# ---- mask_gen_fsm ----
### Where the registers sit, mask_gen_fsm

The bar under the picture is 100 microns long.
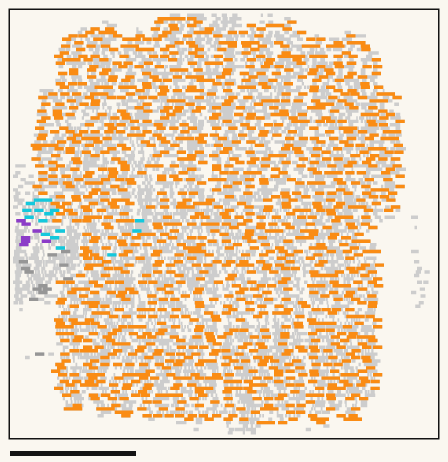

===== config.mk =====
export PLATFORM = sky130hd
export DESIGN_NAME = mask_gen_fsm
export DESIGN_NICKNAME = d
export VERILOG_FILES = /design/src/rtl/mask_gen_fsm.sv
export SDC_FILE = /design/constraint.sdc
export NUM_CORES = 2
export LEC_CHECK = 0
export ABC_CLOCK_PERIOD_IN_PS = 2650
export CORE_MARGIN = 2
export CORE_UTILIZATION = 46
export CTS_BUF_LIST = sky130_fd_sc_hd__clkbuf_8
export DETAILED_ROUTE_END_ITERATION = 10
export GPL_TIMING_DRIVEN = 0
export HOLD_SLACK_MARGIN = 0.08
export PLACE_DENSITY = 0.69
export SLEW_MARGIN = 20
export SYNTH_ARGS = -nofsm -noshare
export SYNTH_HDL_FRONTEND = slang
export SYNTH_SLANG_ARGS = --single-unit
export TNS_END_PERCENT = 5

===== constraint.sdc =====
create_clock -name CLOCK_50 -period 2.65 [get_ports CLOCK_50]
set_clock_uncertainty 0.1 [all_clocks]
set_input_delay 0.53 -clock CLOCK_50 [delete_from_list [all_inputs] [get_ports CLOCK_50]]
set_output_delay 0.53 -clock CLOCK_50 [all_outputs]
set_load 0.05 [all_outputs]

===== src/rtl/mask_gen_fsm.sv =====
// Mutation-mask generator: builds MASK_COUNT masks of GENE_BIT bits, each with
// up to mutate_bits ones placed at pseudo-random positions from a 16-bit LFSR,
// then holds the set until the consumer signals mask_used.
module mask_gen_fsm #(
  parameter int          GENE_BIT   = 80,
  parameter int          MASK_COUNT = 16,
  parameter int          POS_BITS   = 7,
  parameter int          SEL_BITS   = 4,
  parameter int          FIT_BITS   = 10,
  parameter int          FIT_THRESH = 8,
  parameter logic [15:0] SEED       = 16'hACE1,
  localparam int         IDX_W      = $clog2(MASK_COUNT),
  localparam int         CNT_W      = $clog2(GENE_BIT + 1)
) (
  input  logic                CLOCK_50,
  input  logic                reset_n,
  input  logic                mask_used,
  input  logic [SEL_BITS-1:0] mutate_count_select,
  input  logic [FIT_BITS-1:0] best,
  input  logic [IDX_W-1:0]    mask_rd_idx,
  output logic [GENE_BIT-1:0] mask_rd_data,
  output logic                mask_ready,
  output logic [2:0]          state,
  output logic [IDX_W-1:0]    mask_count,
  output logic [CNT_W-1:0]    bit_count
);

  typedef enum logic [2:0] {
    INIT  = 3'd0,
    CHECK = 3'd1,
    SET   = 3'd2,
    NEXT  = 3'd3,
    READY = 3'd4
  } state_e;

  // Mutation count after reset, limited to the gene width.
  localparam int MB_RST = (10 > GENE_BIT) ? GENE_BIT : 10;

  state_e              state_q, state_d;
  logic                mask_ready_q, mask_ready_d;
  logic [IDX_W-1:0]    mask_count_q, mask_count_d;
  logic [CNT_W-1:0]    bit_count_q, bit_count_d;
  logic [CNT_W-1:0]    mutate_bits_q, mutate_bits_d;
  logic [15:0]         lfsr_q, lfsr_d;
  logic [GENE_BIT-1:0] masks_q [MASK_COUNT];
  logic [GENE_BIT-1:0] masks_d [MASK_COUNT];

  logic [15:0]         lfsr_next;
  logic [POS_BITS-1:0] raw_pos;
  logic [POS_BITS-1:0] pos;
  int                  mb_raw;
  logic [CNT_W-1:0]    mb_new;

  // LFSR step, folded bit position and the mutation count offered to the next generation.
  always_comb begin
    lfsr_next = {lfsr_q[14:0], lfsr_q[15] ^ lfsr_q[13] ^ lfsr_q[12] ^ lfsr_q[10]};
    raw_pos   = lfsr_q[POS_BITS-1:0];
    // Raw positions past the gene width wrap once; the position range is at most twice the width.
    pos       = (raw_pos < POS_BITS'(GENE_BIT)) ? raw_pos : raw_pos - POS_BITS'(GENE_BIT);
    if (best < FIT_BITS'(FIT_THRESH)) mb_raw = int'(mutate_count_select[2:0]) + 2;
    else                              mb_raw = int'(mutate_count_select) + 4;
    mb_new    = (mb_raw > GENE_BIT) ? CNT_W'(GENE_BIT) : CNT_W'(mb_raw);
  end

  // Next-state logic: walk the masks from the top index down, one bit per CHECK/SET pair.
  always_comb begin
    // NOTE: every _d gets its hold value first so no path through the case infers a latch.
    state_d       = state_q;
    mask_count_d  = mask_count_q;
    bit_count_d   = bit_count_q;
    mutate_bits_d = mutate_bits_q;
    lfsr_d        = lfsr_q;
    masks_d       = masks_q;
    case (state_q)
      INIT: begin
        masks_d      = '{default: '0};
        mask_count_d = IDX_W'(MASK_COUNT - 1);
        bit_count_d  = '0;
        state_d      = CHECK;
      end
      CHECK: state_d = (bit_count_q < mutate_bits_q) ? SET : NEXT;
      SET: begin
        masks_d[mask_count_q][pos] = 1'b1;
        bit_count_d = bit_count_q + CNT_W'(1);
        lfsr_d      = lfsr_next;
        state_d     = CHECK;
      end
      NEXT: begin
        bit_count_d = '0;
        if (mask_count_q == '0) begin
          state_d = READY;
        end else begin
          mask_count_d = mask_count_q - IDX_W'(1);
          state_d      = CHECK;
        end
      end
      READY: begin
        if (mask_used) begin
          mutate_bits_d = mb_new;
          state_d       = INIT;
        end
      end
      default: state_d = INIT;
    endcase
    mask_ready_d = (state_d == READY);
  end

  // State register with synchronous active-low reset overriding any build in progress.
  always_ff @(posedge CLOCK_50) begin
    if (!reset_n) begin
      // NOTE: the mask store is reset explicitly because a freshly reset generator must read all-zero masks.
      state_q       <= INIT;
      mask_ready_q  <= 1'b0;
      mask_count_q  <= IDX_W'(MASK_COUNT - 1);
      bit_count_q   <= '0;
      mutate_bits_q <= CNT_W'(MB_RST);
      lfsr_q        <= SEED;
      masks_q       <= '{default: '0};
    end else begin
      // NOTE: non-blocking assignments so every register samples the pre-edge values.
      state_q       <= state_d;
      mask_ready_q  <= mask_ready_d;
      mask_count_q  <= mask_count_d;
      bit_count_q   <= bit_count_d;
      mutate_bits_q <= mutate_bits_d;
      lfsr_q        <= lfsr_d;
      masks_q       <= masks_d;
    end
  end

  assign mask_rd_data = masks_q[mask_rd_idx];
  assign mask_ready   = mask_ready_q;
  assign state        = state_q;
  assign mask_count   = mask_count_q;
  assign bit_count    = bit_count_q;

endmodule


# ---- psum_rmw_ctrl_flat ----
### src/rtl/psum_rmw_ctrl_if.sv
// Bundle of the psum accumulator's three bus groups: contribution, downstream psum and RF ports.
// The slave modport is the accumulator's view; master is the surrounding environment.
interface psum_rmw_ctrl_if #(
    parameter int WORDWD = 12,
    parameter int DWD    = 16,
    parameter int AWD    = $clog2(WORDWD),
    parameter int SIZE   = 1
);
    logic                       i_valid;
    logic                       o_ready;
    logic [AWD-1:0]             i_addr;
    logic [SIZE-1:0][DWD-1:0]   i_data;
    logic                       i_first;
    logic                       i_last;

    logic                       o_valid;
    logic                       i_ready;
    logic [AWD-1:0]             o_addr;
    logic [SIZE-1:0][DWD-1:0]   o_psum;

    logic                       o_rf_read;
    logic [AWD-1:0]             o_rf_raddr;
    logic [SIZE-1:0][DWD-1:0]   i_rf_rdata;
    logic                       o_rf_write;
    logic [AWD-1:0]             o_rf_waddr;
    logic [SIZE-1:0][DWD-1:0]   o_rf_wdata;

    modport slave (
        input  i_valid, i_addr, i_data, i_first, i_last, i_ready, i_rf_rdata,
        output o_ready, o_valid, o_addr, o_psum,
        output o_rf_read, o_rf_raddr, o_rf_write, o_rf_waddr, o_rf_wdata
    );

    modport master (
        output i_valid, i_addr, i_data, i_first, i_last, i_ready, i_rf_rdata,
        input  o_ready, o_valid, o_addr, o_psum,
        input  o_rf_read, o_rf_raddr, o_rf_write, o_rf_waddr, o_rf_wdata
    );
endinterface

### src/rtl/psum_rmw_ctrl.sv
// Read-modify-write psum accumulator in front of a two-port RF: S0 read issue, S1 add, S2 write.
// Same-address hazards against ops still in S1/S2 are resolved by forwarding instead of reading.
module psum_rmw_lane #(
    parameter int DWD = 16
) (
    input  logic [DWD-1:0] i_opnd,
    input  logic [DWD-1:0] i_data,
    input  logic           i_first,
    output logic [DWD-1:0] o_sum
);
    logic [DWD:0] wide;

    always_comb begin
        wide = {i_opnd[DWD-1], i_opnd} + {i_data[DWD-1], i_data};
        if (i_first) begin
            o_sum = i_data;
        end else if (wide[DWD] != wide[DWD-1]) begin
            // the two top bits disagree only on overflow; wide[DWD] is the true sign
            o_sum = wide[DWD] ? {1'b1, {(DWD-1){1'b0}}} : {1'b0, {(DWD-1){1'b1}}};
        end else begin
            o_sum = wide[DWD-1:0];
        end
    end
endmodule

module psum_rmw_ctrl #(
    parameter int WORDWD = 12,
    parameter int DWD    = 16,
    parameter int AWD    = $clog2(WORDWD),
    parameter int SIZE   = 1
) (
    input  logic           i_clk,
    input  logic           i_rst,
    psum_rmw_ctrl_if.slave bus
);
    typedef logic [SIZE-1:0][DWD-1:0] vec_t;
    typedef enum logic [1:0] {FWD_NONE = 2'd0, FWD_S1 = 2'd1, FWD_S2 = 2'd2} fwd_sel_e;

    typedef struct packed {
        logic [AWD-1:0] addr;
        vec_t           data;
        logic           first;
        logic           last;
        fwd_sel_e       sel;
    } s1_t;

    typedef struct packed {
        logic [AWD-1:0] addr;
        vec_t           sum;
        logic           last;
    } s2_t;

    logic [2:1] vld_pipe_q, vld_pipe_d;
    s1_t        s1_q, s1_d;
    s2_t        s2_q, s2_d;
    vec_t       fwd_q, fwd_d;
    logic       written_q, written_d;

    logic       stall, accept, hit_s1, hit_s2;
    vec_t       opnd, sum;

    always_comb begin
        stall  = vld_pipe_q[2] && s2_q.last && !bus.i_ready;
        accept = bus.i_valid && !stall;
        hit_s1 = vld_pipe_q[1] && (s1_q.addr == bus.i_addr);
        hit_s2 = vld_pipe_q[2] && (s2_q.addr == bus.i_addr);
        // S1-hit means the older op now sits in S2; S2-hit means it retired into fwd_q
        case (s1_q.sel)
            FWD_S1:  opnd = s2_q.sum;
            FWD_S2:  opnd = fwd_q;
            default: opnd = bus.i_rf_rdata;
        endcase
    end

    for (genvar l = 0; l < SIZE; l++) begin : g_lane
        psum_rmw_lane #(.DWD(DWD)) u_lane (
            .i_opnd  (opnd[l]),
            .i_data  (s1_q.data[l]),
            .i_first (s1_q.first),
            .o_sum   (sum[l])
        );
    end

    always_comb begin
        vld_pipe_d = vld_pipe_q;
        s1_d       = s1_q;
        s2_d       = s2_q;
        fwd_d      = fwd_q;
        // a stalled S2 op has already written in its first cycle
        written_d  = stall;
        if (!stall) begin
            vld_pipe_d = {vld_pipe_q[1], accept};
            if (vld_pipe_q[1]) begin
                s2_d.addr = s1_q.addr;
                s2_d.sum  = sum;
                s2_d.last = s1_q.last;
            end
            if (accept) begin
                s1_d.addr  = bus.i_addr;
                s1_d.data  = bus.i_data;
                s1_d.first = bus.i_first;
                s1_d.last  = bus.i_last;
                if (bus.i_first)  s1_d.sel = FWD_NONE;
                else if (hit_s1)  s1_d.sel = FWD_S1;
                else if (hit_s2)  s1_d.sel = FWD_S2;
                else              s1_d.sel = FWD_NONE;
                fwd_d = s2_q.sum;
            end
        end
    end

    always_ff @(posedge i_clk or posedge i_rst) begin
        if (i_rst) begin
            vld_pipe_q <= '0;
            s1_q       <= '0;
            s2_q       <= '0;
            fwd_q      <= '0;
            written_q  <= 1'b0;
        end else begin
            vld_pipe_q <= vld_pipe_d;
            s1_q       <= s1_d;
            s2_q       <= s2_d;
            fwd_q      <= fwd_d;
            written_q  <= written_d;
        end
    end

    assign bus.o_ready    = !stall;
    assign bus.o_rf_read  = accept && !bus.i_first && !hit_s1 && !hit_s2;
    assign bus.o_rf_raddr = bus.i_addr;
    assign bus.o_rf_write = vld_pipe_q[2] && !written_q;
    assign bus.o_rf_waddr = s2_q.addr;
    assign bus.o_rf_wdata = s2_q.sum;
    assign bus.o_valid    = vld_pipe_q[2] && s2_q.last;
    assign bus.o_addr     = s2_q.addr;
    assign bus.o_psum     = s2_q.sum;
endmodule

### src/flat_wrapper.sv
// flat-port wrapper written by rule: the top's interface ports become plain ports
module psum_rmw_ctrl_flat 
#(
    parameter int WORDWD = 12,
    parameter int DWD    = 16,
    parameter int AWD    = $clog2(WORDWD),
    parameter int SIZE   = 1
)
  (i_clk, i_rst, bus_i_valid, bus_i_addr, bus_i_data, bus_i_first, bus_i_last, bus_i_ready, bus_i_rf_rdata, bus_o_ready, bus_o_valid, bus_o_addr, bus_o_psum, bus_o_rf_read, bus_o_rf_raddr, bus_o_rf_write, bus_o_rf_waddr, bus_o_rf_wdata);
  psum_rmw_ctrl_if #(.WORDWD(WORDWD), .DWD(DWD), .AWD(AWD), .SIZE(SIZE)) bus_i ();
  input  logic i_clk;
  input  logic i_rst;
  input wire logic [$bits(bus_i.i_valid)-1:0] bus_i_valid;
  input wire logic [$bits(bus_i.i_addr)-1:0] bus_i_addr;
  input wire logic [$bits(bus_i.i_data)-1:0] bus_i_data;
  input wire logic [$bits(bus_i.i_first)-1:0] bus_i_first;
  input wire logic [$bits(bus_i.i_last)-1:0] bus_i_last;
  input wire logic [$bits(bus_i.i_ready)-1:0] bus_i_ready;
  input wire logic [$bits(bus_i.i_rf_rdata)-1:0] bus_i_rf_rdata;
  output wire logic [$bits(bus_i.o_ready)-1:0] bus_o_ready;
  output wire logic [$bits(bus_i.o_valid)-1:0] bus_o_valid;
  output wire logic [$bits(bus_i.o_addr)-1:0] bus_o_addr;
  output wire logic [$bits(bus_i.o_psum)-1:0] bus_o_psum;
  output wire logic [$bits(bus_i.o_rf_read)-1:0] bus_o_rf_read;
  output wire logic [$bits(bus_i.o_rf_raddr)-1:0] bus_o_rf_raddr;
  output wire logic [$bits(bus_i.o_rf_write)-1:0] bus_o_rf_write;
  output wire logic [$bits(bus_i.o_rf_waddr)-1:0] bus_o_rf_waddr;
  output wire logic [$bits(bus_i.o_rf_wdata)-1:0] bus_o_rf_wdata;
  assign bus_i.i_valid = bus_i_valid;
  assign bus_i.i_addr = bus_i_addr;
  assign bus_i.i_data = bus_i_data;
  assign bus_i.i_first = bus_i_first;
  assign bus_i.i_last = bus_i_last;
  assign bus_i.i_ready = bus_i_ready;
  assign bus_i.i_rf_rdata = bus_i_rf_rdata;
  assign bus_o_ready = bus_i.o_ready;
  assign bus_o_valid = bus_i.o_valid;
  assign bus_o_addr = bus_i.o_addr;
  assign bus_o_psum = bus_i.o_psum;
  assign bus_o_rf_read = bus_i.o_rf_read;
  assign bus_o_rf_raddr = bus_i.o_rf_raddr;
  assign bus_o_rf_write = bus_i.o_rf_write;
  assign bus_o_rf_waddr = bus_i.o_rf_waddr;
  assign bus_o_rf_wdata = bus_i.o_rf_wdata;
  psum_rmw_ctrl #(.WORDWD(WORDWD), .DWD(DWD), .AWD(AWD), .SIZE(SIZE)) u_core (.i_clk(i_clk), .i_rst(i_rst), .bus(bus_i));
endmodule
### config.mk
export PLATFORM = sky130hd
export DESIGN_NAME = psum_rmw_ctrl_flat
export DESIGN_NICKNAME = d
export VERILOG_FILES = /design/src/rtl/psum_rmw_ctrl_if.sv /design/src/rtl/psum_rmw_ctrl.sv /design/src/flat_wrapper.sv
export SDC_FILE = /design/constraint.sdc
export NUM_CORES = 1
export LEC_CHECK = 0
export CAP_MARGIN = 20
export CORE_UTILIZATION = 52
export CTS_CLUSTER_SIZE = 30
export DETAILED_ROUTE_END_ITERATION = 16
export GPL_ROUTABILITY_DRIVEN = 0
export PLACE_DENSITY_LB_ADDON = 0.15
export SLEW_MARGIN = 30
export SYNTH_ARGS = -nofsm -noshare
export SYNTH_HDL_FRONTEND = slang
export SYNTH_SLANG_ARGS = --single-unit
export TNS_END_PERCENT = 20
### constraint.sdc
create_clock -name i_clk -period 4.75 [get_ports i_clk]
set_clock_uncertainty 0.2 [all_clocks]
set_input_delay 0.95 -clock i_clk [delete_from_list [all_inputs] [get_ports i_clk]]
set_output_delay 0.95 -clock i_clk [all_outputs]
set_load 0.02 [all_outputs]
# ---- tea_iter_core_flat ----
--- src/rtl/tea_iter_core_if.sv ---
// Block-in / result-out valid/ready bundle for tea_iter_core.
// The slave modport is the core; the master modport is the source/sink side.
interface tea_iter_core_if;
  logic         in_valid;
  logic         in_ready;
  logic         in_decrypt;
  logic [63:0]  in_v;
  logic [127:0] in_k;
  logic         out_valid;
  logic         out_ready;
  logic [63:0]  out_v;
  logic         out_decrypt;

  modport master (
    output in_valid, in_decrypt, in_v, in_k, out_ready,
    input  in_ready, out_valid, out_v, out_decrypt
  );

  modport slave (
    input  in_valid, in_decrypt, in_v, in_k, out_ready,
    output in_ready, out_valid, out_v, out_decrypt
  );
endinterface

--- src/rtl/tea_iter_core.sv ---
// Iterative TEA encrypt/decrypt engine: ROUNDS TEA cycles per block,
// UNROLL of them chained combinationally per clock, valid/ready on both sides.
module tea_iter_core #(
  parameter int ROUNDS = 32,
  parameter int UNROLL = 1
) (
  input  logic             clk,
  input  logic             rst,
  tea_iter_core_if.slave   bus
);

  localparam logic [31:0] DELTA        = 32'h9E3779B9;
  localparam int          STEPS        = ROUNDS / UNROLL;
  localparam int          CNT_W        = (STEPS > 1) ? $clog2(STEPS) : 1;
  localparam logic [31:0] SUM_DEC_INIT = 32'(ROUNDS) * DELTA;

  if (ROUNDS < 1 || UNROLL < 1 || (ROUNDS % UNROLL) != 0) begin : g_bad_cfg
    $error("tea_iter_core: ROUNDS must be >= 1 and UNROLL must divide ROUNDS");
  end

  typedef enum logic [1:0] {IDLE, RUN, DONE} state_e;

  state_e       state_q, state_d;
  logic [31:0]  v0_q, v1_q, sum_q;
  logic [127:0] k_q;
  logic         dec_q;
  logic [CNT_W-1:0] cnt_q;
  logic [63:0]  out_v_q;
  logic         out_dec_q;

  logic [31:0]  v0_n, v1_n, sum_n;
  logic         in_rdy;
  logic         accept;
  logic         last_step;

  function automatic logic [31:0] tea_f(input logic [31:0] x,
                                        input logic [63:0] kp,
                                        input logic [31:0] s);
    return ((x << 4) + kp[63:32]) ^ (x + s) ^ ((x >> 5) + kp[31:0]);
  endfunction

  // NOTE: blocking assignments here chain the UNROLL cycles inside one clock;
  // every register below is updated only with non-blocking assignments.
  always_comb begin
    v0_n  = v0_q;
    v1_n  = v1_q;
    sum_n = sum_q;
    for (int i = 0; i < UNROLL; i++) begin
      if (dec_q) begin
        v1_n  = v1_n - tea_f(v0_n, k_q[127:64], sum_n);
        v0_n  = v0_n - tea_f(v1_n, k_q[63:0], sum_n);
        sum_n = sum_n - DELTA;
      end else begin
        sum_n = sum_n + DELTA;
        v0_n  = v0_n + tea_f(v1_n, k_q[63:0], sum_n);
        v1_n  = v1_n + tea_f(v0_n, k_q[127:64], sum_n);
      end
    end
  end

  assign last_step = (cnt_q == CNT_W'(STEPS - 1));

  // NOTE: every output of this block gets a default first, so no latches form.
  always_comb begin
    state_d = state_q;
    in_rdy  = 1'b0;
    unique case (state_q)
      IDLE: begin
        in_rdy = 1'b1;
        if (bus.in_valid) state_d = RUN;
      end
      RUN: begin
        if (last_step) state_d = DONE;
      end
      DONE: begin
        if (bus.out_ready) begin
          in_rdy  = 1'b1;
          state_d = bus.in_valid ? RUN : IDLE;
        end
      end
      default: state_d = IDLE;
    endcase
  end

  assign accept          = bus.in_valid & in_rdy;
  assign bus.in_ready    = in_rdy & ~rst;
  assign bus.out_valid   = (state_q == DONE);
  assign bus.out_v       = out_v_q;
  assign bus.out_decrypt = out_dec_q;

  always_ff @(posedge clk) begin
    if (rst) begin
      state_q   <= IDLE;
      v0_q      <= '0;
      v1_q      <= '0;
      sum_q     <= '0;
      k_q       <= '0;
      dec_q     <= 1'b0;
      cnt_q     <= '0;
      out_v_q   <= '0;
      out_dec_q <= 1'b0;
    end else begin
      state_q <= state_d;
      if (accept) begin
        v0_q  <= bus.in_v[63:32];
        v1_q  <= bus.in_v[31:0];
        k_q   <= bus.in_k;
        dec_q <= bus.in_decrypt;
        sum_q <= bus.in_decrypt ? SUM_DEC_INIT : 32'h0;
        cnt_q <= '0;
      end else if (state_q == RUN) begin
        v0_q  <= v0_n;
        v1_q  <= v1_n;
        sum_q <= sum_n;
        cnt_q <= cnt_q + 1'b1;
        // Result lands in out_v on the same edge the FSM enters DONE.
        if (last_step) begin
          out_v_q   <= {v0_n, v1_n};
          out_dec_q <= dec_q;
        end
      end
    end
  end

endmodule

--- src/flat_wrapper.sv ---
// flat-port wrapper written by rule: the top's interface ports become plain ports
module tea_iter_core_flat 
#(
  parameter int ROUNDS = 32,
  parameter int UNROLL = 1
)
  (clk, rst, bus_in_valid, bus_in_decrypt, bus_in_v, bus_in_k, bus_out_ready, bus_in_ready, bus_out_valid, bus_out_v, bus_out_decrypt);
  tea_iter_core_if bus_i ();
  input  logic clk;
  input  logic rst;
  input wire logic [$bits(bus_i.in_valid)-1:0] bus_in_valid;
  input wire logic [$bits(bus_i.in_decrypt)-1:0] bus_in_decrypt;
  input wire logic [$bits(bus_i.in_v)-1:0] bus_in_v;
  input wire logic [$bits(bus_i.in_k)-1:0] bus_in_k;
  input wire logic [$bits(bus_i.out_ready)-1:0] bus_out_ready;
  output wire logic [$bits(bus_i.in_ready)-1:0] bus_in_ready;
  output wire logic [$bits(bus_i.out_valid)-1:0] bus_out_valid;
  output wire logic [$bits(bus_i.out_v)-1:0] bus_out_v;
  output wire logic [$bits(bus_i.out_decrypt)-1:0] bus_out_decrypt;
  assign bus_i.in_valid = bus_in_valid;
  assign bus_i.in_decrypt = bus_in_decrypt;
  assign bus_i.in_v = bus_in_v;
  assign bus_i.in_k = bus_in_k;
  assign bus_i.out_ready = bus_out_ready;
  assign bus_in_ready = bus_i.in_ready;
  assign bus_out_valid = bus_i.out_valid;
  assign bus_out_v = bus_i.out_v;
  assign bus_out_decrypt = bus_i.out_decrypt;
  tea_iter_core #(.ROUNDS(ROUNDS), .UNROLL(UNROLL)) u_core (.clk(clk), .rst(rst), .bus(bus_i));
endmodule
--- config.mk ---
export PLATFORM = sky130hd
export DESIGN_NAME = tea_iter_core_flat
export DESIGN_NICKNAME = d
export VERILOG_FILES = /design/src/rtl/tea_iter_core_if.sv /design/src/rtl/tea_iter_core.sv /design/src/flat_wrapper.sv
export SDC_FILE = /design/constraint.sdc
export NUM_CORES = 2
export LEC_CHECK = 0
export CORE_ASPECT_RATIO = 1.75
export CORE_MARGIN = 5
export CORE_UTILIZATION = 56
export DETAILED_ROUTE_END_ITERATION = 6
export GPL_TIMING_DRIVEN = 0
export HOLD_SLACK_MARGIN = 0.08
export PLACE_DENSITY = 0.87
export SYNTH_ARGS = -nofsm -noshare
export SYNTH_HDL_FRONTEND = slang
export SYNTH_SLANG_ARGS = --single-unit
--- constraint.sdc ---
create_clock -name clk -period 17.3 [get_ports clk]
set_clock_uncertainty 0.1 [all_clocks]
set_input_delay 5.19 -clock clk [delete_from_list [all_inputs] [get_ports clk]]
set_output_delay 5.19 -clock clk [all_outputs]
set_load 0.01 [all_outputs]
### Selected gate families, psum_rmw_ctrl_flat

The bar under the picture is 20 microns long.
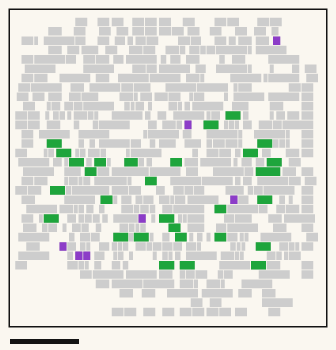
legend:
  fa/ha/maj cells:
    colour: green
    cells: 29
  and/or cells:
    colour: purple
    cells: 7

### Signal wires by layer, psum_rmw_ctrl_flat

The bar under the picture is 20 microns long.
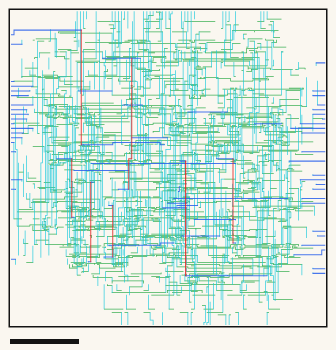
legend:
  M3:
    colour: blue
    wire_length: 480 microns
  M2:
    colour: cyan
    wire_length: 4690 microns
  M1:
    colour: green
    wire_length: 3940 microns
  M4:
    colour: red
    wire_length: 185 microns

==> results.ini, psum_rmw_ctrl_flat <==
[finish]
design_area_sq_um = 5072
sh_comb_area = 0.4201
largest_class = combinational gates
flops = 64
largest_register_ffs = 24
layoutNonFillerInstCount = 570
diodes = 0
layout_top_cell = clkdlybuf4s50_1
buffer_area_frac = 0.1860
regMostFlops = u_core.s1_q
clockNetworkAreaShare = 0.04341

[yosys]
synthFlopType = dfrtp_1
syn_area_per_cell_sq_um = 9.930
numSynthFlops = 64
yosysCellCount = 423
xor_share = 0.04170
top_logic_kind = AND-OR/OR-AND gates
aoi_share = 0.1632
adder_share = 0.08251
ys_types = 48

[job]
warnings = 27

[final_timing]
slew_headroom = 0.4940
fin_crit_sh = 0.8462
max_clock_freq_mhz = 248.8
setup_violations = 0
fin_ws_ns = 0.7306
whs_ns = 0.3001
finalSetupTns_ns = 0

[setup_path]
reg2reg_depth = 14
path_max_fanout = 16
critPathRequiredTime_ns = 4.76
r2r_start = u_core.s1_q[0]
worstSetupEndpoint = u_core.bus.o_psum[9]
path_class = reg2reg
cp-start-kind = register

[min_path]
hold_path_depth = 1
hold_path_class = reg2reg

[grt]
grt_max_degree = 44
grt_pass1_wl_mm = 15.73
use_met1 = 0.3010
use_met3 = 0.06053

[route]
vias = 3256
drt-total-wl_mm = 9.300
vias_per_cell = 5.712
routed.top_layer = met4
drtIter0Drc = 210
wl_met2_mm = 4.694
ant_nets = 0

[floorplan]
die_height_microns = 91.88
die_area_sq_um = 8441
rows = 32

[clock_network]
cts_buffers = 9
h-tree-depth = 3
cts_hold_buf = 0

[placed_design]
pre_cts_ws_ns = 0.5256

[run_status]
outcome = finished, final reports clean

[psum_rmw_ctrl_flat: worst max-delay path: stages, from the launching register on]
cell and delay, ns:
dfrtp_1 0.39, inv_1 0.06, ha_1 0.44, a22oi_1 0.26, o21ai_0 0.11, ha_1 0.24
fa_1 0.40, a21o_1 0.20, a221oi_2 0.34, nor3_2 0.11, a211oi_4 0.30, a2bb2oi_4 0.33
buf_4 0.21, maj3_1 0.19, o221ai_1 0.12
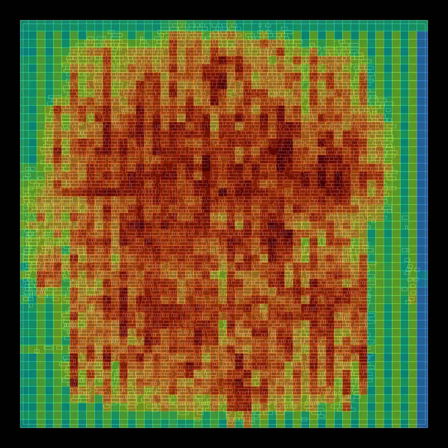
*Track usage over the die, mask_gen_fsm*
GR peak layer: met2
GRT Util Overall: 0.3584

## Picture notes: 'Where the registers sit' of mask_gen_fsm
legend:
  `bit_count`:
    colour: purple
    sequential_cells: 7
    where: left middle
  `lfsr_q`:
    colour: cyan
    sequential_cells: 16
    where: left middle
  `masks_q`:
    colour: orange
    sequential_cells: 1280
    where: spread over the die
not coloured: 13

==> results.ini, mask_gen_fsm <==
[run_status]
outcome = complete, but fails checks
violations = setup timing

[final_timing]
whs_ns = 0.1463
fin_crit_sh = 1.275
setup_violations = 275
fin_ws_ns = -0.7275
finalSetupTns_ns = -52.10
layout_min_cycle_time_ns = 3.378

[setup_path]
crit_start = masks_q[1167]
cp.depth = 4
path_max_fanout = 2
cp_slowest_cell = a22oi_2
cp_top_family = AND-OR/OR-AND gates
cp_num_buf_inv = 1

[placed_design]
dpl_cell_area_sq_um = 55220
place.gp.congestion = 1.026
port-buffer-count = 109

[grt]
grt_antenna_before_repair = 9

[floorplan]
rows = 123
die_height_microns = 340.1
dieWidth_microns = 340.1
die_area_sq_um = 115700
fp_util = 0.4626
taps = 1500

[route]
first_pass_iters = 8
wl_per_cell_microns = 31.03
drtIter0Drc = 6488
drt-total-wl_mm = 213.2

[clock_network]
cts_buffers = 206
h-tree-depth = 4
cts_tree = built
postCtsSetupRepairBufs = 2

[finish]
mostFrequentLayoutCells = dfxtp_1, nand2_1, o21ai_0, a32o_1, mux4_2
clockNetworkAreaShare = 0.06965
final_util = 0.5466
comb_area_sq_um = 24030
drive_gt1_frac = 0.2560
buffer_area_frac = 0.07820
sh_comb_area = 0.3913

[job]
drv_cap = 0
warnings = 38

[yosys]
yosys-mux-area-fraction = 0.1395
ys_seq_frac = 0.5069
netlist_instances = 4866
yosysTopAreaCellShare = 0.5069
xor_share = 0.001348
ys_types = 56
synth.area.top_cells = dfxtp_1, mux4_2, a32o_1
yosysWarningCount = 0

[mask_gen_fsm: layer usage]
metal	GRT usage	routed length [microns]	part of all wire
met5	0.01062	28	0.00013
met1	0.4346	73760	0.35
met2	0.5388	92660	0.43
met4	0.2302	15730	0.074
met3	0.1293	30980	0.15
[mask_gen_fsm: sequential cells by signal (all words and copies together), names as in the netlist]
name / count
masks_q: 1280
lfsr_q: 16
bit_count: 7
mutate_bits_q: 5
mask_count: 4
state: 3
mask_ready: 1
### Signal wires by layer, tea_iter_core_flat

The bar under the picture is 50 microns long.
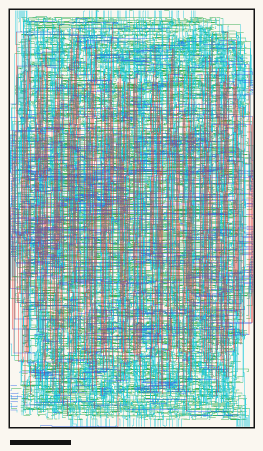
legend:
  M3:
    colour: blue
    wire_length: 13600 microns
  M1:
    colour: green
    wire_length: 55.9 mm
  M4:
    colour: red
    wire_length: 27.4 mm
  M2:
    colour: cyan
    wire_length: 70.8 mm

==> results.ini, tea_iter_core_flat <==
[yosys]
ys_seq_frac = 0.1677
most_common_cell = xnor2_1
netlist_instances = 4611
synth_nets = 5309
common_cells = xnor2_1, a21oi_1, nand2_1, ha_1, nor2_1
yosysTopAreaCell = ha_1

[job]
warnings = 44
drv_cap = 1

[final_timing]
drv_slew = 11
hold_viol = 0

[route]
drc = 1
wl_met1_mm = 55.89

[finish]
register_area_sq_um = 5946
comb_cells = 4040
drive_gt1_frac = 0.02289
n_all_inverters = 126
mostFrequentLayoutCells = xnor2_1, a21oi_1, nand2_1, ha_1, nor2_1

[setup_path]
path_class = reg2reg
cp_slowest_cell = xor2_1
reg2reg_depth = 42
max_stage_delay_ns = 1.07

[clock_network]
postCtsSetupRepairBufs = 0
clock_latency_ns = 0.61
clkSlewWorstSetupHoldPaths_ns = 0.06
cts_tree = built

[placed_design]
place.gp.congestion = 1.088

[min_path]
hold_path_class = reg2reg

[grt]
use_met1 = 0.4787
grt_pass1_wl_mm = 235.9
grt_pass1_vias = 35070

[run_status]
violations = DRC, capacitance limit, slew limit
outcome = complete, but fails checks

[floorplan]
dieWidth_microns = 200.2

[tea_iter_core_flat: metrics by stage]
stage / instances / hold WS (ns)
2_1_floorplan: 4611 / 0.3478
3_3_place_gp: 5679 / 0.3421
3_5_place_dp: 5679 / 0.3475
4_1_cts: 5742 / 0.3582
5_1_grt: 5742 / 0.3722
6_report: 5746 / 0.3587

==> screenshots <==
Layout detail.
picture 1
The bar under the picture is 5 microns long. Window x 90 to 110, y 230 to 250 microns. Cells in grey, sequential cells in the stronger grey; small squares are vias.
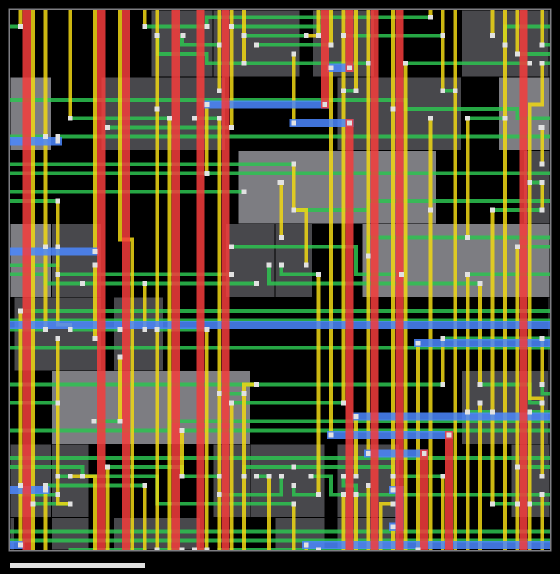
picture 2
The bar under the picture is 5 microns long. Window x 160 to 180, y 228 to 248 microns. Cells in grey, sequential cells in the stronger grey; small squares are vias.
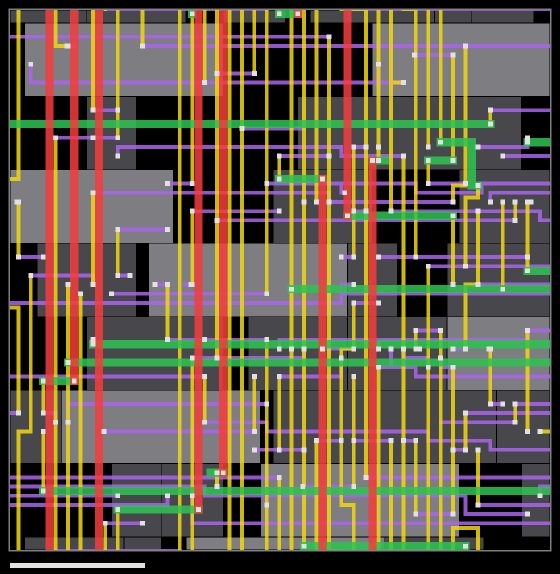
picture 3
The bar under the picture is 5 microns long. Window x 36 to 56, y 54 to 74 microns. Cells in grey, sequential cells in the stronger grey; small squares are vias.
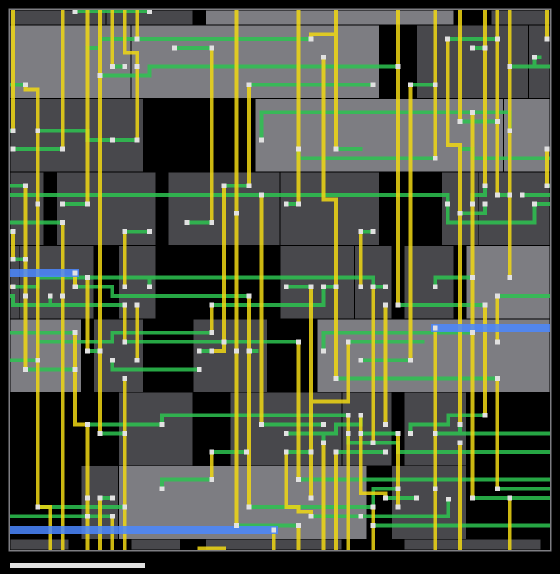
Of these, smallest die: picture 3
Of these, largest die: picture 2
psum_rmw_ctrl_flat: picture 3
tea_iter_core_flat: picture 1
mask_gen_fsm: picture 2

Key to picture 1:
legend:
  M3:
    colour: blue
  M1:
    colour: green
  M4:
    colour: red
  M2:
    colour: yellow
netlist names of flops here include: `u_core.sum_q` (3)
cells with their middle in the window: 22
most frequent: nor2_1 (4), a21oi_1 (3), dfxtp_1 (3)
sequential cells in the window: 3


# ---- multicycle_datapath ----
$ cat config.mk
export PLATFORM = sky130hd
export DESIGN_NAME = multicycle_datapath
export DESIGN_NICKNAME = d
export VERILOG_FILES = /design/src/rtl/mdp_pkg.sv /design/src/rtl/mdp_alu.sv /design/src/rtl/multicycle_datapath.sv
export SDC_FILE = /design/constraint.sdc
export NUM_CORES = 2
export LEC_CHECK = 0
export ABC_CLOCK_PERIOD_IN_PS = 5800
export CORE_MARGIN = 8
export CORE_UTILIZATION = 46
export DETAILED_ROUTE_END_ITERATION = 8
export PLACE_DENSITY = 0.73
export SLEW_MARGIN = 40
export SYNTH_ARGS = -nofsm -noshare
export SYNTH_HDL_FRONTEND = slang
export SYNTH_SLANG_ARGS = --single-unit
$ cat constraint.sdc
create_clock -name Phi -period 5.8 [get_ports Phi]
set_input_delay 0.58 -clock Phi [delete_from_list [all_inputs] [get_ports Phi]]
set_output_delay 0.58 -clock Phi [all_outputs]
set_load 0.02 [all_outputs]
$ cat src/rtl/mdp_pkg.sv
// Shared definitions for the multicycle datapath: phase codes, ALU opcodes,
// flag bit positions and the branch condition helper.
package mdp_pkg;

  localparam int unsigned INSTR_W = 32;
  localparam int unsigned OPX_W   = 11;
  localparam int unsigned FLAG_W  = 4;

  // Phase FSM state codes; also driven out on the phase port.
  typedef enum logic [2:0] {
    FETCH  = 3'd0,
    DECODE = 3'd1,
    EXEC   = 3'd2,
    MEM    = 3'd3,
    WB     = 3'd4
  } phase_t;

  // ALU operation encodings.
  localparam logic [2:0] ALU_PASSB = 3'b000;
  localparam logic [2:0] ALU_ADD   = 3'b001;
  localparam logic [2:0] ALU_SUB   = 3'b010;
  localparam logic [2:0] ALU_AND   = 3'b011;
  localparam logic [2:0] ALU_OR    = 3'b100;
  localparam logic [2:0] ALU_XOR   = 3'b101;
  localparam logic [2:0] ALU_SHL   = 3'b110;
  localparam logic [2:0] ALU_SHR   = 3'b111;

  // Bit positions inside the {Z,N,V,C} flag vector.
  localparam int unsigned FLAG_Z = 3;
  localparam int unsigned FLAG_N = 2;
  localparam int unsigned FLAG_V = 1;
  localparam int unsigned FLAG_C = 0;

  // Signed greater-than after a compare: N == V and result non-zero.
  function automatic logic branch_gt(input logic [FLAG_W-1:0] f);
    return (f[FLAG_N] ~^ f[FLAG_V]) & ~f[FLAG_Z];
  endfunction

endpackage

$ cat src/rtl/mdp_alu.sv
// Combinational ALU for the multicycle datapath.
// Ports:
//   op       - ALU operation (mdp_pkg ALU_* codes)
//   a, b     - operands, DATA_W bits
//   result_c - operation result
//   flags_c  - {Z,N,V,C}; V and C only meaningful for add/sub, else 0
module mdp_alu
  import mdp_pkg::*;
#(
  parameter int unsigned DATA_W = 32
) (
  input  logic [2:0]        op,
  input  logic [DATA_W-1:0] a,
  input  logic [DATA_W-1:0] b,
  output logic [DATA_W-1:0] result_c,
  output logic [FLAG_W-1:0] flags_c
);

  localparam int unsigned MSB = DATA_W - 1;

  logic [DATA_W:0] wide;
  logic            carry;
  logic            ovf;

  // Result plus carry/overflow; carry on subtract means "no borrow".
  always_comb begin
    wide     = '0;
    carry    = 1'b0;
    ovf      = 1'b0;
    result_c = '0;
    case (op)
      ALU_PASSB: result_c = b;
      ALU_ADD: begin
        wide     = {1'b0, a} + {1'b0, b};
        result_c = wide[MSB:0];
        carry    = wide[DATA_W];
        ovf      = (a[MSB] == b[MSB]) && (wide[MSB] != a[MSB]);
      end
      ALU_SUB: begin
        wide     = {1'b0, a} - {1'b0, b};
        result_c = wide[MSB:0];
        carry    = ~wide[DATA_W];
        ovf      = (a[MSB] != b[MSB]) && (wide[MSB] != a[MSB]);
      end
      ALU_AND: result_c = a & b;
      ALU_OR:  result_c = a | b;
      ALU_XOR: result_c = a ^ b;
      ALU_SHL: result_c = a << b[4:0];
      ALU_SHR: result_c = a >> b[4:0];
      default: result_c = '0;
    endcase
  end

  // Flag vector assembly.
  always_comb begin
    flags_c         = '0;
    flags_c[FLAG_Z] = (result_c == '0);
    flags_c[FLAG_N] = result_c[MSB];
    flags_c[FLAG_V] = ovf;
    flags_c[FLAG_C] = carry;
  end

endmodule

$ cat src/rtl/multicycle_datapath.sv
// Multicycle datapath: FETCH/DECODE/EXEC/MEM/WB sequenced by an internal
// phase FSM on a single clock. Control comes from an external decoder fed
// by instx_op; data memory is behind a req/ack handshake that stalls MEM.
// Optional feature macro: MDP_SHIFT_EN (adds alu_shift, immediate B operand).
// Ports:
//   Phi        - clock, rising edge
//   RST        - asynchronous active-low reset
//   imem_addr  - PC, instruction memory address
//   imem_data  - instruction word
//   instx_op   - IR[31:21] to the control decoder
//   phase      - current FSM state code
//   alu_op, swe, mem_en, rnw, r2loc, wd_mux, pcc, bsc, bgr - decoder controls
//   alu_shift  - B = IR[15:10] immediate (MDP_SHIFT_EN only)
//   dmem_req/we/addr/wdata/rdata/ack - data memory handshake
module multicycle_datapath
  import mdp_pkg::*;
#(
  parameter int unsigned DATA_W  = 32,
  parameter int unsigned PC_W    = 7,
  parameter int unsigned NREG    = 32,
  parameter int unsigned DADDR_W = 11
) (
  input  logic                Phi,
  input  logic                RST,
  output logic [PC_W-1:0]     imem_addr,
  input  logic [INSTR_W-1:0]  imem_data,
  output logic [OPX_W-1:0]    instx_op,
  output logic [2:0]          phase,
  input  logic [2:0]          alu_op,
  input  logic                swe,
  input  logic                mem_en,
  input  logic                rnw,
  input  logic                r2loc,
  input  logic                wd_mux,
  input  logic                pcc,
  input  logic                bsc,
  input  logic                bgr,
`ifdef MDP_SHIFT_EN
  input  logic                alu_shift,
`endif
  output logic                dmem_req,
  output logic                dmem_we,
  output logic [DADDR_W-1:0]  dmem_addr,
  output logic [DATA_W-1:0]   dmem_wdata,
  input  logic [DATA_W-1:0]   dmem_rdata,
  input  logic                dmem_ack
);

  localparam int unsigned SEL_W = $clog2(NREG);

  phase_t              state_q, state_d;
  logic [PC_W-1:0]     pc_q;
  logic [INSTR_W-1:0]  ir_q;
  logic [DATA_W-1:0]   a_q, b_q, aluout_q, ldr_q;
  logic [FLAG_W-1:0]   flags_q;
  logic [DATA_W-1:0]   rf [NREG];
  logic                req_q, we_q;
  logic                req_d, we_d;

  logic [SEL_W-1:0]    rn_sel, rm_sel, rd_sel;
  logic [DATA_W-1:0]   ra_c, rb_c, b_in_c, wd_c;
  logic [DATA_W-1:0]   alu_res_c;
  logic [FLAG_W-1:0]   alu_flags_c;
  logic                rf_we_c;
  logic                taken_c;
  logic [PC_W-1:0]     pc_next_c;

  assign imem_addr  = pc_q;
  assign instx_op   = ir_q[31:21];
  assign phase      = state_q;
  assign dmem_req   = req_q;
  assign dmem_we    = we_q;
  assign dmem_addr  = a_q[DADDR_W-1:0];
  assign dmem_wdata = b_q;

  // IR bits not consumed by every build, kept visible to avoid dangling nets.
  logic unused_bits;
  assign unused_bits = ^{ir_q[15:12], flags_q[FLAG_C]};

  mdp_alu #(.DATA_W(DATA_W)) u_alu (
    .op       (alu_op),
    .a        (a_q),
    .b        (b_q),
    .result_c (alu_res_c),
    .flags_c  (alu_flags_c)
  );

  // Register file read ports; the top register is hard-wired to zero.
  always_comb begin
    rn_sel = ir_q[5 +: SEL_W];
    rm_sel = r2loc ? ir_q[0 +: SEL_W] : ir_q[16 +: SEL_W];
    rd_sel = ir_q[0 +: SEL_W];
    ra_c   = (32'(rn_sel) >= NREG - 1) ? '0 : rf[rn_sel];
    rb_c   = (32'(rm_sel) >= NREG - 1) ? '0 : rf[rm_sel];
`ifdef MDP_SHIFT_EN
    b_in_c = alu_shift ? DATA_W'(ir_q[15:10]) : rb_c;
`else
    b_in_c = rb_c;
`endif
  end

  // Write-back data, write enable and next PC.
  always_comb begin
    wd_c      = wd_mux ? ldr_q : aluout_q;
    rf_we_c   = swe && (32'(rd_sel) < NREG - 1);
    taken_c   = bgr & branch_gt(flags_q);
    pc_next_c = pc_q + PC_W'(1);
    if (pcc) begin
      pc_next_c = bsc ? a_q[PC_W-1:0] : ir_q[PC_W-1:0];
    end else if (taken_c) begin
      pc_next_c = ir_q[5 +: PC_W];
    end
  end

  // Phase FSM next state and registered handshake outputs.
  always_comb begin
    state_d = state_q;
    req_d   = 1'b0;
    we_d    = 1'b0;
    case (state_q)
      FETCH:   state_d = DECODE;
      DECODE:  state_d = EXEC;
      EXEC:    state_d = mem_en ? MEM : WB;
      MEM:     state_d = dmem_ack ? WB : MEM;
      WB:      state_d = FETCH;
      default: state_d = FETCH;
    endcase
    if (state_d == MEM) begin
      req_d = 1'b1;
      we_d  = ~rnw;
    end
  end

  // State register.
  always_ff @(posedge Phi or negedge RST) begin
    if (!RST) begin
      state_q <= FETCH;
      req_q   <= 1'b0;
      we_q    <= 1'b0;
    end else begin
      state_q <= state_d;
      req_q   <= req_d;
      we_q    <= we_d;
    end
  end

  // Datapath hold registers, PC and register file, updated per phase.
  always_ff @(posedge Phi or negedge RST) begin
    if (!RST) begin
      pc_q     <= '0;
      ir_q     <= '0;
      a_q      <= '0;
      b_q      <= '0;
      aluout_q <= '0;
      ldr_q    <= '0;
      flags_q  <= '0;
      for (int unsigned i = 0; i < NREG; i++) begin
        rf[i] <= '0;
      end
    end else begin
      case (state_q)
        FETCH: ir_q <= imem_data;
        DECODE: begin
          a_q <= ra_c;
          b_q <= b_in_c;
        end
        EXEC: begin
          aluout_q <= alu_res_c;
          flags_q  <= alu_flags_c;
        end
        MEM: begin
          if (dmem_ack && rnw) begin
            ldr_q <= dmem_rdata;
          end
        end
        WB: begin
          pc_q <= pc_next_c;
          if (rf_we_c) begin
            rf[rd_sel] <= wd_c;
          end
        end
        default: ;
      endcase
    end
  end

endmodule

# ---- uart_frame_loader_flat ----
--- config.mk ---
export PLATFORM = sky130hd
export DESIGN_NAME = uart_frame_loader_flat
export DESIGN_NICKNAME = d
export VERILOG_FILES = /design/src/rtl/uart_frame_loader_if.sv /design/src/rtl/uart_frame_loader.sv /design/src/flat_wrapper.sv
export SDC_FILE = /design/constraint.sdc
export NUM_CORES = 1
export LEC_CHECK = 0
export CORE_MARGIN = 1.5
export CORE_UTILIZATION = 44
export CTS_CLUSTER_DIAMETER = 30
export CTS_CLUSTER_SIZE = 24
export DETAILED_ROUTE_END_ITERATION = 8
export GPL_TIMING_DRIVEN = 0
export PLACE_DENSITY_LB_ADDON = 0.2
export SLEW_MARGIN = 10
export SYNTH_ARGS = -nofsm -noshare
export SYNTH_HDL_FRONTEND = slang
export SYNTH_SLANG_ARGS = --single-unit
--- constraint.sdc ---
create_clock -name clk -period 6.25 [get_ports clk]
set_clock_uncertainty 0.2 [all_clocks]
set_input_delay 0.625 -clock clk [delete_from_list [all_inputs] [get_ports clk]]
set_output_delay 0.625 -clock clk [all_outputs]
set_load 0.005 [all_outputs]
--- src/rtl/uart_frame_loader_if.sv ---
// Byte-stream input and clue-memory/status output bundle for uart_frame_loader.
interface uart_frame_loader_if #(
  parameter int unsigned ADDR_W = 6
);
  logic              axiiv;
  logic [7:0]        axiid;
  logic              wr_en;
  logic [ADDR_W-1:0] wr_addr;
  logic [7:0]        wr_data;
  logic              busy;
  logic              frame_done;
  logic              frame_err;
  logic [7:0]        frame_len;
  logic              mem_valid;

  modport slave (
    input  axiiv, axiid,
    output wr_en, wr_addr, wr_data, busy, frame_done, frame_err, frame_len, mem_valid
  );

  modport master (
    output axiiv, axiid,
    input  wr_en, wr_addr, wr_data, busy, frame_done, frame_err, frame_len, mem_valid
  );
endinterface

--- src/rtl/uart_frame_loader.sv ---
// Frames the UART byte stream (SOF, length, payload[, checksum]) into clue-memory writes.
// Define UART_FRAME_CHKSUM_EN to require a trailing XOR checksum byte per frame.
module uart_frame_loader #(
  parameter logic [7:0]  SOF_BYTE       = 8'hA5,
  parameter int unsigned MAX_LEN        = 64,
  parameter int unsigned ADDR_W         = 6,
  parameter int unsigned TIMEOUT_CYCLES = 262144
) (
  input  logic                clk,
  input  logic                rst,
  uart_frame_loader_if.slave  bus
);

  localparam int unsigned      IDX_W     = ADDR_W + 1;
  localparam int unsigned      TMO_W     = $clog2(TIMEOUT_CYCLES);
  localparam logic [TMO_W-1:0] TMO_LAST  = TMO_W'(TIMEOUT_CYCLES - 1);
  localparam logic [7:0]       MAX_LEN_B = 8'(MAX_LEN);

  localparam logic [1:0] IDLE    = 2'd0;
  localparam logic [1:0] LEN     = 2'd1;
  localparam logic [1:0] PAYLOAD = 2'd2;
`ifdef UART_FRAME_CHKSUM_EN
  localparam logic [1:0] CHK     = 2'd3;
`endif

  logic [1:0]        state,  state_nxt;
  logic [IDX_W-1:0]  index,  index_nxt;
  logic [IDX_W-1:0]  idx_inc;
  logic [7:0]        len,    len_nxt;
  logic [TMO_W-1:0]  tmo,    tmo_nxt;
`ifdef UART_FRAME_CHKSUM_EN
  logic [7:0]        chk,    chk_nxt;
`endif

  logic              wr_en_nxt;
  logic [ADDR_W-1:0] wr_addr_nxt;
  logic [7:0]        wr_data_nxt;
  logic              done_nxt;
  logic              err_nxt;
  logic [7:0]        frame_len_nxt;
  logic              mem_valid_nxt;

  // Next-state and next-output decode; a byte in the expiry cycle takes priority over the timeout.
  always_comb begin
    state_nxt     = state;
    index_nxt     = index;
    len_nxt       = len;
    tmo_nxt       = tmo;
`ifdef UART_FRAME_CHKSUM_EN
    chk_nxt       = chk;
`endif
    wr_en_nxt     = 1'b0;
    wr_addr_nxt   = bus.wr_addr;
    wr_data_nxt   = bus.wr_data;
    done_nxt      = 1'b0;
    err_nxt       = 1'b0;
    frame_len_nxt = bus.frame_len;
    mem_valid_nxt = bus.mem_valid;
    idx_inc       = index + IDX_W'(1);

    if (state == IDLE) begin
      tmo_nxt = '0;
      if (bus.axiiv && (bus.axiid == SOF_BYTE)) begin
        state_nxt     = LEN;
        mem_valid_nxt = 1'b0;
      end
    end else if (!bus.axiiv) begin
      if (tmo == TMO_LAST) begin
        err_nxt   = 1'b1;
        state_nxt = IDLE;
        tmo_nxt   = '0;
      end else begin
        tmo_nxt = tmo + TMO_W'(1);
      end
    end else begin
      tmo_nxt = '0;
      case (state)
        LEN: begin
          if ((bus.axiid == 8'd0) || (bus.axiid > MAX_LEN_B)) begin
            err_nxt   = 1'b1;
            state_nxt = IDLE;
          end else begin
            len_nxt   = bus.axiid;
            index_nxt = '0;
`ifdef UART_FRAME_CHKSUM_EN
            chk_nxt   = bus.axiid;
`endif
            state_nxt = PAYLOAD;
          end
        end
        PAYLOAD: begin
          wr_en_nxt   = 1'b1;
          wr_addr_nxt = index[ADDR_W-1:0];
          wr_data_nxt = bus.axiid;
          index_nxt   = idx_inc;
`ifdef UART_FRAME_CHKSUM_EN
          chk_nxt     = chk ^ bus.axiid;
          if (8'(idx_inc) == len) begin
            state_nxt = CHK;
          end
`else
          // Without a checksum the last payload byte completes the frame directly.
          if (8'(idx_inc) == len) begin
            done_nxt      = 1'b1;
            frame_len_nxt = len;
            mem_valid_nxt = 1'b1;
            state_nxt     = IDLE;
          end
`endif
        end
`ifdef UART_FRAME_CHKSUM_EN
        CHK: begin
          if (bus.axiid == chk) begin
            done_nxt      = 1'b1;
            frame_len_nxt = len;
            mem_valid_nxt = 1'b1;
          end else begin
            err_nxt = 1'b1;
          end
          state_nxt = IDLE;
        end
`endif
        default: begin
          state_nxt = IDLE;
        end
      endcase
    end
  end

  // State and registered outputs; reset drops any in-flight write without an error pulse.
  always_ff @(posedge clk) begin
    if (!rst) begin
      state          <= IDLE;
      index          <= '0;
      len            <= '0;
      tmo            <= '0;
`ifdef UART_FRAME_CHKSUM_EN
      chk            <= '0;
`endif
      bus.wr_en      <= 1'b0;
      bus.wr_addr    <= '0;
      bus.wr_data    <= '0;
      bus.busy       <= 1'b0;
      bus.frame_done <= 1'b0;
      bus.frame_err  <= 1'b0;
      bus.frame_len  <= '0;
      bus.mem_valid  <= 1'b0;
    end else begin
      state          <= state_nxt;
      index          <= index_nxt;
      len            <= len_nxt;
      tmo            <= tmo_nxt;
`ifdef UART_FRAME_CHKSUM_EN
      chk            <= chk_nxt;
`endif
      bus.wr_en      <= wr_en_nxt;
      bus.wr_addr    <= wr_addr_nxt;
      bus.wr_data    <= wr_data_nxt;
      bus.busy       <= (state_nxt != IDLE);
      bus.frame_done <= done_nxt;
      bus.frame_err  <= err_nxt;
      bus.frame_len  <= frame_len_nxt;
      bus.mem_valid  <= mem_valid_nxt;
    end
  end

endmodule

--- src/flat_wrapper.sv ---
// flat-port wrapper written by rule: the top's interface ports become plain ports
module uart_frame_loader_flat 
#(
  parameter logic [7:0]  SOF_BYTE       = 8'hA5,
  parameter int unsigned MAX_LEN        = 64,
  parameter int unsigned ADDR_W         = 6,
  parameter int unsigned TIMEOUT_CYCLES = 262144
)
  (clk, rst, bus_axiiv, bus_axiid, bus_wr_en, bus_wr_addr, bus_wr_data, bus_busy, bus_frame_done, bus_frame_err, bus_frame_len, bus_mem_valid);
  uart_frame_loader_if #(.ADDR_W(ADDR_W)) bus_i ();
  input  logic clk;
  input  logic rst;
  input wire logic [$bits(bus_i.axiiv)-1:0] bus_axiiv;
  input wire logic [$bits(bus_i.axiid)-1:0] bus_axiid;
  output wire logic [$bits(bus_i.wr_en)-1:0] bus_wr_en;
  output wire logic [$bits(bus_i.wr_addr)-1:0] bus_wr_addr;
  output wire logic [$bits(bus_i.wr_data)-1:0] bus_wr_data;
  output wire logic [$bits(bus_i.busy)-1:0] bus_busy;
  output wire logic [$bits(bus_i.frame_done)-1:0] bus_frame_done;
  output wire logic [$bits(bus_i.frame_err)-1:0] bus_frame_err;
  output wire logic [$bits(bus_i.frame_len)-1:0] bus_frame_len;
  output wire logic [$bits(bus_i.mem_valid)-1:0] bus_mem_valid;
  assign bus_i.axiiv = bus_axiiv;
  assign bus_i.axiid = bus_axiid;
  assign bus_wr_en = bus_i.wr_en;
  assign bus_wr_addr = bus_i.wr_addr;
  assign bus_wr_data = bus_i.wr_data;
  assign bus_busy = bus_i.busy;
  assign bus_frame_done = bus_i.frame_done;
  assign bus_frame_err = bus_i.frame_err;
  assign bus_frame_len = bus_i.frame_len;
  assign bus_mem_valid = bus_i.mem_valid;
  uart_frame_loader #(.SOF_BYTE(SOF_BYTE), .MAX_LEN(MAX_LEN), .ADDR_W(ADDR_W), .TIMEOUT_CYCLES(TIMEOUT_CYCLES)) u_core (.clk(clk), .rst(rst), .bus(bus_i));
endmodule
# ---- ahb3lite_dma_tx_port ----
--- src/rtl/ahb3lite_dma_tx_port_pkg.sv ---
// ahb3lite_dma_tx_pkg: shared AHB encodings, register map, bit positions and response FSM states
// Ports: none (package only).
package ahb3lite_dma_tx_pkg;
    localparam logic [1:0] HTRANS_IDLE   = 2'b00;
    localparam logic [1:0] HTRANS_BUSY   = 2'b01;
    localparam logic [1:0] HTRANS_NONSEQ = 2'b10;
    localparam logic [1:0] HTRANS_SEQ    = 2'b11;
    localparam logic HRESP_OKAY  = 1'b0;
    localparam logic HRESP_ERROR = 1'b1;
    localparam logic [2:0] HSIZE_WORD = 3'b010;
    localparam int OFF_DATA   = 'h0;
    localparam int OFF_STATUS = 'h4;
    localparam int OFF_CTRL   = 'h8;
    localparam int CTRL_EN       = 0;
    localparam int CTRL_OVF_IE   = 1;
    localparam int CTRL_EMPTY_IE = 2;
    localparam int CTRL_THR_LSB  = 8;
    localparam int STAT_EMPTY   = 0;
    localparam int STAT_FULL    = 1;
    localparam int STAT_OVF     = 2;
    localparam int STAT_LVL_LSB = 8;
    localparam logic [31:0] CTRL_RST = 32'h0000_0100;
    typedef enum logic [1:0] {RSP_IDLE, RSP_ERR1, RSP_ERR2} rsp_state_t;
endpackage

--- src/rtl/ahb3lite_dma_tx_port_sync_fifo.sv ---
// sync_fifo: single-clock FIFO with occupancy level; pushes when full and pops when empty are ignored
// Ports: i_clk, i_rst_n (async active-low), i_push/i_data write side,
//        i_pop/o_data read side (o_data is the head entry), o_full, o_empty, o_level.
module sync_fifo #(
    parameter int DEPTH = 8,
    parameter int DW    = 32
) (
    input  logic                       i_clk,
    input  logic                       i_rst_n,
    input  logic                       i_push,
    input  logic                       i_pop,
    input  logic [DW-1:0]              i_data,
    output logic [DW-1:0]              o_data,
    output logic                       o_full,
    output logic                       o_empty,
    output logic [$clog2(DEPTH):0]     o_level
);
    localparam int PW = $clog2(DEPTH);
    localparam int LW = PW + 1;
    logic [DW-1:0] r_mem [DEPTH];
    logic [PW-1:0] r_wptr;
    logic [PW-1:0] r_rptr;
    logic [LW-1:0] r_level;
    logic          w_push;
    logic          w_pop;
    assign w_push  = i_push & ~o_full;
    assign w_pop   = i_pop & ~o_empty;
    assign o_data  = r_mem[r_rptr];
    assign o_full  = r_level == LW'(DEPTH);
    assign o_empty = r_level == '0;
    assign o_level = r_level;
    // DEPTH is a power of two, so pointers wrap by natural overflow
    always_ff @(posedge i_clk or negedge i_rst_n) begin
        if (!i_rst_n) begin
            r_wptr  <= '0;
            r_rptr  <= '0;
            r_level <= '0;
        end else begin
            if (w_push) r_wptr <= r_wptr + PW'(1);
            if (w_pop) r_rptr <= r_rptr + PW'(1);
            r_level <= r_level + LW'(w_push) - LW'(w_pop);
        end
    end
    always_ff @(posedge i_clk) begin
        if (w_push) r_mem[r_wptr] <= i_data;
    end
endmodule

--- src/rtl/ahb3lite_dma_tx_port.sv ---
// ahb3lite_dma_tx_port: AHB3-Lite TX endpoint; DMA-written words are queued and drained on a valid/ready stream
// Ports: clk_i, rst_n_i (async active-low); sH* AHB3-Lite slave port (DATA 0x0, STATUS 0x4, CTRL 0x8);
//        tx_data_o/tx_valid_o/tx_ready_i stream; dma_req_o/dma_ack_i DMA request handshake;
//        irq_o only when AHB3LITE_DMA_TX_PORT_IRQ_EN is defined.
module ahb3lite_dma_tx_port
    import ahb3lite_dma_tx_pkg::*;
#(
    parameter int DEPTH = 8,
    parameter int AW    = 4
) (
    input  logic        clk_i,
    input  logic        rst_n_i,
    input  logic        sHSEL,
    input  logic [31:0] sHADDR,
    input  logic [31:0] sHWDATA,
    output logic [31:0] sHRDATA,
    input  logic        sHWRITE,
    input  logic [2:0]  sHSIZE,
    input  logic [2:0]  sHBURST,
    input  logic [3:0]  sHPROT,
    input  logic [1:0]  sHTRANS,
    input  logic        sHREADY,
    output logic        sHREADYOUT,
    output logic        sHRESP,
    output logic [31:0] tx_data_o,
    output logic        tx_valid_o,
    input  logic        tx_ready_i,
    output logic        dma_req_o,
    input  logic        dma_ack_i
`ifdef AHB3LITE_DMA_TX_PORT_IRQ_EN
    ,
    output logic        irq_o
`endif
);
`ifdef AHB3LITE_DMA_TX_PORT_IRQ_EN
    localparam logic [31:0] CTRL_MASK = 32'h0000_FF07;
`else
    localparam logic [31:0] CTRL_MASK = 32'h0000_FF01;
`endif
    localparam int LW = $clog2(DEPTH) + 1;
    rsp_state_t    r_state;
    logic          r_dp_wr;
    logic          r_dp_rd;
    logic          r_dp_ovf;
    logic [AW-1:0] r_dp_addr;
    logic [31:0]   r_ctrl;
    logic          r_ovf;
    logic          r_dma_req;
    logic          w_accept;
    logic [AW-1:0] w_addr;
    logic          w_size_err;
    logic          w_full_err;
    logic          w_err;
    logic          w_push;
    logic          w_pop;
    logic          w_full;
    logic          w_empty;
    logic [LW-1:0] w_level;
    logic [31:0]   w_level_nxt;
    logic [7:0]    w_lvl8;
    logic [7:0]    w_thr;
    logic [31:0]   w_status;
    logic          w_unused;
    assign w_unused   = ^{sHADDR[31:AW], sHADDR[1:0], sHBURST, sHPROT};
    assign w_accept   = sHSEL & sHREADY & (sHTRANS == HTRANS_NONSEQ || sHTRANS == HTRANS_SEQ);
    assign w_addr     = {sHADDR[AW-1:2], 2'b00};
    assign w_push     = r_dp_wr & (r_dp_addr == AW'(OFF_DATA));
    assign w_pop      = tx_valid_o & tx_ready_i;
    // Level the FIFO will hold during the upcoming data phase; a full FIFO then means the write is dropped
    assign w_level_nxt = 32'(w_level) + 32'(w_push) - 32'(w_pop);
    assign w_size_err = sHSIZE != HSIZE_WORD;
    assign w_full_err = w_accept & ~w_size_err & sHWRITE & (w_addr == AW'(OFF_DATA)) & (w_level_nxt == 32'(DEPTH));
    assign w_err      = w_accept & (w_size_err | w_full_err);
    assign w_lvl8     = (32'(w_level) > 32'd255) ? 8'hFF : 8'(w_level);
    assign w_thr      = (r_ctrl[CTRL_THR_LSB +: 8] == 8'd0) ? 8'd1 : r_ctrl[CTRL_THR_LSB +: 8];
    assign w_status   = {16'h0, w_lvl8, 5'h0, r_ovf, w_full, w_empty};
    assign sHRDATA    = !r_dp_rd ? 32'h0 :
                        (r_dp_addr == AW'(OFF_STATUS)) ? w_status :
                        (r_dp_addr == AW'(OFF_CTRL)) ? r_ctrl : 32'h0;
    assign tx_valid_o = ~w_empty;
    assign dma_req_o  = r_dma_req;
    sync_fifo #(.DEPTH(DEPTH), .DW(32)) u_fifo (
        .i_clk   (clk_i),
        .i_rst_n (rst_n_i),
        .i_push  (w_push),
        .i_pop   (w_pop),
        .i_data  (sHWDATA),
        .o_data  (tx_data_o),
        .o_full  (w_full),
        .o_empty (w_empty),
        .o_level (w_level)
    );
    // Errors are decided at the address phase so the first error cycle can be driven from a register
    always_ff @(posedge clk_i or negedge rst_n_i) begin
        if (!rst_n_i) begin
            r_state    <= RSP_IDLE;
            sHREADYOUT <= 1'b1;
            sHRESP     <= HRESP_OKAY;
            r_dp_wr    <= 1'b0;
            r_dp_rd    <= 1'b0;
            r_dp_ovf   <= 1'b0;
            r_dp_addr  <= '0;
        end else if (r_state == RSP_ERR1) begin
            r_state    <= RSP_ERR2;
            sHREADYOUT <= 1'b1;
            sHRESP     <= HRESP_ERROR;
            r_dp_ovf   <= 1'b0;
        end else begin
            r_state    <= w_err ? RSP_ERR1 : RSP_IDLE;
            sHREADYOUT <= ~w_err;
            sHRESP     <= w_err ? HRESP_ERROR : HRESP_OKAY;
            r_dp_wr    <= w_accept & ~w_err & sHWRITE;
            r_dp_rd    <= w_accept & ~w_err & ~sHWRITE;
            r_dp_ovf   <= w_full_err;
            r_dp_addr  <= w_addr;
        end
    end
    always_ff @(posedge clk_i or negedge rst_n_i) begin
        if (!rst_n_i) begin
            r_ctrl    <= CTRL_RST;
            r_ovf     <= 1'b0;
            r_dma_req <= 1'b0;
        end else begin
            if (r_dp_wr && r_dp_addr == AW'(OFF_CTRL)) r_ctrl <= sHWDATA & CTRL_MASK;
            if (r_dp_ovf) r_ovf <= 1'b1;
            else if (r_dp_wr && r_dp_addr == AW'(OFF_STATUS) && sHWDATA[STAT_OVF]) r_ovf <= 1'b0;
            // An acknowledged request is held low for one cycle before re-evaluation
            r_dma_req <= (dma_ack_i & r_dma_req) ? 1'b0 :
                         r_ctrl[CTRL_EN] & ((32'(DEPTH) - 32'(w_level)) >= 32'(w_thr));
        end
    end
`ifdef AHB3LITE_DMA_TX_PORT_IRQ_EN
    always_ff @(posedge clk_i or negedge rst_n_i) begin
        if (!rst_n_i) irq_o <= 1'b0;
        else irq_o <= (r_ctrl[CTRL_OVF_IE] & r_ovf) | (r_ctrl[CTRL_EMPTY_IE] & w_empty & r_ctrl[CTRL_EN]);
    end
`endif
endmodule
--- config.mk ---
export PLATFORM = sky130hd
export DESIGN_NAME = ahb3lite_dma_tx_port
export DESIGN_NICKNAME = d
export VERILOG_FILES = /design/src/rtl/ahb3lite_dma_tx_port_pkg.sv /design/src/rtl/ahb3lite_dma_tx_port_sync_fifo.sv /design/src/rtl/ahb3lite_dma_tx_port.sv
export SDC_FILE = /design/constraint.sdc
export NUM_CORES = 1
export LEC_CHECK = 0
export ABC_AREA = 1
export CAP_MARGIN = 20
export CELL_PAD_IN_SITES_DETAIL_PLACEMENT = 0
export CELL_PAD_IN_SITES_GLOBAL_PLACEMENT = 1
export CORE_MARGIN = 1
export CORE_UTILIZATION = 48
export CTS_BUF_LIST = sky130_fd_sc_hd__clkbuf_16
export CTS_CLUSTER_SIZE = 16
export DETAILED_ROUTE_END_ITERATION = 8
export PLACE_DENSITY = 0.82
export SLEW_MARGIN = 25
export SYNTH_ARGS = -nofsm -noshare
export SYNTH_HDL_FRONTEND = slang
export SYNTH_SLANG_ARGS = --single-unit
--- constraint.sdc ---
create_clock -name clk_i -period 6.6 [get_ports clk_i]
set_input_delay 1.65 -clock clk_i [delete_from_list [all_inputs] [get_ports clk_i]]
set_output_delay 1.65 -clock clk_i [all_outputs]
set_load 0.05 [all_outputs]
### Signal wires by layer, ahb3lite_dma_tx_port

The bar under the picture is 50 microns long.
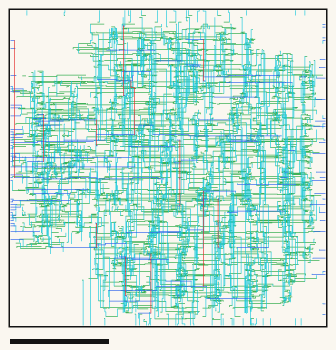
legend:
  M1:
    colour: green
    wire_length: 10600 microns
  M3:
    colour: blue
    wire_length: 1340 microns
  M4:
    colour: red
    wire_length: 360 microns
  M2:
    colour: cyan
    wire_length: 11500 microns

==> results.ini, ahb3lite_dma_tx_port <==
[run_status]
outcome = finished, final reports clean

[finish]
comb_cells = 602
seq-cell-share = 0.6021
mostFrequentLayoutCells = edfxtp_1, nor2_1, nand2_1, clkdlybuf4s50_1, o21ai_0
fillers = 1969
layout_top_cell = edfxtp_1
clock_buffers = 31
buffer_area_frac = 0.07347

[floorplan]
taps = 324
fp_util = 0.4913
die_height_microns = 160.0

[yosys]
yosysTopAreaCell = edfxtp_1
xor_share = 0.005847
yosysWarningCount = 0
common_cells = edfxtp_1, nor2_1, nand2_1, o21ai_0, o32ai_1
yosysCellCount = 984
yosysTopAreaCellShare = 0.6415
top_logic_kind = simple AND/OR/NAND/NOR gates
ys_seq_frac = 0.7043
simple_gate_share = 0.1262
synth_async_sr_flop_share = 0.1049

[setup_path]
r2r_slack_ns = 3.40
r2r_start = u_fifo.o_level[1]
cp_num_buf_inv = 2
path_class = reg2out
crit_path_end_kind = primary output
max_stage_delay_ns = 0.99

[power]
power_uw = 6080
p_seq_frac = 0.358
p_per_area_nw_per_um2 = 433.3
p_switching_uw = 2424
p_leak_uw = 0.005101

[final_timing]
fin_ws_ns = 1.406
finClkSkew_ns = 0.008306
whs_ns = 0.4342

[job]
warnings = 68

[min_path]
hold_path_class = reg2reg
hold_path_depth = 1

[route]
vias_per_cell = 5.264
routed.top_layer = met4
drt-total-wl_mm = 23.81
vias = 7465
drtIter0Drc = 608

[clock_network]
cts_buffers = 30

[grt]
overflow = 0
grt_antenna_before_repair = 1

[placed_design]
pre_cts_ws_ns = 1.949
dpl_cell_area_sq_um = 13150

ahb3lite_dma_tx_port: registers in the layout, indices dropped and copies added, names as in the netlist:
signal / flops
dma_req_o: 1
u_fifo.r_rptr: 3
u_fifo.r_wptr: 3
sHREADYOUT: 1
r_state: 2
u_fifo.o_level: 4
r_ctrl: 9
r_dp_wr: 1
r_ovf: 1
r_dp_rd: 1
u_fifo.r_mem: 256
r_dp_addr: 2
r_dp_ovf: 1
sHRESP: 1
### Selected gate families, uart_frame_loader_flat

The bar under the picture is 20 microns long.
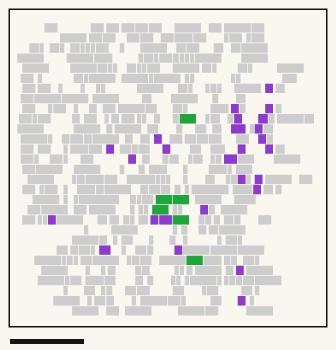
legend:
  and/or cells:
    colour: purple
    cells: 26
  fa/ha/maj cells:
    colour: green
    cells: 6

==> results.ini, uart_frame_loader_flat <==
[run_status]
outcome = finished, final reports clean

[final_timing]
max_clock_freq_mhz = 358.7
whs_ns = 0.2345
hold_viol = 0
layout_min_cycle_time_ns = 2.788
fin_ws_ns = 3.462
slew_headroom = 0.4330

[placed_design]
place.gp.congestion = 0.8270
pre_cts_ws_ns = 3.175
port-buffer-count = 37

[route]
ant_nets = 0
vias_per_cell = 5.228
vias = 2431
wl_met1_mm = 3.274
dr_wl_met3_microns = 238
wl_per_cell_microns = 13.91
routed.top_layer = met4

[setup_path]
cp_slowest_cell = a2111oi_0
crit_start = u_core.state[1]
worstSetupEndpoint = u_core.index[5]
path_max_fanout = 7
r2r_start = u_core.state[1]
r2r_slack_ns = 3.46
rr_endpoint = u_core.index[5]
reg2reg_depth = 7
path_cells = inv_1, ha_1, nand3b_1, a2111oi_0, o31ai_1, or3_1, a21boi_0
path_class = reg2reg

[finish]
buffer_area_frac = 0.1194
clockNetworkAreaShare = 0.05225
seq-cell-share = 0.3433
final_util = 0.5630
comb_cells = 256
design_area_sq_um = 3616
register_area_sq_um = 1241
n_all_inverters = 5
diodes = 0
clock_buffers = 11
synthToLayoutAreaGrowth_pct = 22.15
layoutNonFillerInstCount = 465
n_all_buffers = 50
flops = 62

[floorplan]
die_area_sq_um = 7229
taps = 77

[yosys]
synth_nets = 353
netlist_instances = 336
yosysTopAreaCell = dfxtp_1
syn_area_per_cell_sq_um = 8.811
yosysChipArea_sq_um = 2960
synth.area.top_cells = dfxtp_1, nand2_1, mux2i_1
yosysTopAreaCellShare = 0.4193
adder_share = 0.02536
simple_gate_share = 0.2819
synthFlopType = dfxtp_1
xor_share = 0.07058
top_logic_kind = simple AND/OR/NAND/NOR gates
most_common_cell = dfxtp_1

[grt]
grt_use_met2 = 0.2727
busiest_layer = met2
grt.total_usage = 0.1906
grt_pass1_wl_mm = 10.80
use_met1 = 0.2717

[job]
drv_cap = 0
warnings = 29

[min_path]
whs_endpoint = u_core.len[7]

[clock_network]
cts_hold_buf = 0
postCtsSetupRepairBufs = 0
cts_resized = 0

[power]
pg_comb_uw = 22.1
p_per_area_nw_per_um2 = 210.8
maxPowerGroup = registers

## uart_frame_loader_flat: registers in the layout, indices dropped and copies added (netlist names)
signal                 flops
u_core.tmo                18
u_core.bus.mem_valid       1
u_core.len                 8
u_core.bus.wr_data         8
u_core.bus.wr_en           1
u_core.bus.busy            1
u_core.state               2
u_core.bus.frame_done      1
u_core.index               7
u_core.bus.frame_err       1
u_core.bus.wr_addr         6
u_core.bus.frame_len       8
### Signal wires by layer, multicycle_datapath

The bar under the picture is 100 microns long.
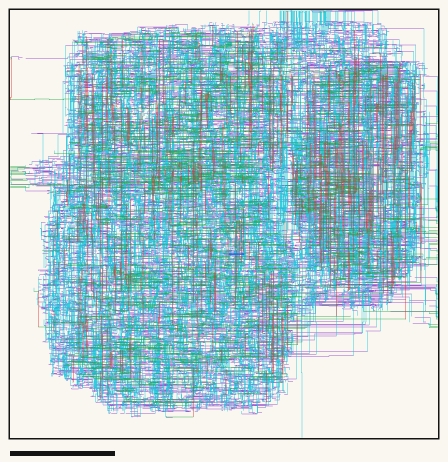
legend:
  M5:
    colour: blue
    wire_length: 12.9 microns
  M4:
    colour: red
    wire_length: 16600 microns
  M3:
    colour: green
    wire_length: 31.3 mm
  M2:
    colour: cyan
    wire_length: 117 mm
  M1:
    colour: purple
    wire_length: 98.9 mm

==> results.ini, multicycle_datapath <==
[placed_design]
port-buffer-count = 139

[power]
p_leak_uw = 0.03251
vdd_drop_max_uv = 592.1
p_seq_frac = 0.290
p_switching_uw = 20760

[setup_path]
worstSetupEndpoint = flags_q[3]
cp-start-kind = register
cp_top_family = AND-OR/OR-AND gates
crit_start = dmem_wdata[0]
cp_num_buf_inv = 1

[finish]
layout_top_cell = nand2_1
buffer_area_frac = 0.04952

[yosys]
yosysCellCount = 7853
xor_share = 0.002858
numSynthFlops = 1194

[floorplan]
die_area_sq_um = 166000
core_area_sq_um = 152100
rows = 143
dieWidth_microns = 407.4

[clock_network]
clock_latency_ns = 0.79
cts_num_sinks = 1194

[route]
drt-total-wl_mm = 263.8

[final_timing]
fin_ws_ns = 0.7614

[run_status]
outcome = finished, final reports clean

==> multicycle_datapath: flip-flops by register name (all words and copies together), names as in the netlist <==
register    count
dmem_wdata     32
dmem_req        1
phase           3
rf           1024
ldr_q          32
ir_q           28
dmem_we         1
a_q            32
aluout_q       31
flags_q         3
imem_addr       7
==> multicycle_datapath: what timing repair did <==
action	CTS	global route
endpoints found under the hold margin	41	0
setup buffers	0	0
hold buffers	1	0
==> multicycle_datapath: routing by layer <==
layer  GRT usage  wire, microns  vias up
met2      0.4646         117000     4381
met3     0.07714          31260      960
met1      0.4058          98890    31147
met4      0.1651          16580        2
met5           0             12        -
li1            -              -    27238

==> layout pictures side by side <==
Track usage over the die.
image #1
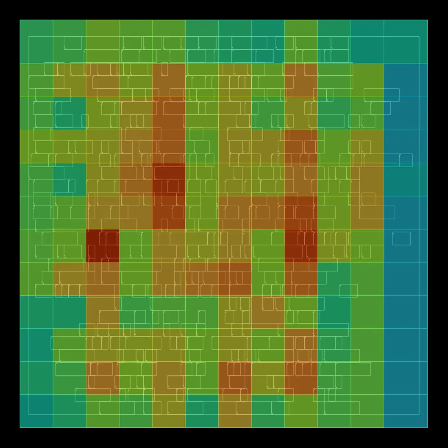
image #2
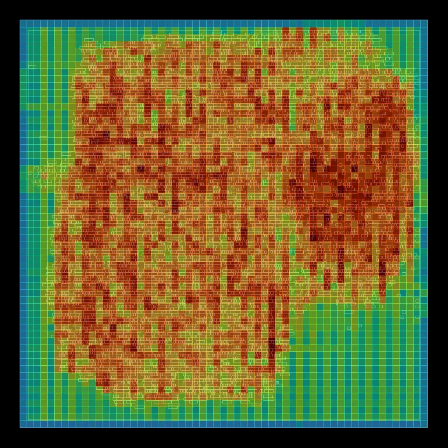
image #3
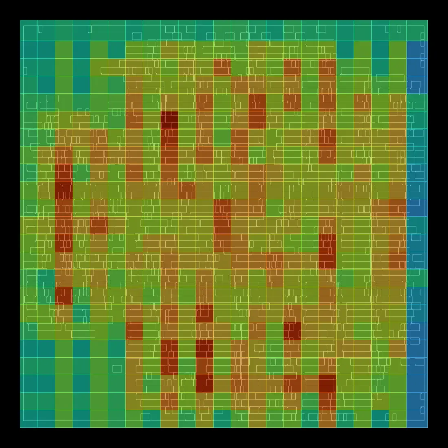
| picture | from |
|---|---|
| image #1 | uart_frame_loader_flat |
| image #3 | ahb3lite_dma_tx_port |
| image #2 | multicycle_datapath |
Of these, most wire per cell: image #2
Of these, highest track usage: image #2


# ---- capture_pkt_sched ----
### Where the registers sit, capture_pkt_sched

The bar under the picture is 20 microns long.
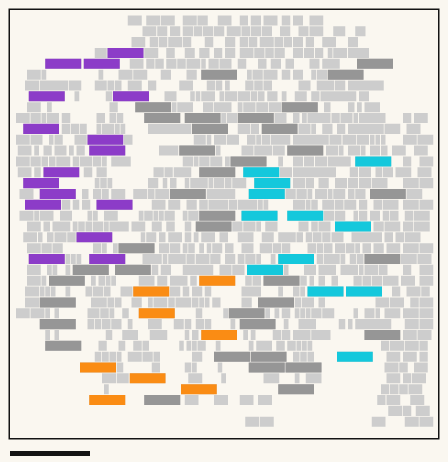
### Layout detail, capture_pkt_sched

The bar under the picture is 5 microns long. Window x 44 to 64, y 65 to 85 microns. Cells in grey, sequential cells in the stronger grey; small squares are vias.
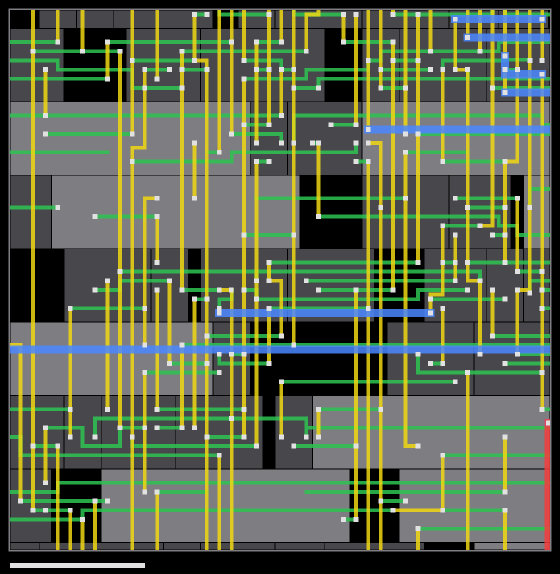
### Track usage over the die, capture_pkt_sched

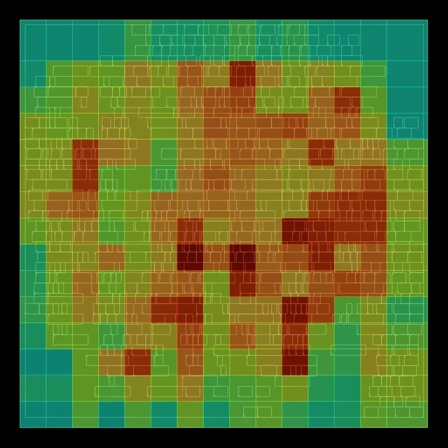
$ cat config.mk
export PLATFORM = sky130hd
export DESIGN_NAME = capture_pkt_sched
export DESIGN_NICKNAME = d
export VERILOG_FILES = /design/src/rtl/capture_pkt_sched.sv
export SDC_FILE = /design/constraint.sdc
export NUM_CORES = 1
export LEC_CHECK = 0
export CAP_MARGIN = 20
export CORE_UTILIZATION = 44
export CTS_CLUSTER_SIZE = 25
export DETAILED_ROUTE_END_ITERATION = 8
export GPL_TIMING_DRIVEN = 1
export PLACE_DENSITY = 0.86
export SLEW_MARGIN = 15
export SYNTH_ARGS = -nofsm -noshare
export SYNTH_HDL_FRONTEND = slang
export SYNTH_SLANG_ARGS = --single-unit
export TNS_END_PERCENT = 1
$ cat constraint.sdc
create_clock -name clk_100m -period 2.65 [get_ports clk_100m]
set_clock_uncertainty 0.05 [all_clocks]
set_input_delay 0.3975 -clock clk_100m [delete_from_list [all_inputs] [get_ports clk_100m]]
set_output_delay 0.3975 -clock clk_100m [all_outputs]
set_load 0.03 [all_outputs]
$ cat src/rtl/capture_pkt_sched.sv
// Capture sequencer: fills the capture buffer with one packet of ADC samples,
// then replays it as framed packets with programmable beat and packet spacing.
module capture_pkt_sched #(
  parameter int DW     = 18,
  parameter int AW     = 11,
  parameter int IDLE_W = 8,
  parameter int CNT_W  = 16
) (
  input  logic              clk_100m,
  input  logic              rst,
  input  logic              cfg_en,
  input  logic              cfg_capture_mode,
  input  logic [1:0]        cfg_data_length,
  input  logic [3:0]        cfg_gap,
  input  logic [IDLE_W-1:0] cfg_idle_length,
  input  logic              capture_start,
  input  logic              capture_again,
  input  logic              adc_vld,
  input  logic [DW-1:0]     adc_data,
  output logic              mem_wr_en,
  output logic [AW-1:0]     mem_wr_addr,
  output logic [DW-1:0]     mem_wr_data,
  output logic              mem_rd_en,
  output logic [AW-1:0]     mem_rd_addr,
  input  logic [DW-1:0]     mem_rd_data,
  output logic              pkt_vld,
  output logic              pkt_sop,
  output logic              pkt_eop,
  output logic [DW-1:0]     pkt_data,
  output logic              busy,
  output logic              done,
  output logic [CNT_W-1:0]  pkt_cnt
);

  localparam logic [2:0] ST_IDLE     = 3'd0;
  localparam logic [2:0] ST_CAPTURE  = 3'd1;
  localparam logic [2:0] ST_SEND     = 3'd2;
  localparam logic [2:0] ST_IDLE_GAP = 3'd3;
  localparam logic [2:0] ST_DONE     = 3'd4;

  // One extra bit so the read counter can sit at L (all reads issued).
  localparam int CW = AW + 1;

  logic [2:0]        state_q, state_d;
  logic [CW-1:0]     wcnt_q, wcnt_d;
  logic [CW-1:0]     rcnt_q, rcnt_d;
  logic [3:0]        gcnt_q, gcnt_d;
  logic [IDLE_W-1:0] icnt_q, icnt_d;
  logic [CNT_W-1:0]  pkt_cnt_q, pkt_cnt_d;
  logic              mode_q, mode_d;
  logic [1:0]        len_q, len_d;
  logic [3:0]        gap_q, gap_d;
  logic [IDLE_W-1:0] idle_q, idle_d;
  logic              pkt_vld_q, pkt_vld_d;
  logic              pkt_sop_q, pkt_sop_d;
  logic              pkt_eop_q, pkt_eop_d;

  logic [CW-1:0]     len_words;
  logic              wr_fire;
  logic              rd_fire;
  logic              trig;

  always_comb begin
    case (len_q)
      2'b00:   len_words = CW'(216);
      2'b01:   len_words = CW'(432);
      2'b10:   len_words = CW'(864);
      default: len_words = CW'(1728);
    endcase
  end

  assign wr_fire = (state_q == ST_CAPTURE) && adc_vld;
  assign rd_fire = (state_q == ST_SEND) && (rcnt_q != len_words) && (gcnt_q == 4'd0);
  assign trig    = capture_start | capture_again;

  always_comb begin
    state_d   = state_q;
    wcnt_d    = wcnt_q;
    rcnt_d    = rcnt_q;
    gcnt_d    = gcnt_q;
    icnt_d    = icnt_q;
    pkt_cnt_d = pkt_cnt_q;
    mode_d    = mode_q;
    len_d     = len_q;
    gap_d     = gap_q;
    idle_d    = idle_q;
    // A read issued while the block is being disabled never becomes a beat.
    pkt_vld_d = rd_fire && cfg_en;
    pkt_sop_d = rd_fire && cfg_en && (rcnt_q == '0);
    pkt_eop_d = rd_fire && cfg_en && (rcnt_q == len_words - 1'b1);

    if (pkt_eop_q && (pkt_cnt_q != '1)) begin
      pkt_cnt_d = pkt_cnt_q + 1'b1;
    end

    case (state_q)
      ST_IDLE: begin
        if (capture_start && cfg_en) begin
          state_d   = ST_CAPTURE;
          wcnt_d    = '0;
          pkt_cnt_d = '0;
          mode_d    = cfg_capture_mode;
          len_d     = cfg_data_length;
          gap_d     = cfg_gap;
          idle_d    = cfg_idle_length;
        end
      end
      ST_CAPTURE: begin
        if (adc_vld) begin
          wcnt_d = wcnt_q + 1'b1;
          if (wcnt_q == len_words - 1'b1) begin
            state_d = ST_SEND;
            rcnt_d  = '0;
            gcnt_d  = 4'd0;
          end
        end
      end
      ST_SEND: begin
        if (rd_fire) begin
          rcnt_d = rcnt_q + 1'b1;
          gcnt_d = gap_q;
        end else if (gcnt_q != 4'd0) begin
          gcnt_d = gcnt_q - 1'b1;
        end
        // The eop beat is on the wire this cycle; decide what follows it.
        if (pkt_eop_q) begin
          if (idle_q != '0) begin
            state_d = ST_IDLE_GAP;
            icnt_d  = idle_q - 1'b1;
          end else if (mode_q) begin
            state_d = ST_DONE;
          end else begin
            rcnt_d = '0;
            gcnt_d = 4'd0;
          end
        end
      end
      ST_IDLE_GAP: begin
        if (icnt_q == '0) begin
          if (mode_q) begin
            state_d = ST_DONE;
          end else begin
            state_d = ST_SEND;
            rcnt_d  = '0;
            gcnt_d  = 4'd0;
          end
        end else begin
          icnt_d = icnt_q - 1'b1;
        end
      end
      ST_DONE: begin
        if (trig && cfg_en) begin
          state_d   = ST_CAPTURE;
          wcnt_d    = '0;
          pkt_cnt_d = '0;
          mode_d    = cfg_capture_mode;
          len_d     = cfg_data_length;
          gap_d     = cfg_gap;
          idle_d    = cfg_idle_length;
        end
      end
      default: state_d = ST_IDLE;
    endcase

    if (!cfg_en) begin
      state_d = ST_IDLE;
    end
  end

  always_ff @(posedge clk_100m or posedge rst) begin
    if (rst) begin
      state_q   <= ST_IDLE;
      wcnt_q    <= '0;
      rcnt_q    <= '0;
      gcnt_q    <= 4'd0;
      icnt_q    <= '0;
      pkt_cnt_q <= '0;
      mode_q    <= 1'b0;
      len_q     <= 2'b00;
      gap_q     <= 4'd0;
      idle_q    <= '0;
      pkt_vld_q <= 1'b0;
      pkt_sop_q <= 1'b0;
      pkt_eop_q <= 1'b0;
    end else begin
      state_q   <= state_d;
      wcnt_q    <= wcnt_d;
      rcnt_q    <= rcnt_d;
      gcnt_q    <= gcnt_d;
      icnt_q    <= icnt_d;
      pkt_cnt_q <= pkt_cnt_d;
      mode_q    <= mode_d;
      len_q     <= len_d;
      gap_q     <= gap_d;
      idle_q    <= idle_d;
      pkt_vld_q <= pkt_vld_d;
      pkt_sop_q <= pkt_sop_d;
      pkt_eop_q <= pkt_eop_d;
    end
  end

  assign mem_wr_en   = wr_fire;
  assign mem_wr_addr = wr_fire ? wcnt_q[AW-1:0] : '0;
  assign mem_wr_data = wr_fire ? adc_data : '0;
  assign mem_rd_en   = rd_fire;
  assign mem_rd_addr = rd_fire ? rcnt_q[AW-1:0] : '0;

  // Memory data arrives the cycle after the read, aligned with pkt_vld_q.
  assign pkt_vld  = pkt_vld_q;
  assign pkt_sop  = pkt_sop_q;
  assign pkt_eop  = pkt_eop_q;
  assign pkt_data = pkt_vld_q ? mem_rd_data : '0;

  assign busy    = (state_q == ST_CAPTURE) || (state_q == ST_SEND) || (state_q == ST_IDLE_GAP);
  assign done    = (state_q == ST_DONE);
  assign pkt_cnt = pkt_cnt_q;

endmodule
==> results.ini <==
[run_status]
violations = setup timing
outcome = complete, but fails checks

[power]
clkPwrFrac = 0.226
p_switching_uw = 1676
p_per_area_nw_per_um2 = 627.9
pg_seq_uw = 1420

[route]
wl_met1_mm = 5.527
first_pass_iters = 5
ant_nets = 0
wl_per_cell_microns = 16.16
drt-total-wl_mm = 13.97
dr_wl_met3_mm = 1.136

[clock_network]
cts_tree = built
cts_buffers = 9
clock_path_buffers = 2
h-tree-depth = 3

[finish]
sh_comb_area = 0.4367
comb_area_sq_um = 3000
buffer_area_frac = 0.2317
register_area_sq_um = 1827
largest_class = combinational gates
fillers = 879
synthToLayoutAreaGrowth_pct = 40.72
diodes = 0
n_all_inverters = 15
drive_gt1_frac = 0.1851
layoutNonFillerInstCount = 864
mostFrequentLayoutCells = clkdlybuf4s50_1, dfrtp_1, nand2_1, buf_4, nor2_1

[setup_path]
max_stage_delay_ns = 0.39
path_class = reg2out
cp_top_family = simple AND/OR/NAND/NOR gates
crit_path_end_kind = primary output
r2r_slack_ns = 0.19
cp_num_buf_inv = 3
cp-start-kind = register
crit_start = len_q[0]

[placed_design]
place_hpwl_mm = 9.865
pre_cts_ws_ns = 0.1038
port-buffer-count = 137
place.gp.congestion = 0.9015

[yosys]
yosysTopAreaCellShare = 0.3742
synth.area.top_cells = dfrtp_1, and2_1, nand2_1
yosysCellCount = 570
yosysTopAreaCell = dfrtp_1
adder_share = 0.03588
ys_types = 68
yosysChipArea_sq_um = 4882
synth_async_sr_flop_share = 1.000
netlist_instances = 570
ys_seq_frac = 0.3742
yosys-mux-area-fraction = 0.02563
yosysWarningCount = 0
simple_gate_share = 0.3270
common_cells = dfrtp_1, nand2_1, nor2_1, and2_1, o21ai_0
top_logic_kind = simple AND/OR/NAND/NOR gates

[final_timing]
slew_headroom = 0.4777
whs_ns = 0.3670
fin_crit_sh = 1.039
setup_violations = 10
fin_ws_ns = -0.1030

[floorplan]
io_pins = 138
fp_util = 0.4504
die_area_sq_um = 11520
rows = 38

[grt]
overflow = 0
grt_max_degree = 74
grt_pass1_vias = 4729
grt_antenna_before_repair = 0
grt_pass1_wl_mm = 22.53

Notes on 'Where the registers sit' of capture_pkt_sched above:
legend:
  `rcnt_q`:
    colour: cyan
    sequential_cells: 12
  `icnt_q`:
    colour: orange
    sequential_cells: 8
  `pkt_cnt`:
    colour: purple
    sequential_cells: 16
not coloured: 37

Notes on 'Layout detail' of capture_pkt_sched above:
legend:
  M4:
    colour: red
  M2:
    colour: yellow
  M3:
    colour: blue
  M1:
    colour: green
sequential cells in the window: 7
most frequent: dfrtp_1 (7), xnor2_1 (4), nor2_1 (4)
cells with their middle in the window: 30
netlist names of flops here include: `wcnt_q` (6), `rcnt_q` (1)

Notes on 'Track usage over the die' of capture_pkt_sched above:
utilization after layout: 0.6338
met2 usage: 0.4258
met1 Usage GRT: 0.3000
GRT Util Overall: 0.2440
GR peak layer: met2

stage by stage:
step	area, sq um	setup TNS [ns]	total power (uW)
finish	6870	-0.9001	4314
global placement	6395	0	2999
global route	6870	-1.675	4560
floorplan	4901	0	2537
detailed placement	6395	0	3087
CTS	6835	-0.9830	4259
sequential cells by signal, summed over array words and instances, names as in the netlist:
name	flops
mode_q	1
gap_q	4
state_q	3
len_q	2
idle_q	8
pkt_sop	1
gcnt_q	4
pkt_cnt	16
icnt_q	8
pkt_vld	1
pkt_eop	1
rcnt_q	12
wcnt_q	12


## Gallery

Signal wires by layer.
panel A
The bar under the picture is 100 microns long.
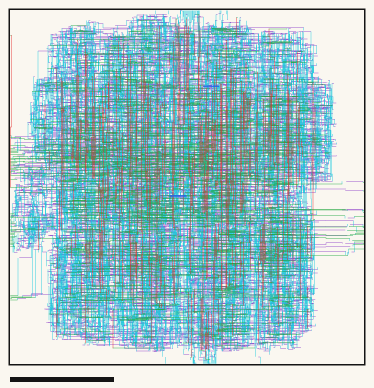
panel B
The bar under the picture is 20 microns long.
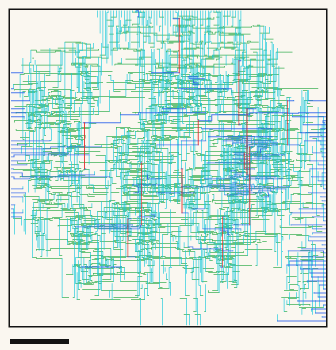
panel C
The bar under the picture is 20 microns long.
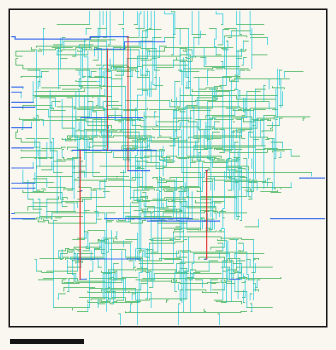
panel A -> mask_gen_fsm
panel B -> capture_pkt_sched
panel C -> uart_frame_loader_flat
Of these, most wire: panel A


==> screenshots <==
Where the registers sit.
(a)
The bar under the picture is 50 microns long.
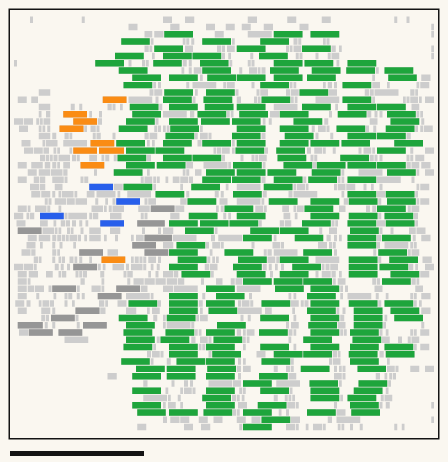
(b)
The bar under the picture is 20 microns long.
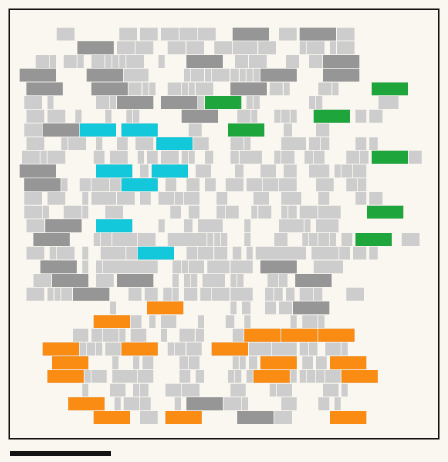
(c)
The bar under the picture is 50 microns long.
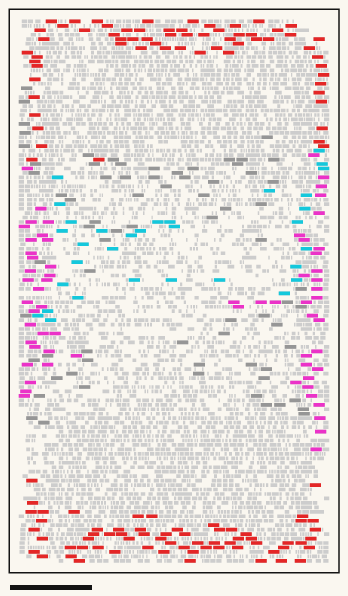
(d)
The bar under the picture is 20 microns long.
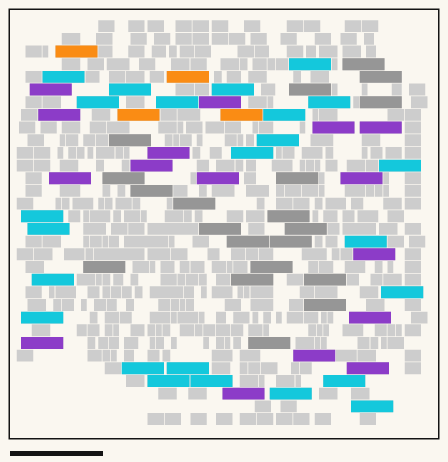
(e)
The bar under the picture is 100 microns long.
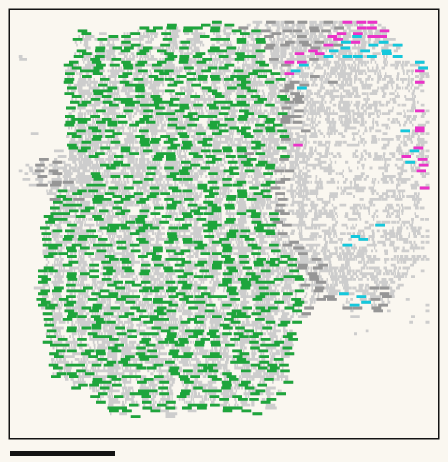
(d) comes from psum_rmw_ctrl_flat.
(b) comes from uart_frame_loader_flat.
(e) comes from multicycle_datapath.
(c) comes from tea_iter_core_flat.
(a) comes from ahb3lite_dma_tx_port.

Key to (c):
legend:
  `u_core.v1_q`:
    colour: cyan
    sequential_cells: 32
    where: a horizontal strip, middle
  `u_core.bus.out_v`:
    colour: magenta
    sequential_cells: 64
  `u_core.k_q`:
    colour: red
    sequential_cells: 128
    where: spread over the die
not coloured: 73

Power figures rest on the tool's default switching activity, not on a simulated workload.
